==================== shift_reg_bank
shift_reg_bank, power grid:
The bar under the picture is 20 µm long. Pins as bars on the die edge. Tap cells in gray.
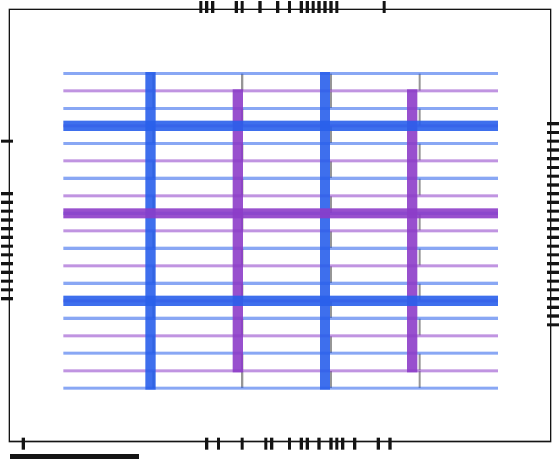
shift_reg_bank, placed cells, one color a class:
The bar under the picture is 20 µm long.
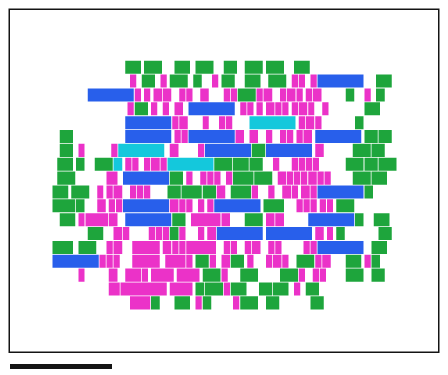
shift_reg_bank, clock network drawn from the DEF:
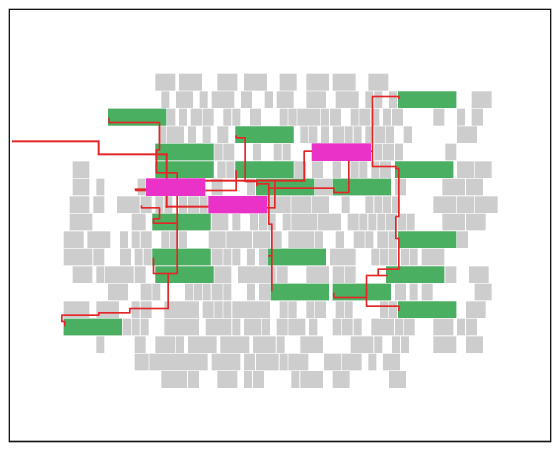
`src/rtl/shift_reg_bank.sv`:
```
// WIDTH x DEPTH register bank with hold / shift up / shift down / parallel load and fill tracking.
// Optional rotate on shift, enabled by defining USR_ROTATE_EN.
module shift_reg_bank #(
  parameter int unsigned     WIDTH     = 4,
  parameter int unsigned     DEPTH     = 4,
  parameter logic [WIDTH-1:0] RESET_VAL = '0
) (
  input  logic                     clk_i,
  input  logic                     rst_i,
  input  logic                     clr_i,
  input  logic [1:0]               mode_i,
  input  logic                     rot_i,
  input  logic [WIDTH-1:0]         d_i,
  input  logic [WIDTH*DEPTH-1:0]   par_i,
  output logic [WIDTH*DEPTH-1:0]   q_o,
  output logic [WIDTH*DEPTH-1:0]   notq_o,
  output logic [WIDTH-1:0]         head_o,
  output logic [WIDTH-1:0]         tail_o,
  output logic [$clog2(DEPTH+1)-1:0] cnt_o,
  output logic                     full_o
);

  localparam int unsigned CW = $clog2(DEPTH+1);

  localparam logic [1:0] MODE_HOLD = 2'b00;
  localparam logic [1:0] MODE_UP   = 2'b01;
  localparam logic [1:0] MODE_DOWN = 2'b10;
  localparam logic [1:0] MODE_LOAD = 2'b11;

  logic [DEPTH-1:0][WIDTH-1:0] stage_q, stage_d;
  logic [CW-1:0]               cnt_q, cnt_d;
  logic [CW-1:0]               cnt_inc;
  logic                        rotate;

`ifdef USR_ROTATE_EN
  assign rotate = rot_i;
`else
  logic unused_rot;
  assign unused_rot = rot_i;
  assign rotate     = 1'b0;
`endif

  // Fill count saturates at DEPTH
  assign cnt_inc = (cnt_q == CW'(DEPTH)) ? cnt_q : cnt_q + CW'(1);

  // Next-state selection: clear beats mode; rotate leaves the fill count alone
  always_comb begin
    stage_d = stage_q;
    cnt_d   = cnt_q;
    if (clr_i) begin
      stage_d = {DEPTH{RESET_VAL}};
      cnt_d   = '0;
    end else begin
      case (mode_i)
        MODE_HOLD: ;
        MODE_UP: begin
          if (rotate) begin
            stage_d = {stage_q[DEPTH-2:0], stage_q[DEPTH-1]};
          end else begin
            stage_d = {stage_q[DEPTH-2:0], d_i};
            cnt_d   = cnt_inc;
          end
        end
        MODE_DOWN: begin
          if (rotate) begin
            stage_d = {stage_q[0], stage_q[DEPTH-1:1]};
          end else begin
            stage_d = {d_i, stage_q[DEPTH-1:1]};
            cnt_d   = cnt_inc;
          end
        end
        MODE_LOAD: begin
          stage_d = par_i;
          cnt_d   = CW'(DEPTH);
        end
        default: ;
      endcase
    end
  end

  always_ff @(posedge clk_i or posedge rst_i) begin
    if (rst_i) begin
      stage_q <= {DEPTH{RESET_VAL}};
      cnt_q   <= '0;
    end else begin
      stage_q <= stage_d;
      cnt_q   <= cnt_d;
    end
  end

  assign q_o    = stage_q;
  assign notq_o = ~stage_q;
  assign head_o = stage_q[DEPTH-1];
  assign tail_o = stage_q[0];
  assign cnt_o  = cnt_q;
  assign full_o = (cnt_q == CW'(DEPTH));

endmodule

```
`config.mk`:
```
export PLATFORM = sky130hd
export DESIGN_NAME = shift_reg_bank
export DESIGN_NICKNAME = d
export VERILOG_FILES = /design/src/rtl/shift_reg_bank.sv
export SDC_FILE = /design/constraint.sdc
export NUM_CORES = 1
export LEC_CHECK = 0
export ABC_AREA = 1
export ABC_CLOCK_PERIOD_IN_PS = 1200
export CAP_MARGIN = 20
export CORE_ASPECT_RATIO = 0.75
export CORE_MARGIN = 8
export CORE_UTILIZATION = 40
export CTS_BUF_LIST = sky130_fd_sc_hd__clkbuf_16
export CTS_CLUSTER_DIAMETER = 50
export DETAILED_ROUTE_END_ITERATION = 7
export GPL_ROUTABILITY_DRIVEN = 0
export GPL_TIMING_DRIVEN = 0
export PLACE_DENSITY = 0.8
export SYNTH_ARGS = -nofsm -noshare
export SYNTH_HDL_FRONTEND = slang
export SYNTH_SLANG_ARGS = --single-unit
export TNS_END_PERCENT = 5
```
`constraint.sdc`:
```
create_clock -name clk_i -period 1.2 [get_ports clk_i]
set_input_delay 0.12 -clock clk_i [delete_from_list [all_inputs] [get_ports clk_i]]
set_output_delay 0.12 -clock clk_i [all_outputs]
set_load 0.02 [all_outputs]
```
==> notes.md <==
Implementation results are summarized by area below.

Route
Per the log, the first TritonRoute iteration ended with a DRC count of 87. The routed layout reports a DRC error count of 0. The met1 routed wirelength after detailed routing is 2100 µm.

After detailed routing, the average wire length per cell comes to 14.7 µm. The top metal layer carrying routed signals is met4. The met2 routed wirelength is 2180 µm. The remaining antenna violation count after routing is 0.

Timing
For this run, the top clock speed supported by timing is 787 MHz. The slew of the pin with the lowest slew margin is 0.741 ns. The total negative slack is -0.0735 ns.

Setup violations remaining at the end of the flow were counted as 2. Setup repair after global routing could not meet its margin everywhere. The final timing summary puts the cycle share of the worst path at 106%.

Once routing completed, OpenROAD measured the worst setup slack at -0.0714 ns.

Synth
The mean area per synthesized cell is 6.67 µm². Warnings reported by Yosys during synthesis add up to 0. After Yosys synthesis, AND-OR and OR-AND compound gates account for 1.90% of the synthesized area.

The chip area in the Yosys report is 0.00139 mm². For reference, XOR and XNOR gates occupy 0% of the area reported after synthesis. The synthesized netlist handed to floorplanning was reported with a cell count of 208. Before any placement, the netlist area is recorded as 0.00139 mm². The share of synthesized cell area in and, or, nand and nor gates is 40.3%.

The floorplan net count is 241. The synthesis run identifies the leading combinational cell family as simple AND/OR/NAND/NOR gates. The number of unique standard cell types used by synthesis is 18.

Critical path
Listed in order, past its start point the critical path passes inv_1 > ha_1 > nand2_2 > inv_2 > buf_6. The critical register-to-register path endpoint is cnt_o[0]. For this design, the slowest cell found on the critical path is dfrtp_1.

Walking the critical path from launch to capture passes 5 cell instances. For the worst flop-to-flop path, the logic depth is 7. The critical path class is reg2out. The launch point of the critical path was reported as cnt_o[0]. The largest driver fanout on the critical path is 3.

Pwr
The fraction of power spent switching nets is 35.2%. The sequential cell fraction of total power is 32.9%. The power density relative to cell area is 1080 mW/mm². The proportion of power drawn by combinational gates is 37.1%. Internal power comes to 1.52 mW.

Global route
The number of antenna violations at the first check in global routing is 0. The overall fraction of global-route tracks in use is 15.9%. The largest net degree at the start of global routing is 20.

The via count of the first global-routing pass came to 1560. The layer flagged by global routing as most heavily used is met2. The routing usage on met2 is 27.1%.

Finish
The number of flip-flops and latches is 19. The combined area of the multi-input logic cells is 703 µm². The footprint of the flip-flops and latches is 475 µm². The clock buffer and inverter area fraction after layout is 3.69%. The area growth from synthesis to final layout is 56.5%. Non-clock buffering takes up 34.0% of total cell area after layout. The flip-flop count of the largest register after layout is 8. The multi-input gate share of total cell area is 32.4%. The number of nets in the layout is 318. The fill cell total of the finished layout is 302. The clock buffer count is 3.

Placed design
Summing all placed instances gives a cell area of 0.00212 mm². The number of cells in the design after placement is 316. The port buffer count is 68.

Min path
In this run the worst hold path is classified as in2async.

Outcome
The run finished, with violations left. The checks that failed: negative setup slack.

Clock tree
Counting every sink on the clock net gives 19. The clock tree root driver cell is clkbuf_16. TritonCTS built the clock tree.

Floorplan
70 I/O pins were placed.

Run
The total number of warnings across the stage logs is 34.
Notes on 'power grid' of shift_reg_bank above:
legend:
  VDD:
    color: purple
  VSS:
    color: blue
met1 rails: 19
met4 straps: 4
Die Span X: 84.0 µm
VDD IR max: 1030 µV

Notes on 'placed cells, one color a class' of shift_reg_bank above:
legend:
  clock drivers and dummy loads:
    color: cyan
    cells: 4
    share_of_their_area: 3.8%
  all other logic:
    color: magenta
    cells: 173
    share_of_their_area: 39%
  other buffers and delay cells:
    color: green
    cells: 88
    share_of_their_area: 35%
  flip-flops:
    color: blue
    cells: 19
    share_of_their_area: 22%
fraction of area in registers: 21.9%
final std cell area, no fill: 0.00217 mm²
area of the core region: 0.00331 mm²
final core area utilization: 65.5%

Notes on 'clock network drawn from the DEF' of shift_reg_bank above:
legend:
  clock wires:
    color: red
    length: 281 µm
  cells driving clock nets:
    color: magenta
    count: 3
  flip-flops:
    color: green
    count: 19
routed clock nets: 4
clk_skew: 0.00389 ns
Late-Pin Clk Latency: 0.25 ns
clock share of power: 30.1%
clock group total power: 0.703 mW

-- power by group through the flow --
stage               Sequential (mW)  Combinational, mW  Clock [mW]
floorplan                     0.842              0.398           0
global placement              0.781              0.889           0
detailed placement            0.782              0.900           0
CTS                           0.768              0.854       0.704
global route                  0.780              0.938       0.728
finish                        0.770              0.868       0.703
-- synth_stat cells (all sizes together) --
master	count	area, µm²
nor2	2	10.0
nand3	37	185
clkbuf	1	5.00
dfrtp	19	475
inv	33	124
ha	7	87.6
a21oi	2	21.3
o21ai	1	5.00
buf	15	110
nor3	2	21.3
nand2	89	342

==================== uart_tx
uart_tx, power grid:
The bar under the picture is 20 µm long. Pins as bars on the die edge. Tap cells in gray.
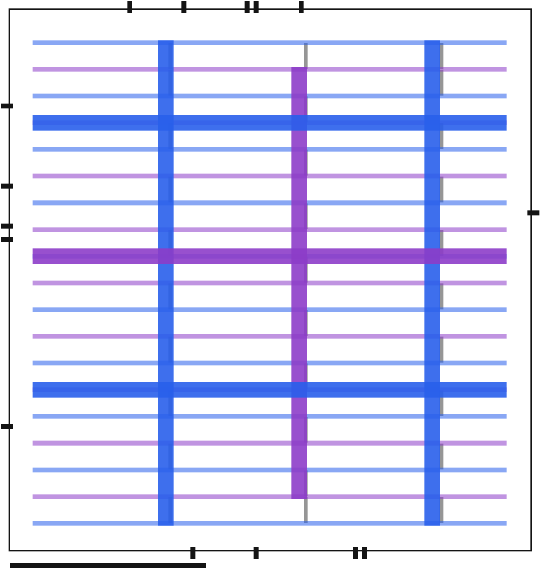
uart_tx, placed cells, one color a class:
The bar under the picture is 20 µm long.
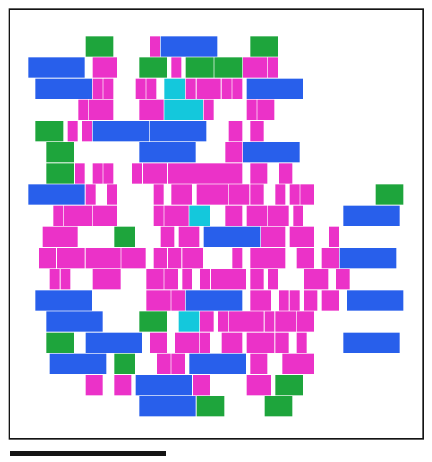
uart_tx, clock network drawn from the DEF:
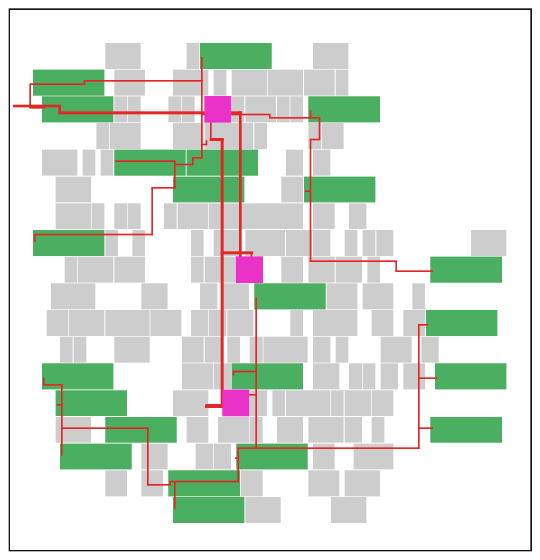
File: config.mk
export PLATFORM = sky130hd
export DESIGN_NAME = uart_tx
export DESIGN_NICKNAME = d
export VERILOG_FILES = /design/src/rtl/uart_tx.sv
export SDC_FILE = /design/constraint.sdc
export NUM_CORES = 1
export LEC_CHECK = 0
export CAP_MARGIN = 20
export CORE_AREA = 2 2 51 53
export CTS_CLUSTER_SIZE = 10
export DETAILED_ROUTE_END_ITERATION = 10
export DIE_AREA = 0 0 53 55
export PLACE_DENSITY = 0.75
export SYNTH_ARGS = -nofsm -noshare
export SYNTH_HDL_FRONTEND = slang
export SYNTH_SLANG_ARGS = --single-unit
File: constraint.sdc
create_clock -name clk -period 2.88 [get_ports clk]
set_input_delay 0.576 -clock clk [delete_from_list [all_inputs] [get_ports clk]]
set_output_delay 0.576 -clock clk [all_outputs]
set_load 0.01 [all_outputs]
File: src/rtl/uart_tx.sv
// uart_tx: 8N1 UART transmitter, LSB first, valid/ready byte handshake.
// Optional even-parity bit between D7 and stop when UART_TX_PARITY_EN is defined.
// All outputs are registered; tx_ready does not depend combinationally on tx_valid.
module uart_tx #(
   parameter int unsigned CLKS_PER_BIT = 16
) (
   input  logic       clk,
   input  logic       rst,
   input  logic [7:0] tx_data,
   input  logic       tx_valid,
   output logic       tx_ready,
   output logic       tx,
   output logic       tx_busy,
   output logic       tx_done
);

   localparam int unsigned CW = (CLKS_PER_BIT > 1) ? $clog2(CLKS_PER_BIT) : 1;
   localparam logic [CW-1:0] BIT_LOAD = CW'(CLKS_PER_BIT - 1);

`ifdef UART_TX_PARITY_EN
   typedef enum logic [2:0] {
      IDLE   = 3'd0,
      START  = 3'd1,
      DATA   = 3'd2,
      PARITY = 3'd3,
      STOP   = 3'd4
   } state_t;
`else
   typedef enum logic [2:0] {
      IDLE   = 3'd0,
      START  = 3'd1,
      DATA   = 3'd2,
      STOP   = 3'd4
   } state_t;
`endif

   state_t          r_state;
   logic [CW-1:0]   r_cnt;
   logic [2:0]      r_idx;
   logic [7:0]      r_shift;
   logic            r_tx;
   logic            r_busy;
   logic            r_done;
   logic            r_ready;

   state_t          w_state;
   logic [CW-1:0]   w_cnt;
   logic [2:0]      w_idx;
   logic [7:0]      w_shift;
   logic            w_tx;
   logic            w_bit_end;

`ifdef UART_TX_PARITY_EN
   logic            r_par;
   logic            w_par;
`endif

   assign w_bit_end = (r_cnt == '0);

   // Next-state, bit timer, shift register and next line level
   always_comb begin
      w_state = r_state;
      w_cnt   = r_cnt;
      w_idx   = r_idx;
      w_shift = r_shift;
      w_tx    = r_tx;
`ifdef UART_TX_PARITY_EN
      w_par   = r_par;
`endif
      case (r_state)
         IDLE: begin
            w_tx = 1'b1;
            if (tx_valid && r_ready) begin
               w_state = START;
               w_cnt   = BIT_LOAD;
               w_idx   = 3'd0;
               w_shift = tx_data;
               w_tx    = 1'b0;
`ifdef UART_TX_PARITY_EN
               w_par   = ^tx_data;
`endif
            end
         end
         START: begin
            if (w_bit_end) begin
               w_state = DATA;
               w_cnt   = BIT_LOAD;
               w_tx    = r_shift[0];
            end else begin
               w_cnt   = r_cnt - CW'(1);
            end
         end
         DATA: begin
            if (w_bit_end) begin
               w_cnt = BIT_LOAD;
               if (r_idx == 3'd7) begin
`ifdef UART_TX_PARITY_EN
                  w_state = PARITY;
                  w_tx    = r_par;
`else
                  w_state = STOP;
                  w_tx    = 1'b1;
`endif
               end else begin
                  w_idx   = r_idx + 3'd1;
                  w_shift = r_shift >> 1;
                  w_tx    = r_shift[1];
               end
            end else begin
               w_cnt = r_cnt - CW'(1);
            end
         end
`ifdef UART_TX_PARITY_EN
         PARITY: begin
            if (w_bit_end) begin
               w_state = STOP;
               w_cnt   = BIT_LOAD;
               w_tx    = 1'b1;
            end else begin
               w_cnt   = r_cnt - CW'(1);
            end
         end
`endif
         STOP: begin
            w_tx = 1'b1;
            if (w_bit_end) begin
               w_state = IDLE;
            end else begin
               w_cnt   = r_cnt - CW'(1);
            end
         end
         default: begin
            w_state = IDLE;
            w_tx    = 1'b1;
         end
      endcase
   end

   // State, datapath and registered outputs; done is flagged for the last stop-bit cycle
   always_ff @(posedge clk) begin
      if (rst) begin
         r_state <= IDLE;
         r_cnt   <= '0;
         r_idx   <= '0;
         r_shift <= '0;
         r_tx    <= 1'b1;
         r_busy  <= 1'b0;
         r_done  <= 1'b0;
         r_ready <= 1'b1;
`ifdef UART_TX_PARITY_EN
         r_par   <= 1'b0;
`endif
      end else begin
         r_state <= w_state;
         r_cnt   <= w_cnt;
         r_idx   <= w_idx;
         r_shift <= w_shift;
         r_tx    <= w_tx;
         r_busy  <= (w_state != IDLE);
         r_done  <= (w_state == STOP) && (w_cnt == '0);
         r_ready <= (w_state == IDLE);
`ifdef UART_TX_PARITY_EN
         r_par   <= w_par;
`endif
      end
   end

   assign tx       = r_tx;
   assign tx_busy  = r_busy;
   assign tx_done  = r_done;
   assign tx_ready = r_ready;

endmodule

==> notes.md <==
Implementation results are summarized by area below.

Route
The met1 routed wirelength after detailed routing is 1120 µm. The routed wire length is 2410 µm. Detailed routing placed a total of 79 µm of wire on met3. The routed design uses 1170 µm of met2 wire.

The residual DRC count is 0. The total vias in the final route is 1028. The first detailed-routing pass ran for 4 iterations. The routed design shows a wire length per standard cell of 13.4 µm. The violation count after the first detailed-routing iteration is 24.

Finish
Leaving out fill and tap cells, the most frequent cells in the layout are 22 x dfxtp_1, 18 x nand2_1, 17 x nor2_1. The multi-input gate share of total cell area is 49.0%. Leaving out buffers and inverters, the combinational logic in the layout accounts for 661 µm². Excluding fillers, the count of instances in the completed layout stands at 180.

The total inserted antenna cells is 0. Leaving out fill and tap cells, the most frequent cell in the layout is dfxtp_1. The number of flip-flops and latches is 22.

Timing
The highest attainable clock frequency is 421 MHz. At the pin with the least slew margin, the transition time is 0.555 ns. The shortest clock period the worst path allows after layout is 2.37 ns.

The final-layout worst hold slack is 0.481 ns. The ratio of final minimum period to clock period is 82.5%. The worst setup skew after layout is 0.00503 ns.

Global route
met2 is the most crowded layer. The met3 global-route usage is 3.23%.

Synth
The gate-level netlist out of Yosys references 44 unique cell types. The number of nets handed over by synthesis was 154. The count of library flops with an enable pin is 0. The dominant cell by count in the synthesized netlist is dfxtp_1.

After technology mapping, the gate count stands at 139. Ranked by total cell area, the synthesized netlist is headed by dfxtp_1 37%, nand2_1 5.7%, nor2_1 5.4%. The primary flip-flop cell chosen by synthesis mapping is dfxtp_1. The chip area in the Yosys report is 0.00118 mm². Ranked by instance count, the synthesized netlist is headed by 22 x dfxtp_1, 18 x nand2_1, 17 x nor2_1.

Summed over its instances, the top area cell type makes up 37.3% of the synthesized netlist area.

Clock tree
The source-to-sink clock delay at the later pin of the worst-skew pair is 0.32 ns. Per the CTS log, the maximum H-tree level is 1. The CTS tree is done. CTS placed an instance of clkbuf_4 at the clock tree root.

Placed design
The standard cell area after detailed placement is 0.00131 mm². Logged for this run, the post-placement worst setup slack is 0.554 ns. The port buffer count is 14. After its last routability iteration, the placer logged a weighted congestion of 0.884.

Floorplan
The core region area is 0.00236 mm². Across the placement rows, the number of tap cells is 30. According to the floorplan report, the total die area is 0.00292 mm². According to the I/O placement log, the pin count is 15.

Critical path
The setup check on the worst reg-to-reg path leaves a slack of 0.51 ns. The launch point of the critical path was reported as r_cnt[0]. The depth of the most critical reg-to-reg path is 9. The critical path's most frequent cell is ha_1.

The critical path capture point type is a flop. The stage delay of the slowest cell on the critical path is 0.35 ns. The endpoint required time on the critical path is 3.11 ns.

Run
The stage logs contain a warning count of 26. The number of max-capacitance violations reported is 0.

Pwr
Of all power groups, the one with the highest power is combinational cells. Per report_power, the Sequential row totals 0.453 mW. The static leakage is 0.529 nW.

The power report attributes to the sequential group a share of 41.0%. The script extracted a net switching power of 0.424 mW. The cell-internal power is 0.680 mW.

The proportion of power drawn by combinational gates is 42.8%.

Outcome
The run finished with clean final reports.

Min path
According to the hold report, the worst path is of the reg2reg type. The launch point of the worst min-delay path is recorded as r_shift[7].
## Picture notes: 'power grid' of uart_tx
legend:
  VDD:
    color: purple
  VSS:
    color: blue
met4 straps: 3
met1 rails: 19
met5 straps: 3
VDD IR max: 507 µV
vertical die dimension: 55 µm
Die Span X: 53 µm

## Picture notes: 'placed cells, one color a class' of uart_tx
legend:
  flip-flops:
    color: blue
    cells: 22
    share_of_their_area: 34%
  other buffers and delay cells:
    color: green
    cells: 16
    share_of_their_area: 12%
  clock drivers and dummy loads:
    color: cyan
    cells: 4
    share_of_their_area: 2.8%
  all other logic:
    color: magenta
    cells: 108
    share_of_their_area: 52%
final std cell area, no fill: 0.00135 mm²
final core area utilization: 57.0%
fraction of area in registers: 32.7%

## Picture notes: 'clock network drawn from the DEF' of uart_tx
legend:
  clock wires:
    color: red
    length: 282 µm
  flip-flops:
    color: green
    count: 22
  cells driving clock nets:
    color: magenta
    count: 3
flops lie: spread over the die
clock group total power: 0.178 mW
clock share of power: 16.1%

flip-flops by register name, summed over array words and instances (netlist names):
name      count
r_shift       8
r_cnt         4
r_idx         3
r_state       3
tx            1
tx_busy       1
tx_done       1
tx_ready      1
kinds of logic after synthesis:
group                      count (synthesis)  synth area share [%]
buffers and inverters                     14                  6.68
DFF                                       22                  37.3
xor gates and xnor gates                   1                 0.742
and+or+nand+nor                           61                  26.7
AOI/OAI and AO/OA                         34                  21.7
muxes                                      3                  2.55
adders and majority gates                  4                  4.24

==================== rf_wb_arbiter
$ cat src/rtl/rf_wb_arbiter.sv
// Shares the single register-file write port between ALU and load writebacks
// and keeps the per-register pending-write scoreboard used for hazard checks.
module rf_wb_arbiter (
    input  logic        clk,
    input  logic        rst_n,
    input  logic        iss_valid,
    input  logic [4:0]  iss_reg,
    output logic        iss_ready,
    input  logic [4:0]  chk_reg1,
    input  logic [4:0]  chk_reg2,
    output logic        hazard,
    input  logic        a_valid,
    input  logic [4:0]  a_reg,
    input  logic [31:0] a_data,
    output logic        a_ready,
    input  logic        m_valid,
    input  logic [4:0]  m_reg,
    input  logic [31:0] m_data,
    output logic        m_ready,
    output logic        RegWr,
    output logic [4:0]  W_Reg,
    output logic [31:0] W_data,
    output logic [31:0] pending
);
    localparam logic GRANT_ALU = 1'b0;
    localparam logic GRANT_LD  = 1'b1;

    logic        r_last_grant;
    logic        r_regwr_p1;
    logic [4:0]  r_wreg_p1;
    logic [31:0] r_wdata_p1;
    logic [31:0] r_pending;

    logic        w_a_grant;
    logic        w_m_grant;
    logic        w_iss_acc;
    logic [31:0] w_set;
    logic [31:0] w_clr;

    // On a tie the requester that did not win last time is granted.
    assign w_a_grant = rst_n & a_valid & (~m_valid | (r_last_grant == GRANT_LD));
    assign w_m_grant = rst_n & m_valid & (~a_valid | (r_last_grant == GRANT_ALU));
    assign a_ready   = w_a_grant;
    assign m_ready   = w_m_grant;

    assign iss_ready = rst_n & ((iss_reg == 5'd0) | ~r_pending[iss_reg]);
    assign w_iss_acc = iss_valid & iss_ready & (iss_reg != 5'd0);
    assign w_set     = w_iss_acc ? (32'd1 << iss_reg) : 32'd0;
    assign w_clr     = r_regwr_p1 ? (32'd1 << r_wreg_p1) : 32'd0;

    assign hazard = rst_n & (((chk_reg1 != 5'd0) & r_pending[chk_reg1]) |
                             ((chk_reg2 != 5'd0) & r_pending[chk_reg2]));

    // Stage p0 -> p1: register the granted writeback onto the RF write port.
    always_ff @(posedge clk) begin
        if (!rst_n) begin
            r_last_grant <= GRANT_LD;
            r_regwr_p1   <= 1'b0;
            r_wreg_p1    <= 5'd0;
            r_wdata_p1   <= 32'd0;
        end else if (w_a_grant) begin
            r_last_grant <= GRANT_ALU;
            r_regwr_p1   <= (a_reg != 5'd0);
            r_wreg_p1    <= a_reg;
            r_wdata_p1   <= a_data;
        end else if (w_m_grant) begin
            r_last_grant <= GRANT_LD;
            r_regwr_p1   <= (m_reg != 5'd0);
            r_wreg_p1    <= m_reg;
            r_wdata_p1   <= m_data;
        end else begin
            r_regwr_p1   <= 1'b0;
        end
    end

    // Clear lands with the RF write; a coincident set takes precedence.
    always_ff @(posedge clk) begin
        if (!rst_n) begin
            r_pending <= 32'd0;
        end else begin
            r_pending <= ((r_pending & ~w_clr) | w_set) & ~32'd1;
        end
    end

    assign RegWr   = r_regwr_p1;
    assign W_Reg   = r_wreg_p1;
    assign W_data  = r_wdata_p1;
    assign pending = r_pending;
endmodule

$ cat config.mk
export PLATFORM = sky130hd
export DESIGN_NAME = rf_wb_arbiter
export DESIGN_NICKNAME = d
export VERILOG_FILES = /design/src/rtl/rf_wb_arbiter.sv
export SDC_FILE = /design/constraint.sdc
export NUM_CORES = 1
export LEC_CHECK = 0
export ABC_AREA = 1
export ABC_CLOCK_PERIOD_IN_PS = 2800
export CORE_UTILIZATION = 30
export CTS_CLUSTER_DIAMETER = 60
export DETAILED_ROUTE_END_ITERATION = 10
export PLACE_DENSITY = 0.7
export SLEW_MARGIN = 20
export SYNTH_ARGS = -nofsm -noshare
export SYNTH_HDL_FRONTEND = slang
export SYNTH_SLANG_ARGS = --single-unit
$ cat constraint.sdc
create_clock -name clk -period 2.8 [get_ports clk]
set_clock_uncertainty 0.2 [all_clocks]
set_input_delay 0.42 -clock clk [delete_from_list [all_inputs] [get_ports clk]]
set_output_delay 0.42 -clock clk [all_outputs]
set_load 0.01 [all_outputs]
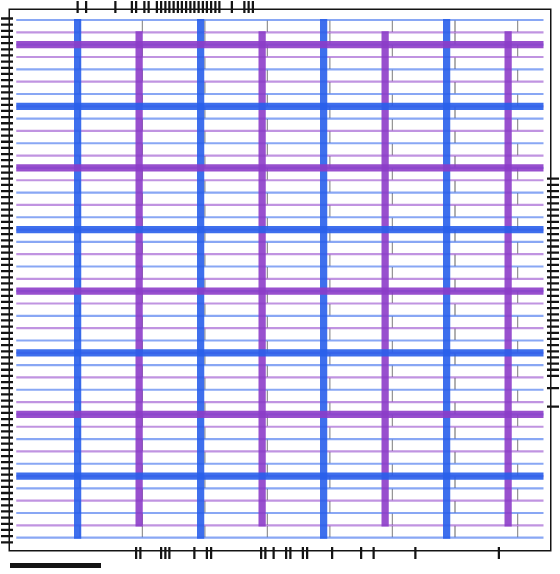
rf_wb_arbiter: power grid
The bar under the picture is 20 µm long. Pins as bars on the die edge. Tap cells in gray.
legend:
  VSS:
    color: blue
  VDD:
    color: purple
signal pins: 168
tap cells: 176
rows: 42
met1 rails: 43
met5 straps: 8
area of the core region: 0.0133 mm²
Die Span X: 119 µm
vertical die dimension: 119 µm
VDD IR max: 344 µV

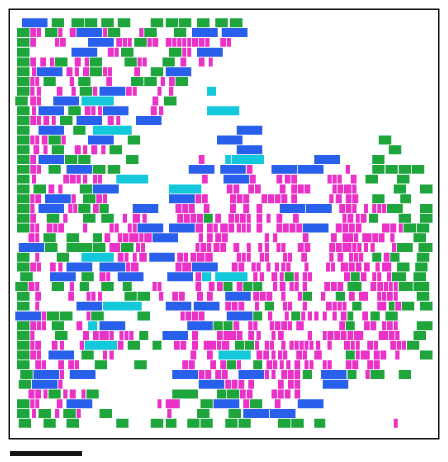
rf_wb_arbiter: placed cells, one color a class
The bar under the picture is 20 µm long.
legend:
  flip-flops:
    color: blue
    cells: 70
    share_of_their_area: 22%
  all other logic:
    color: magenta
    cells: 553
    share_of_their_area: 40%
  other buffers and delay cells:
    color: green
    cells: 208
    share_of_their_area: 32%
  clock drivers and dummy loads:
    color: cyan
    cells: 15
    share_of_their_area: 5.0%
final core area utilization: 48.6%
final std cell area, no fill: 0.00646 mm²

==> notes.md <==
Implementation results are summarized by area below.

Global route
The overflow left after global routing is 0. In the global route stage, met3 resource usage came out at 6.94%. Overall routing resource usage recorded by global route was 21.7%. The number of antenna violations at the first check in global routing is 0. Global routing consumed, on the met2 layer, 35.1% of the routing resources.

Critical path
The critical path capture point type is an output port. The critical path endpoint has a required time of 2.18 ns. The startpoint type of the worst setup path is an input port. The data arrival time of the worst path is 2.03 ns. The report lists the cells along the critical path as clkdlybuf4s50_1 > inv_2 > nand2_1 > inv_1 > o21ai_0 > o2111ai_1 > nand3_1 > nand2_1 > nor2_1 > nor2_1 > dlygate4sd2_1.

The critical path's slowest cell is clkdlybuf4s50_1.

Synth
The main area contributors are dfxtp_1 34%, nand2_1 13%, a21oi_1 9.4%. Per the synth stats, the flop cell with the highest instance count is dfxtp_1. The cell type that accounts for the most area after synthesis is dfxtp_1. The share of synthesized cell area in and, or, nand and nor gates is 33.2%. In this run, the synthesized area fraction spent on xor and xnor cells is recorded as 0%. Counting every net in the synthesized netlist gives 762. The mean area per synthesized cell is 6.17 µm². The number of unique standard cell types used by synthesis is 29. Among all cell types in the netlist, the one instantiated most often is nand2_1. The post-synthesis instance total is 668.

Synthesis inferred 70 register bits. For reference, the top cells by count after synthesis are 148 x nand2_1, 85 x nor2_1, 77 x a21oi_1. The synthesized cell area is 0.00412 mm².

Run
The number of max-capacitance violations reported is 0.

Finish
By area, the class that comes first in the final layout consists of logic gates. The layout report lists the non-clock buffer share of cell area as 31.3%. The clock buffer count is 9. The total inserted antenna cells is 0. The area growth from synthesis to final layout is 56.7%. The most common logic cell in the final layout is clkdlybuf4s50_1. The number of multi-input logic gates is 516.

Of all the cell area in the finished design, the clock network holds 4.84%. Leaving out fill and tap cells, the most frequent cells in the layout are 159 x clkdlybuf4s50_1, 148 x nand2_1, 84 x nor2_1. Per the layout report, the design carries 1339 filler cells.

Once layout is complete, the cells apart from fillers number 1022. Multi-input gates account for 36.5% of the area. In the final layout, the multi-input gates occupy 0.00236 mm².

Timing
Headroom to the max-slew limit came out at 51.3%. The minimum setup slack in the final design is 0.147 ns. Setup repair after global routing left no endpoint under its margin. The final-layout worst hold slack is 0.263 ns.

Placed design
The port buffer count is 166. The post-placement cell area is 0.00608 mm². In this run, placement finished with an instance count of 1001. The worst setup timing slack at the placement stage is -0.253 ns.

Route
For this block, the via count after detailed routing is 5240. Signal nets in the final route climb as high as met4. The average vias per placed instance is 5.13. The residual DRC count is 0. TritonRoute output was used to compute an average wire per cell of 15.0 µm.

Pwr
The static leakage is 2.45 nW. Dividing total power by cell area gives a power density of 451 mW/mm². The completed layout was analyzed and its total power is 2.91 mW.

Outcome
The run finished with clean final reports.

Clock tree
The number of buffers inserted by hold repair at cts is 0.

Floorplan
At the floorplan stage, the core utilization is reported as 31.0%.
-- registers in the layout, indices dropped and copies added (netlist names) --
register      count
W_data           32
pending          31
r_last_grant      1
RegWr             1
W_Reg             5
-- where the power goes --
group,leakage (nW),internal (mW),switching [mW]
Combinational,1.74,0.315,0.311
Sequential,0.571,1.04,0.0350
Clock,0.144,0.772,0.436
-- path summary, 6_finish.rpt --
check                   start     endpoint  slack (ns)  cells past startpoint
setup / recovery  chk_reg1[2]       hazard        0.15                     11
hold / removal     W_data[13]   W_data[13]        0.26                      2
setup reg to reg  pending[21]  pending[20]        0.90                     13
hold reg to reg    W_data[13]   W_data[13]        0.26                      2

==================== mem_store_align
File: config.mk
export PLATFORM = sky130hd
export DESIGN_NAME = mem_store_align
export DESIGN_NICKNAME = d
export VERILOG_FILES = /design/src/rtl/mem_store_align.sv
export SDC_FILE = /design/constraint.sdc
export NUM_CORES = 1
export LEC_CHECK = 0
export ABC_CLOCK_PERIOD_IN_PS = 3140
export CORE_ASPECT_RATIO = 1.2
export CORE_UTILIZATION = 47
export CTS_CLUSTER_DIAMETER = 150
export DETAILED_ROUTE_END_ITERATION = 10
export GPL_TIMING_DRIVEN = 0
export PLACE_DENSITY = 0.76
export SYNTH_ARGS = -nofsm -noshare
export SYNTH_HDL_FRONTEND = slang
export SYNTH_SLANG_ARGS = --single-unit
File: constraint.sdc
create_clock -name clk -period 3.14 [get_ports clk]
set_clock_uncertainty 0.1 [all_clocks]
set_input_delay 0.471 -clock clk [delete_from_list [all_inputs] [get_ports clk]]
set_output_delay 0.471 -clock clk [all_outputs]
set_load 0.1 [all_outputs]
File: src/rtl/mem_store_align.sv
// =============================================================================
// Module  : mem_store_align
// Brief   : Store lane alignment; splits boundary-crossing stores into two beats
// Revision: 1.0
// =============================================================================
`default_nettype none

module mem_store_align #(
   parameter int N = 64
) (
   input  logic         clk,
   input  logic         reset,
   input  logic         st_valid,
   output logic         st_ready,
   input  logic [N-1:0] st_addr,
   input  logic [N-1:0] st_data,
   input  logic [2:0]   st_width,
   output logic         dm_wen,
   input  logic         dm_ready,
   output logic [N-1:0] dm_addr,
   output logic [N-1:0] dm_wdata,
   output logic [7:0]   dm_byteEn,
   output logic         st_done,
   output logic         st_err
);

   typedef enum logic [1:0] {
      IDLE  = 2'd0,
      BEAT0 = 2'd1,
      BEAT1 = 2'd2
   } state_t;

   localparam logic [N-1:0] c_BEAT_STRIDE = N'(8);

   state_t         r_state;
   logic [N-1:0]   r_hi_data;
   logic [7:0]     r_hi_be;
   logic           r_split;
   logic           r_dm_wen;
   logic [N-1:0]   r_dm_addr;
   logic [N-1:0]   r_dm_wdata;
   logic [7:0]     r_dm_be;
   logic           r_done;
   logic           r_err;

   logic [2:0]     w_offset;
   logic [5:0]     w_shift;
   logic [N-1:0]   w_base;
   logic [7:0]     w_mask8;
   logic [15:0]    w_be16;
   logic [N-1:0]   w_data_mask;
   logic [N-1:0]   w_data_clean;
   logic [2*N-1:0] w_d128;
   logic           w_split;
   logic           w_legal;

   assign w_offset = st_addr[2:0];
   assign w_shift  = {w_offset, 3'b000};
   assign w_base   = {st_addr[N-1:3], 3'b000};
   assign w_mask8  = {{4{st_width[2]}}, {2{st_width[1]}}, st_width[0], 1'b1};
   assign w_be16   = {8'b0, w_mask8} << w_offset;
   assign w_split  = |w_be16[15:8];
   assign w_legal  = (st_width == 3'b000) || (st_width == 3'b001) ||
                     (st_width == 3'b011) || (st_width == 3'b111);

   // Bytes beyond the store width are zeroed so disabled lanes carry no stale data
   for (genvar gi = 0; gi < 8; gi++) begin : g_lane_mask
      assign w_data_mask[8*gi +: 8] = {8{w_mask8[gi]}};
   end

   assign w_data_clean = st_data & w_data_mask;
   assign w_d128       = {{N{1'b0}}, w_data_clean} << w_shift;

   always_ff @(posedge clk) begin
      if (!reset) begin
         r_state    <= IDLE;
         r_hi_data  <= '0;
         r_hi_be    <= '0;
         r_split    <= 1'b0;
         r_dm_wen   <= 1'b0;
         r_dm_addr  <= '0;
         r_dm_wdata <= '0;
         r_dm_be    <= '0;
         r_done     <= 1'b0;
         r_err      <= 1'b0;
      end else begin
         r_done <= 1'b0;
         r_err  <= 1'b0;
         case (r_state)
            IDLE: begin
               if (st_valid) begin
                  if (w_legal) begin
                     r_state    <= BEAT0;
                     r_split    <= w_split;
                     r_hi_data  <= w_d128[2*N-1:N];
                     r_hi_be    <= w_be16[15:8];
                     r_dm_wen   <= 1'b1;
                     r_dm_addr  <= w_base;
                     r_dm_wdata <= w_d128[N-1:0];
                     r_dm_be    <= w_be16[7:0];
                  end else begin
                     r_err <= 1'b1;
                  end
               end
            end
            BEAT0: begin
               if (dm_ready) begin
                  if (r_split) begin
                     r_state    <= BEAT1;
                     r_dm_addr  <= r_dm_addr + c_BEAT_STRIDE;
                     r_dm_wdata <= r_hi_data;
                     r_dm_be    <= r_hi_be;
                  end else begin
                     r_state    <= IDLE;
                     r_dm_wen   <= 1'b0;
                     r_dm_wdata <= '0;
                     r_dm_be    <= '0;
                     r_done     <= 1'b1;
                  end
               end
            end
            BEAT1: begin
               if (dm_ready) begin
                  r_state    <= IDLE;
                  r_dm_wen   <= 1'b0;
                  r_dm_wdata <= '0;
                  r_dm_be    <= '0;
                  r_done     <= 1'b1;
               end
            end
            default: begin
               r_state <= IDLE;
            end
         endcase
      end
   end

   assign st_ready  = (r_state == IDLE);
   assign dm_wen    = r_dm_wen;
   assign dm_addr   = r_dm_addr;
   assign dm_wdata  = r_dm_wdata;
   assign dm_byteEn = r_dm_be;
   assign st_done   = r_done;
   assign st_err    = r_err;

endmodule

`default_nettype wire

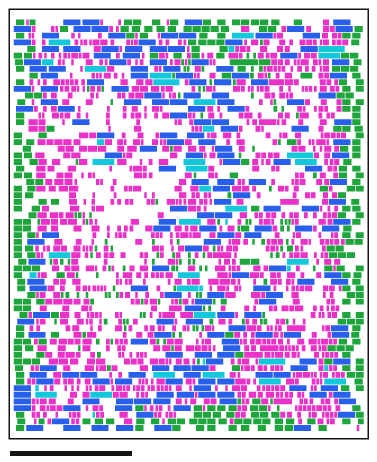
mem_store_align: placed cells, one color a class
The bar under the picture is 50 µm long.
legend:
  other buffers and delay cells:
    color: green
    cells: 415
    share_of_their_area: 22%
  all other logic:
    color: magenta
    cells: 1150
    share_of_their_area: 46%
  clock drivers and dummy loads:
    color: cyan
    cells: 40
    share_of_their_area: 5.2%
  flip-flops:
    color: blue
    cells: 202
    share_of_their_area: 26%
final std cell area, no fill: 0.0157 mm²
area of the core region: 0.0242 mm²
final core area utilization: 64.9%
number of rows in the core area: 62

==> notes.md <==
Implementation results are summarized by area below.

Route
For this block, the initial DRC count from the detailed router was 1566. Summing over every cut layer, the via total after detailed routing is 13900. The top metal layer carrying routed signals is met4.

The residual DRC count is 1. In the detailed route, the total length drawn on met3 is 5510 µm.

Finish
Cells with a size suffix above 1 make up 8.08% of the layout. The layout report gives the multi-input gate share of total cell area as 44.8%. The flow measured a signed area growth from synthesis to layout of 33.8%. By instance count after routing, the leading logic cell type is clkdlybuf4s50_1.

Critical path
The worst setup path is of the in2reg kind. STA classifies the critical path endpoint as a flop. Counting cells, the worst reg-to-reg path comes to 8.

The endpoint of the worst setup timing path is dm_wdata[9].

Global route
The overall fraction of global-route tracks in use is 43.1%. The number of antenna violations at the first check in global routing is 0. The first global-routing pass estimated 83200 µm of wire. The routing usage on met2 is 71.0%.

Clock tree
Clock tree synthesis inserted a total of 22 buffers. The number of buffers on the longest clock path is 3. The clock tree root driver cell is clkbuf_16.

Pwr
The proportion of power drawn by combinational gates is 43.6%. The cell-internal power is 5.80 mW.

Synth
The sequential cell area fraction in the yosys report is 34.5%. The number of cells reported by Yosys stat comes to 1494. In this run the cell area of the synthesized design comes to 0.0117 mm².

Placed design
Per the gpl log, the routability congestion estimate is 1.14. Including well taps, the total number of placed cells is 2087. The port buffer count is 271.

Timing
The max-slew violation count is 0.

Min path
The worst hold path was traced through 2 stages.

Floorplan
The die covers 0.0256 mm².

Outcome
The run finished, with violations left. The final reports fail on design-rule violations.
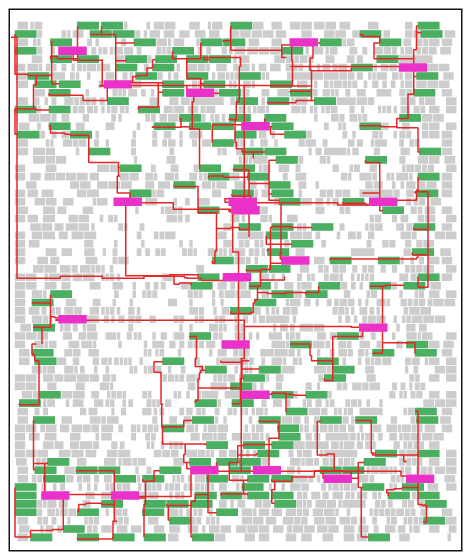
mem_store_align: clock network drawn from the DEF
legend:
  clock wires:
    color: red
    length: 2760 µm
  flip-flops:
    color: green
    count: 202
  cells driving clock nets:
    color: magenta
    count: 22
flops lie: spread over the die
routed clock nets: 23
clock share of power: 26.9%
Late-Pin Clk Latency: 0.52 ns
clock group total power: 2.89 mW

[worst max-delay path, cell delays in order]
cell             delay [ns]
clkdlybuf4s50_1        0.53
clkbuf_1               0.51
buf_1                  0.60
nor2_1                 0.40
a221oi_2               0.79
nor3_1                 0.08
[kinds of logic after synthesis]
kind of cell               after synthesis  share of synthesized area [%]
and+or+nand+nor                        566                           23.9
AOI/OAI and AO/OA                      492                           28.8
DFF                                    202                           34.5
buffers and inverters                  159                           5.91
muxes                                   68                           6.19
adders and majority gates                6                          0.640
other                                    1                         0.0320

==================== btn_debounce
File: src/rtl/btn_debounce_bit.sv
// One button: two-flop synchronizer, then an immediate-response debouncer with a lockout counter.
// The first edge is passed at once; all later input activity is ignored until the counter drains.
module btn_debounce_bit #(
    parameter int LGWAIT = 17
) (
    input  logic i_clk,
    input  logic i_reset,
    input  logic i_btn,
    output logic o_btn,
    output logic o_press,
    output logic o_release,
    output logic o_busy
);
    localparam logic [LGWAIT-1:0] RELOAD = '1;
    localparam logic [LGWAIT-1:0] ONE    = LGWAIT'(1);

    typedef enum logic {IDLE, LOCKOUT} state_t;

    logic              sync1, sync2;
    logic [LGWAIT-1:0] cnt, cnt_nxt;
    logic              btn_nxt, press_nxt, release_nxt;
    state_t            state;

    // The state is not stored separately: a nonzero counter is the lockout.
    assign state  = (cnt != '0) ? LOCKOUT : IDLE;
    assign o_busy = (state == LOCKOUT);

    always_ff @(posedge i_clk or posedge i_reset) begin
        if (i_reset) begin
            sync1     <= 1'b0;
            sync2     <= 1'b0;
            cnt       <= '0;
            o_btn     <= 1'b0;
            o_press   <= 1'b0;
            o_release <= 1'b0;
        end else begin
            sync1     <= i_btn;
            sync2     <= sync1;
            cnt       <= cnt_nxt;
            o_btn     <= btn_nxt;
            o_press   <= press_nxt;
            o_release <= release_nxt;
        end
    end

    always_comb begin
        cnt_nxt     = cnt;
        btn_nxt     = o_btn;
        press_nxt   = 1'b0;
        release_nxt = 1'b0;
        case (state)
            IDLE: begin
                if (sync2 != o_btn) begin
                    btn_nxt     = sync2;
                    press_nxt   = sync2;
                    release_nxt = ~sync2;
                    cnt_nxt     = RELOAD;
                end
            end
            LOCKOUT: cnt_nxt = cnt - ONE;
            default: cnt_nxt = '0;
        endcase
    end
endmodule

File: src/rtl/btn_debounce.sv
// Debounces NBTN independent push buttons; busy is high while any button is locked out.
// Busy is a pure OR of per-button counter terms, with no extra register stage.
module btn_debounce #(
    parameter int NBTN   = 8,
    parameter int LGWAIT = 17
) (
    input  logic            i_clk,
    input  logic            i_reset,
    input  logic [NBTN-1:0] i_btn,
    output logic [NBTN-1:0] o_btn,
    output logic [NBTN-1:0] o_press,
    output logic [NBTN-1:0] o_release,
    output logic            o_busy
);
    logic [NBTN-1:0] busy_v;

    for (genvar i = 0; i < NBTN; i++) begin : g_bit
        btn_debounce_bit #(.LGWAIT(LGWAIT)) u_bit (
            .i_clk     (i_clk),
            .i_reset   (i_reset),
            .i_btn     (i_btn[i]),
            .o_btn     (o_btn[i]),
            .o_press   (o_press[i]),
            .o_release (o_release[i]),
            .o_busy    (busy_v[i])
        );
    end

    assign o_busy = |busy_v;
endmodule

File: config.mk
export PLATFORM = sky130hd
export DESIGN_NAME = btn_debounce
export DESIGN_NICKNAME = d
export VERILOG_FILES = /design/src/rtl/btn_debounce_bit.sv /design/src/rtl/btn_debounce.sv
export SDC_FILE = /design/constraint.sdc
export NUM_CORES = 1
export LEC_CHECK = 0
export CAP_MARGIN = 20
export CORE_MARGIN = 5
export CORE_UTILIZATION = 25
export DETAILED_ROUTE_END_ITERATION = 7
export PLACE_DENSITY = 0.45
export SKIP_CTS_REPAIR_TIMING = 1
export SLEW_MARGIN = 10
export SYNTH_ARGS = -nofsm -noshare
export SYNTH_HDL_FRONTEND = slang
export SYNTH_SLANG_ARGS = --single-unit
File: constraint.sdc
create_clock -name i_clk -period 6.4 [get_ports i_clk]
set_input_delay 0.64 -clock i_clk [delete_from_list [all_inputs] [get_ports i_clk]]
set_output_delay 0.64 -clock i_clk [all_outputs]
set_load 0.05 [all_outputs]
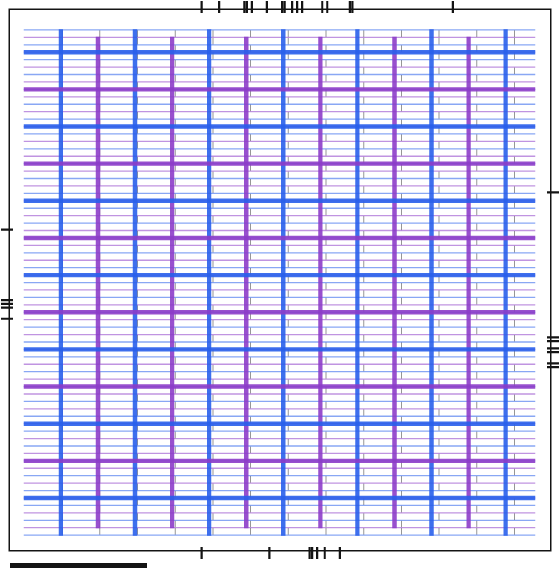
btn_debounce: power grid
The bar under the picture is 50 µm long. Pins as bars on the die edge. Tap cells in gray.
legend:
  VDD:
    color: purple
  VSS:
    color: blue
met1 rails: 69
met4 straps: 13
signal pins: 35
area of the core region: 0.0346 mm²
VDD IR max: 196 µV
Die Span X: 198 µm

[kinds of logic after synthesis]
group | count (synthesis) | synth area share [%]
compound gates | 179 | 13.0
xor+xnor | 20 | 1.99
fa+ha+maj | 32 | 4.55
buf+inv | 87 | 4.96
flops | 176 | 50.0
mux | 20 | 2.30
simple gates | 366 | 23.2
[metrics by stage]
stage / cells / cell area, µm² / hold slack (ns)
finish: 1356 / 10100 / 0.348
global route: 1356 / 10100 / 0.350
CTS: 1356 / 10100 / 0.349
detailed placement: 1324 / 9460 / 0.335
global placement: 1324 / 9460 / 0.332
floorplan: 880 / 8810 / 0.331
==> notes.md <==
Implementation results are summarized by area below.

Placed design
Input and output buffers added on the ports amount to 34. The worst setup timing slack at the placement stage is 2.42 ns. In the placement report, post-DP HPWL is listed as 12500 µm.

Finish
In the finished layout, the clock tree contains a buffer count of 20. The library cells used most frequently in the layout, excluding fill and tap cells, are 176 x dfrtp_1, 85 x nor2_1, 73 x nor3_1. The multi-input gate share of total cell area is 39.2%.

The number of flip-flops and latches is 176. At the end of the flow the core is filled with cells to 29.2%. The number of nets in the layout is 930. Counting the fill cells in the layout gives 3543. In the final layout, flip-flops and latches occupy 0.00440 mm². The count of inverters not on the clock network in the layout is 39.

Clock tree
In this run the clock root is driven by a clkbuf_16. The number of buffers on the longest clock path is 2. Buffers inserted during clock tree synthesis total 17.

The registers of the reported paths see a clock transition of 0.06 ns. The number of sinks handled by clock tree synthesis is 176.

Critical path
Per the timing report, the biggest fanout along the worst path comes to 11. STA classifies the critical path endpoint as an output port. The endpoint of the worst setup timing path is o_busy. In this run the worst setup path begins at g_bit[6].u_bit.cnt[12].

The startpoint type of the worst setup path is a flop. The buffers plus inverters on the worst setup path is 1. In this run the critical path is formed by nor4_1 > nand3_1 > nor2_1 > nand4_1 > or3_1 > clkdlybuf4s50_1. The worst register-to-register path begins at g_bit[1].u_bit.cnt[11]. Looking at the reg2reg group, the worst path ends at g_bit[1].u_bit.cnt[14].

Pwr
The static leakage is 3.99 nW. The power density relative to cell area is 352 mW/mm². The flow reports power dissipated in the clock network as 1.18 mW.

The sequential cell fraction of total power is 47.7%. The highest-power group is sequential cells. Power comes to 3.57 mW. The clock network burns 33.0% of the power.

The reported combinational group power is 0.686 mW. The fraction of power spent switching nets is 31.5%.

Synth
The synthesized netlist contains 61 unique library cells. The chip area in the Yosys report is 0.00881 mm². The cell count in the Yosys report is 880. The count of library flops with an enable pin is 0. For this run the top cell type by instance count after synthesis was dfrtp_1. Before any placement, the netlist area is recorded as 0.00881 mm². The synthesis run shows the most used standard cells to be 176 x dfrtp_1, 85 x nor2_1, 73 x nor3_1. In the synthesized netlist the dominant register cell turns out to be dfrtp_1.

Route
The average vias per placed instance is 4.68. The met3 routed wirelength is 396 µm.

Timing
The number of endpoints with negative hold slack in the final report is 0. Endpoints with negative setup slack in the final report add up to 0. The worst path needs 4.40 ns of the cycle, external delays included. The slew of the pin with the lowest slew margin is 0.963 ns. Setup repair after global routing left no endpoint under its margin.

Min path
The hold-critical path depth is 0. The class of the tightest hold or removal check is reg2reg.

Floorplan
The well-tap cell count is 455. The floorplan die area is 0.0391 mm².

Global route
The overall fraction of global-route tracks in use is 9.71%. Entering global routing, the biggest net connects 118 pins.

Outcome
The run finished with clean final reports.

==================== aud_trace_deframer_flat
aud_trace_deframer_flat, power grid:
The bar under the picture is 50 µm long. Pins as bars on the die edge. Tap cells in gray.
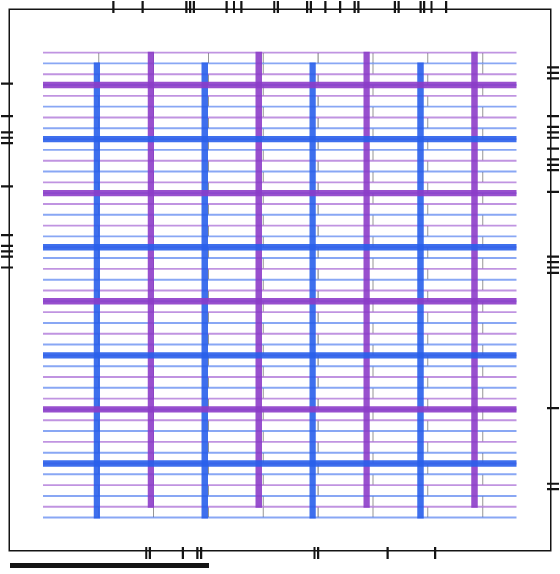
===== src/rtl/aud_pkg.sv =====
// rtl/aud_pkg.sv - shared types, constants and helpers for the AUD trace deframer
// State encoding, frame type codes and nibble-count/mask conversion used by the deframer and merge unit.
package aud_pkg;

   localparam int AUD_DW = 32;

   typedef enum logic {
      IDLE = 1'b0,
      DATA = 1'b1
   } aud_state_e;

   localparam logic [1:0] TYPE_BSRC = 2'b00;
   localparam logic [1:0] TYPE_BDST = 2'b01;
   localparam logic [1:0] TYPE_EXC  = 2'b10;
   localparam logic [1:0] TYPE_RSVD = 2'b11;

   function automatic logic [3:0] len_nibbles(input logic [1:0] len_code);
      logic [3:0] n;
      case (len_code)
         2'b00:   n = 4'd1;
         2'b01:   n = 4'd2;
         2'b10:   n = 4'd4;
         default: n = 4'd8;
      endcase
      return n;
   endfunction

   // Low 4*n bits set; eight or more nibbles covers the whole word.
   function automatic logic [AUD_DW-1:0] nib_mask(input logic [3:0] nib_cnt);
      logic [AUD_DW-1:0] m;
      if (nib_cnt >= 4'd8) begin
         m = '1;
      end else begin
         m = (32'h1 << {nib_cnt, 2'b00}) - 32'h1;
      end
      return m;
   endfunction

endpackage


===== src/rtl/aud_trace_deframer_if.sv =====
// rtl/aud_trace_deframer_if.sv - AUD bus input and trace-word FIFO write side bundle
// The capture source/sink uses master; the deframer uses slave.
interface aud_trace_deframer_if #(
   parameter int DATA_WIDTH    = 32,
   parameter int ERR_CNT_WIDTH = 16
);
   logic                     aud_sync_n;
   logic [3:0]               aud_data;
   logic                     full_i;
   logic [DATA_WIDTH-1:0]    dat_o;
   logic                     we_o;
   logic [1:0]               type_o;
   logic                     busy_o;
   logic                     ovf_o;
   logic [ERR_CNT_WIDTH-1:0] err_cnt_o;

   modport master (
      output aud_sync_n, aud_data, full_i,
      input  dat_o, we_o, type_o, busy_o, ovf_o, err_cnt_o
   );

   modport slave (
      input  aud_sync_n, aud_data, full_i,
      output dat_o, we_o, type_o, busy_o, ovf_o, err_cnt_o
   );
endinterface


===== src/rtl/aud_addr_merge.sv =====
// rtl/aud_addr_merge.sv - combinational partial-address merge
// Replaces the low nib_cnt nibbles of the previous address with freshly received ones.
module aud_addr_merge
   import aud_pkg::*;
(
   input  logic [AUD_DW-1:0] last_addr_i,
   input  logic [AUD_DW-1:0] shift_i,
   input  logic [3:0]        nib_cnt_i,
   output logic [AUD_DW-1:0] new_addr_o
);
   logic [AUD_DW-1:0] mask;

   assign mask       = nib_mask(nib_cnt_i);
   assign new_addr_o = (last_addr_i & ~mask) | (shift_i & mask);
endmodule


===== src/rtl/aud_trace_deframer.sv =====
// rtl/aud_trace_deframer.sv - AUD branch-trace deframer feeding the trace-word FIFO
// Optional protocol error counter built when AUD_ERR_CNT_EN is defined; otherwise err_cnt_o is tied 0.
module aud_trace_deframer
   import aud_pkg::*;
#(
   parameter int DATA_WIDTH    = AUD_DW,
   parameter int ERR_CNT_WIDTH = 16
) (
   input  logic                 clk,
   input  logic                 rst,
   aud_trace_deframer_if.slave  bus
);
   aud_state_e            state_q, state_d;
   logic [1:0]            ftype_q, ftype_d;
   logic [3:0]            len_q, len_d;
   logic [2:0]            cnt_q, cnt_d;
   logic [DATA_WIDTH-1:0] shift_q, shift_d;
   logic [DATA_WIDTH-1:0] last_addr_q, last_addr_d;
   logic [DATA_WIDTH-1:0] dat_q, dat_d;
   logic                  we_q, we_d;
   logic [1:0]            type_q, type_d;
   logic                  busy_q, busy_d;
   logic                  ovf_q, ovf_d;

   logic [DATA_WIDTH-1:0] shift_now;
   logic [DATA_WIDTH-1:0] new_addr;
   logic [3:0]            cnt_nxt;
   logic                  take_hdr;
   logic                  err_inc;
   logic [1:0]            hdr_type;
   logic [1:0]            hdr_len;

   assign hdr_type = bus.aud_data[3:2];
   assign hdr_len  = bus.aud_data[1:0];

   // Merge sees the final nibble in the same cycle it is sampled.
   aud_addr_merge u_merge (
      .last_addr_i (last_addr_q),
      .shift_i     (shift_now),
      .nib_cnt_i   (len_q),
      .new_addr_o  (new_addr)
   );

   always_comb begin
      shift_now                       = shift_q;
      shift_now[{cnt_q, 2'b00} +: 4]  = bus.aud_data;
      cnt_nxt                         = {1'b0, cnt_q} + 4'd1;

      state_d     = state_q;
      ftype_d     = ftype_q;
      len_d       = len_q;
      cnt_d       = cnt_q;
      shift_d     = shift_q;
      last_addr_d = last_addr_q;
      dat_d       = dat_q;
      we_d        = 1'b0;
      type_d      = type_q;
      ovf_d       = ovf_q;
      take_hdr    = 1'b0;
      err_inc     = 1'b0;

      case (state_q)
         IDLE: begin
            if (!bus.aud_sync_n) begin
               take_hdr = 1'b1;
            end
         end
         DATA: begin
            if (!bus.aud_sync_n) begin
               // Truncated frame: drop partial data, reuse this nibble as the next header.
               err_inc  = 1'b1;
               take_hdr = 1'b1;
            end else begin
               shift_d = shift_now;
               cnt_d   = cnt_nxt[2:0];
               if (cnt_nxt == len_q) begin
                  state_d     = IDLE;
                  last_addr_d = new_addr;
                  if (!bus.full_i) begin
                     dat_d  = new_addr;
                     type_d = ftype_q;
                     we_d   = 1'b1;
                  end else begin
                     ovf_d = 1'b1;
                  end
               end
            end
         end
         default: state_d = IDLE;
      endcase

      if (take_hdr) begin
         if (hdr_type == TYPE_RSVD) begin
            err_inc = 1'b1;
            state_d = IDLE;
         end else begin
            ftype_d = hdr_type;
            len_d   = len_nibbles(hdr_len);
            cnt_d   = 3'd0;
            shift_d = '0;
            state_d = DATA;
         end
      end

      busy_d = (state_d == DATA);
   end

   always_ff @(posedge clk or posedge rst) begin
      if (rst) begin
         state_q     <= IDLE;
         ftype_q     <= TYPE_BSRC;
         len_q       <= 4'd0;
         cnt_q       <= 3'd0;
         shift_q     <= '0;
         last_addr_q <= '0;
         dat_q       <= '0;
         we_q        <= 1'b0;
         type_q      <= 2'b00;
         busy_q      <= 1'b0;
         ovf_q       <= 1'b0;
      end else begin
         state_q     <= state_d;
         ftype_q     <= ftype_d;
         len_q       <= len_d;
         cnt_q       <= cnt_d;
         shift_q     <= shift_d;
         last_addr_q <= last_addr_d;
         dat_q       <= dat_d;
         we_q        <= we_d;
         type_q      <= type_d;
         busy_q      <= busy_d;
         ovf_q       <= ovf_d;
      end
   end

   assign bus.dat_o  = dat_q;
   assign bus.we_o   = we_q;
   assign bus.type_o = type_q;
   assign bus.busy_o = busy_q;
   assign bus.ovf_o  = ovf_q;

`ifdef AUD_ERR_CNT_EN
   logic [ERR_CNT_WIDTH-1:0] err_cnt_q, err_cnt_d;

   // Saturating; a truncation that lands on a reserved header counts once.
   always_comb begin
      err_cnt_d = err_cnt_q;
      if (err_inc && !(&err_cnt_q)) begin
         err_cnt_d = err_cnt_q + {{(ERR_CNT_WIDTH-1){1'b0}}, 1'b1};
      end
   end

   always_ff @(posedge clk or posedge rst) begin
      if (rst) begin
         err_cnt_q <= '0;
      end else begin
         err_cnt_q <= err_cnt_d;
      end
   end

   assign bus.err_cnt_o = err_cnt_q;
`else
   logic unused_err_inc;
   assign unused_err_inc = err_inc;
   assign bus.err_cnt_o  = '0;
`endif

endmodule

===== src/flat_wrapper.sv =====
// flat-port wrapper written by rule: the top's interface ports become plain ports
module aud_trace_deframer_flat import aud_pkg::*;
#(
   parameter int DATA_WIDTH    = AUD_DW,
   parameter int ERR_CNT_WIDTH = 16
)
  (clk, rst, bus_aud_sync_n, bus_aud_data, bus_full_i, bus_dat_o, bus_we_o, bus_type_o, bus_busy_o, bus_ovf_o, bus_err_cnt_o);
  aud_trace_deframer_if #(.DATA_WIDTH(DATA_WIDTH), .ERR_CNT_WIDTH(ERR_CNT_WIDTH)) bus_i ();
  input  logic clk;
  input  logic rst;
  input wire logic [$bits(bus_i.aud_sync_n)-1:0] bus_aud_sync_n;
  input wire logic [$bits(bus_i.aud_data)-1:0] bus_aud_data;
  input wire logic [$bits(bus_i.full_i)-1:0] bus_full_i;
  output wire logic [$bits(bus_i.dat_o)-1:0] bus_dat_o;
  output wire logic [$bits(bus_i.we_o)-1:0] bus_we_o;
  output wire logic [$bits(bus_i.type_o)-1:0] bus_type_o;
  output wire logic [$bits(bus_i.busy_o)-1:0] bus_busy_o;
  output wire logic [$bits(bus_i.ovf_o)-1:0] bus_ovf_o;
  output wire logic [$bits(bus_i.err_cnt_o)-1:0] bus_err_cnt_o;
  assign bus_i.aud_sync_n = bus_aud_sync_n;
  assign bus_i.aud_data = bus_aud_data;
  assign bus_i.full_i = bus_full_i;
  assign bus_dat_o = bus_i.dat_o;
  assign bus_we_o = bus_i.we_o;
  assign bus_type_o = bus_i.type_o;
  assign bus_busy_o = bus_i.busy_o;
  assign bus_ovf_o = bus_i.ovf_o;
  assign bus_err_cnt_o = bus_i.err_cnt_o;
  aud_trace_deframer #(.DATA_WIDTH(DATA_WIDTH), .ERR_CNT_WIDTH(ERR_CNT_WIDTH)) u_core (.clk(clk), .rst(rst), .bus(bus_i));
endmodule

===== config.mk =====
export PLATFORM = sky130hd
export DESIGN_NAME = aud_trace_deframer_flat
export DESIGN_NICKNAME = d
export VERILOG_FILES = /design/src/rtl/aud_pkg.sv /design/src/rtl/aud_trace_deframer_if.sv /design/src/rtl/aud_addr_merge.sv /design/src/rtl/aud_trace_deframer.sv /design/src/flat_wrapper.sv
export SDC_FILE = /design/constraint.sdc
export NUM_CORES = 1
export LEC_CHECK = 0
export ABC_AREA = 1
export CAP_MARGIN = 20
export CORE_MARGIN = 8
export CORE_UTILIZATION = 40
export CTS_BUF_LIST = sky130_fd_sc_hd__clkbuf_4 sky130_fd_sc_hd__clkbuf_8
export CTS_CLUSTER_SIZE = 20
export DETAILED_ROUTE_END_ITERATION = 7
export GPL_TIMING_DRIVEN = 0
export SLEW_MARGIN = 20
export SYNTH_ARGS = -nofsm -noshare
export SYNTH_HDL_FRONTEND = slang
export SYNTH_HIERARCHICAL = 1
export SYNTH_SLANG_ARGS = --single-unit

===== constraint.sdc =====
create_clock -name clk -period 4.5 [get_ports clk]
set_input_delay 1.125 -clock clk [delete_from_list [all_inputs] [get_ports clk]]
set_output_delay 1.125 -clock clk [all_outputs]
set_load 0.02 [all_outputs]

==> notes.md <==
Implementation results are summarized by area below.

Timing
The shortest clock period the worst path allows after layout is 3.14 ns. The number of endpoints failing setup at the final stage is 0. The remaining max-slew budget at the tightest pin is 39.4%. The slew of the pin with the lowest slew margin is 0.901 ns.

Global route
The met3 global-route usage is 3.69%. The most heavily used metal layer in global routing is met2. The largest net degree at the start of global routing is 78. The number of antenna violations at the first check in global routing is 0. The overflow left after global routing is 0.

Synth
The synthesized netlist devotes 8.63% of its cell area to compound gates. The mean area per synthesized cell is 8.09 µm². Yosys reports that the most numerous cell types are 265 x nand2_1, 110 x dfrtp_1, 86 x inv_1. The count of library flops with an enable pin is 0. Of the combinational cells, the family taking the most area is simple AND/OR/NAND/NOR gates. The number of cells reported by Yosys stat comes to 710. The post-synthesis instance total is 710. The area fraction of the largest cell type after synthesis is 47.9%. The dominant cell by count in the synthesized netlist is nand2_1.

Floorplan
61 I/O pins were placed. The initial cell density of the core is 41.2%. The core region area is 0.0139 mm².

After floorplanning, the die was sized to cover 0.0185 mm².

Critical path
The cell count along the critical path is 12. For the worst reg-to-reg path, the endpoint reported by OpenROAD is u_core/bus.dat_o[16]. Listed in order, past its start point the critical path passes inv_2 > ha_1 > ha_1 > inv_1 > nor4_1 > nand2_1 > nand2_1 > and2_2 > inv_1 > o21ai_0 > nand4_1 > nand2_1. The cell type group with the largest total delay on the critical path is simple AND/OR/NAND/NOR gates. The depth of the most critical reg-to-reg path is 12. The launch point of the critical path is u_core/cnt_q[0]. For reference, the critical path is captured by u_core/bus.dat_o[16]. The data arrival time of the worst path is 3.46 ns.

Route
The final routed wire length divided by cell count is 15.2 µm. The met1 routed wirelength after detailed routing is 6470 µm. The remaining antenna violation count after routing is 0.

For this run, the detailed router's first-pass iteration total came to 5.

Finish
The area growth from synthesis to final layout is 17.3%. The total inserted antenna cells is 0. The combined area of the multi-input logic cells is 0.00238 mm².

Min path
Looking at hold timing, the worst path starts from u_core/shift_q[16]. The worst hold path belongs to the class reg2reg. The hold-critical path depth is 2.

Pwr
The leakage component of the power was reported as 3.69 nW. The worst VDD IR drop from the latest analysis is 256 µV.

Clock tree
CTS reports a maximum clock tree buffer depth of 2.

Placed design
The worst setup timing slack at the placement stage is 1.32 ns.

Outcome
The run finished with clean final reports.
About 'power grid' of aud_trace_deframer_flat:
legend:
  VDD:
    color: purple
  VSS:
    color: blue
rows: 43
tap cells: 180
vertical die dimension: 136 µm
Die Span X: 136 µm

## worst reg2reg max path: stages, from the launching register on
cell	delay [ns]
dfrtp_1	0.48
inv_2	0.11
ha_1	0.23
ha_1	0.34
inv_1	0.11
nor4_1	0.75
nand2_1	0.25
nand2_1	0.14
and2_2	0.15
inv_1	0.03
o21ai_0	0.27
nand4_1	0.13
nand2_1	0.09
## where the power goes
part	leakage, nW	total (mW)	internal, mW	switching (mW)
clock	0.123	0.713	0.387	0.326
sequential	1.50	1.33	1.21	0.121
combinational	2.07	1.22	0.472	0.749


## Gallery

Clock network drawn from the DEF.
panel A
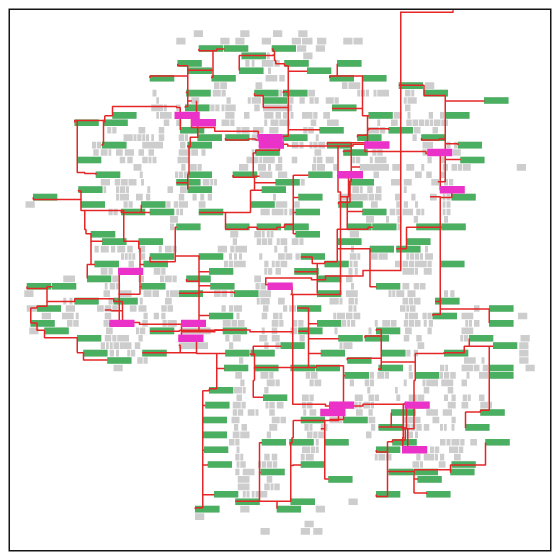
panel B
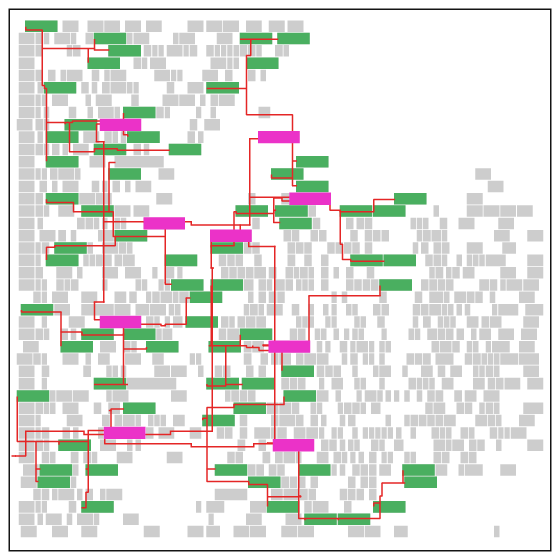
panel C
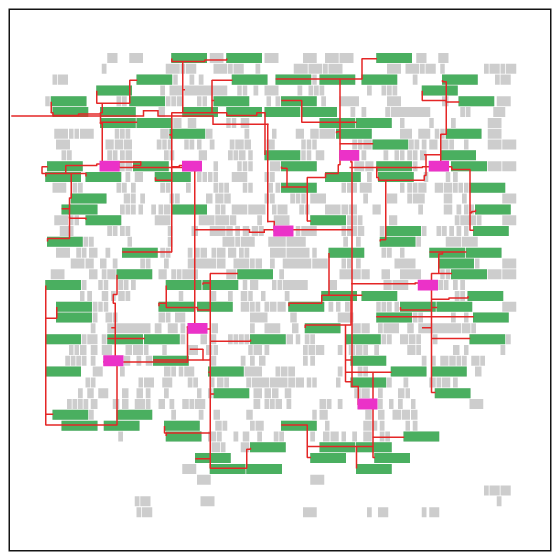
| from | picture |
|---|---|
| rf_wb_arbiter | panel B |
| aud_trace_deframer_flat | panel C |
| btn_debounce | panel A |
- most sequential cells: panel A
- fewest sequential cells: panel B


==> notes/layouts.md <==
Pictures saved along the way, in no particular order.

Routed metal, one color a layer.
Plate I
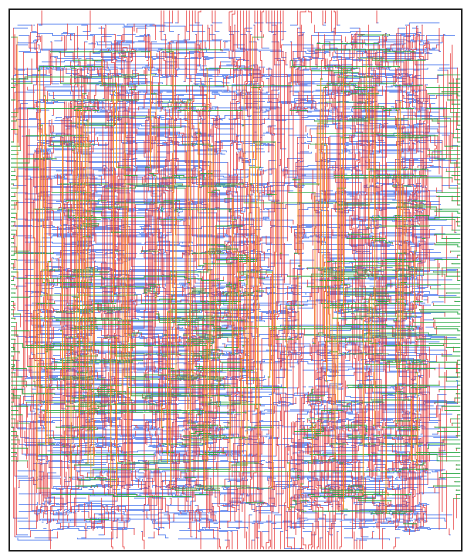
Plate II
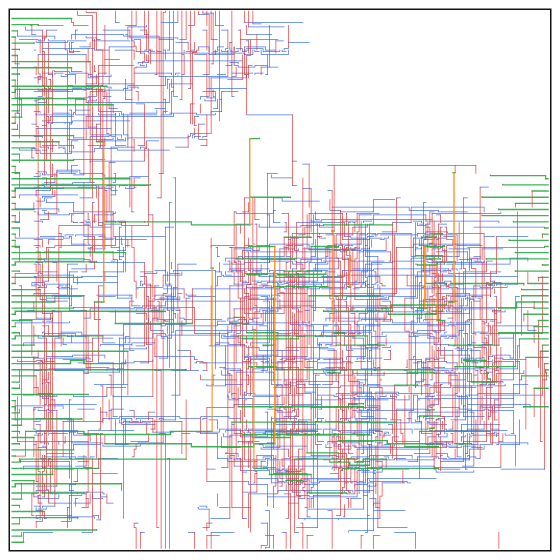
Plate III
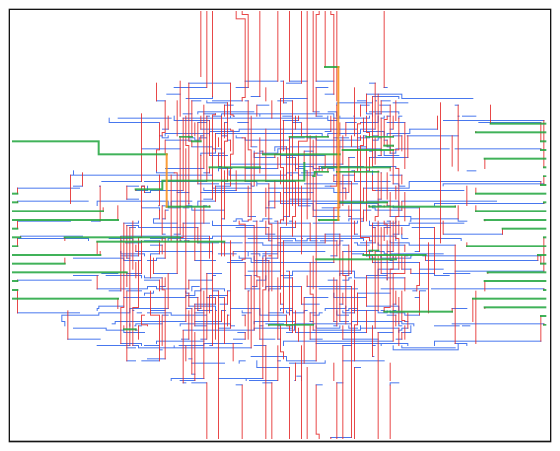
Plate IV
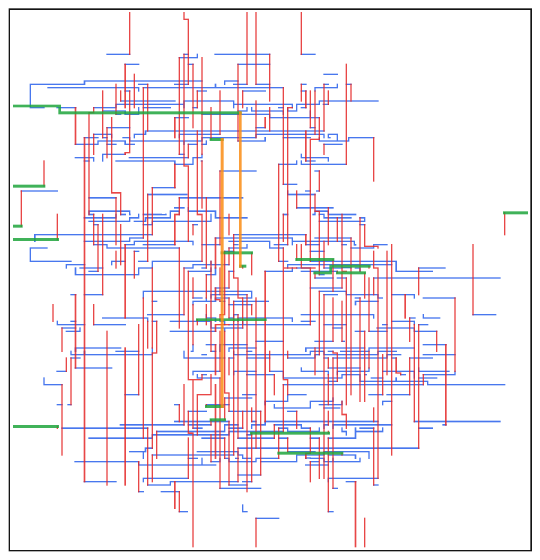
Plate V
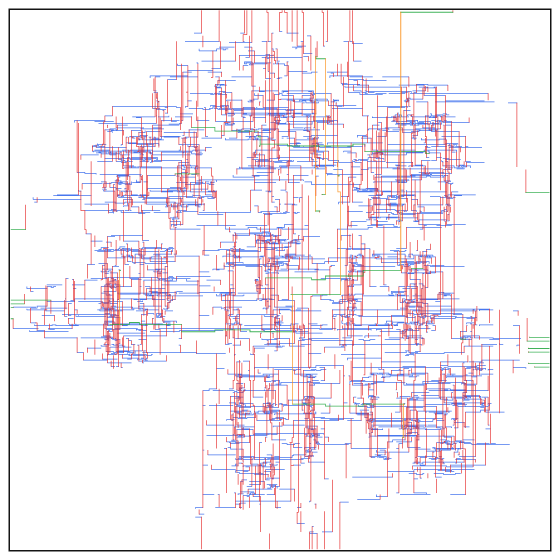
Plate VI
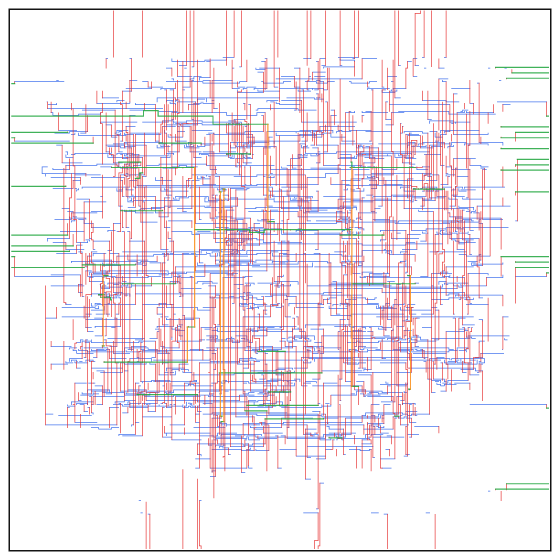
Of these, least wire: Plate IV
- btn_debounce = Plate V
- uart_tx = Plate IV
- rf_wb_arbiter = Plate II
- shift_reg_bank = Plate III
- aud_trace_deframer_flat = Plate VI
- mem_store_align = Plate I

Power figures rest on the tool's default switching activity, not on a simulated workload.
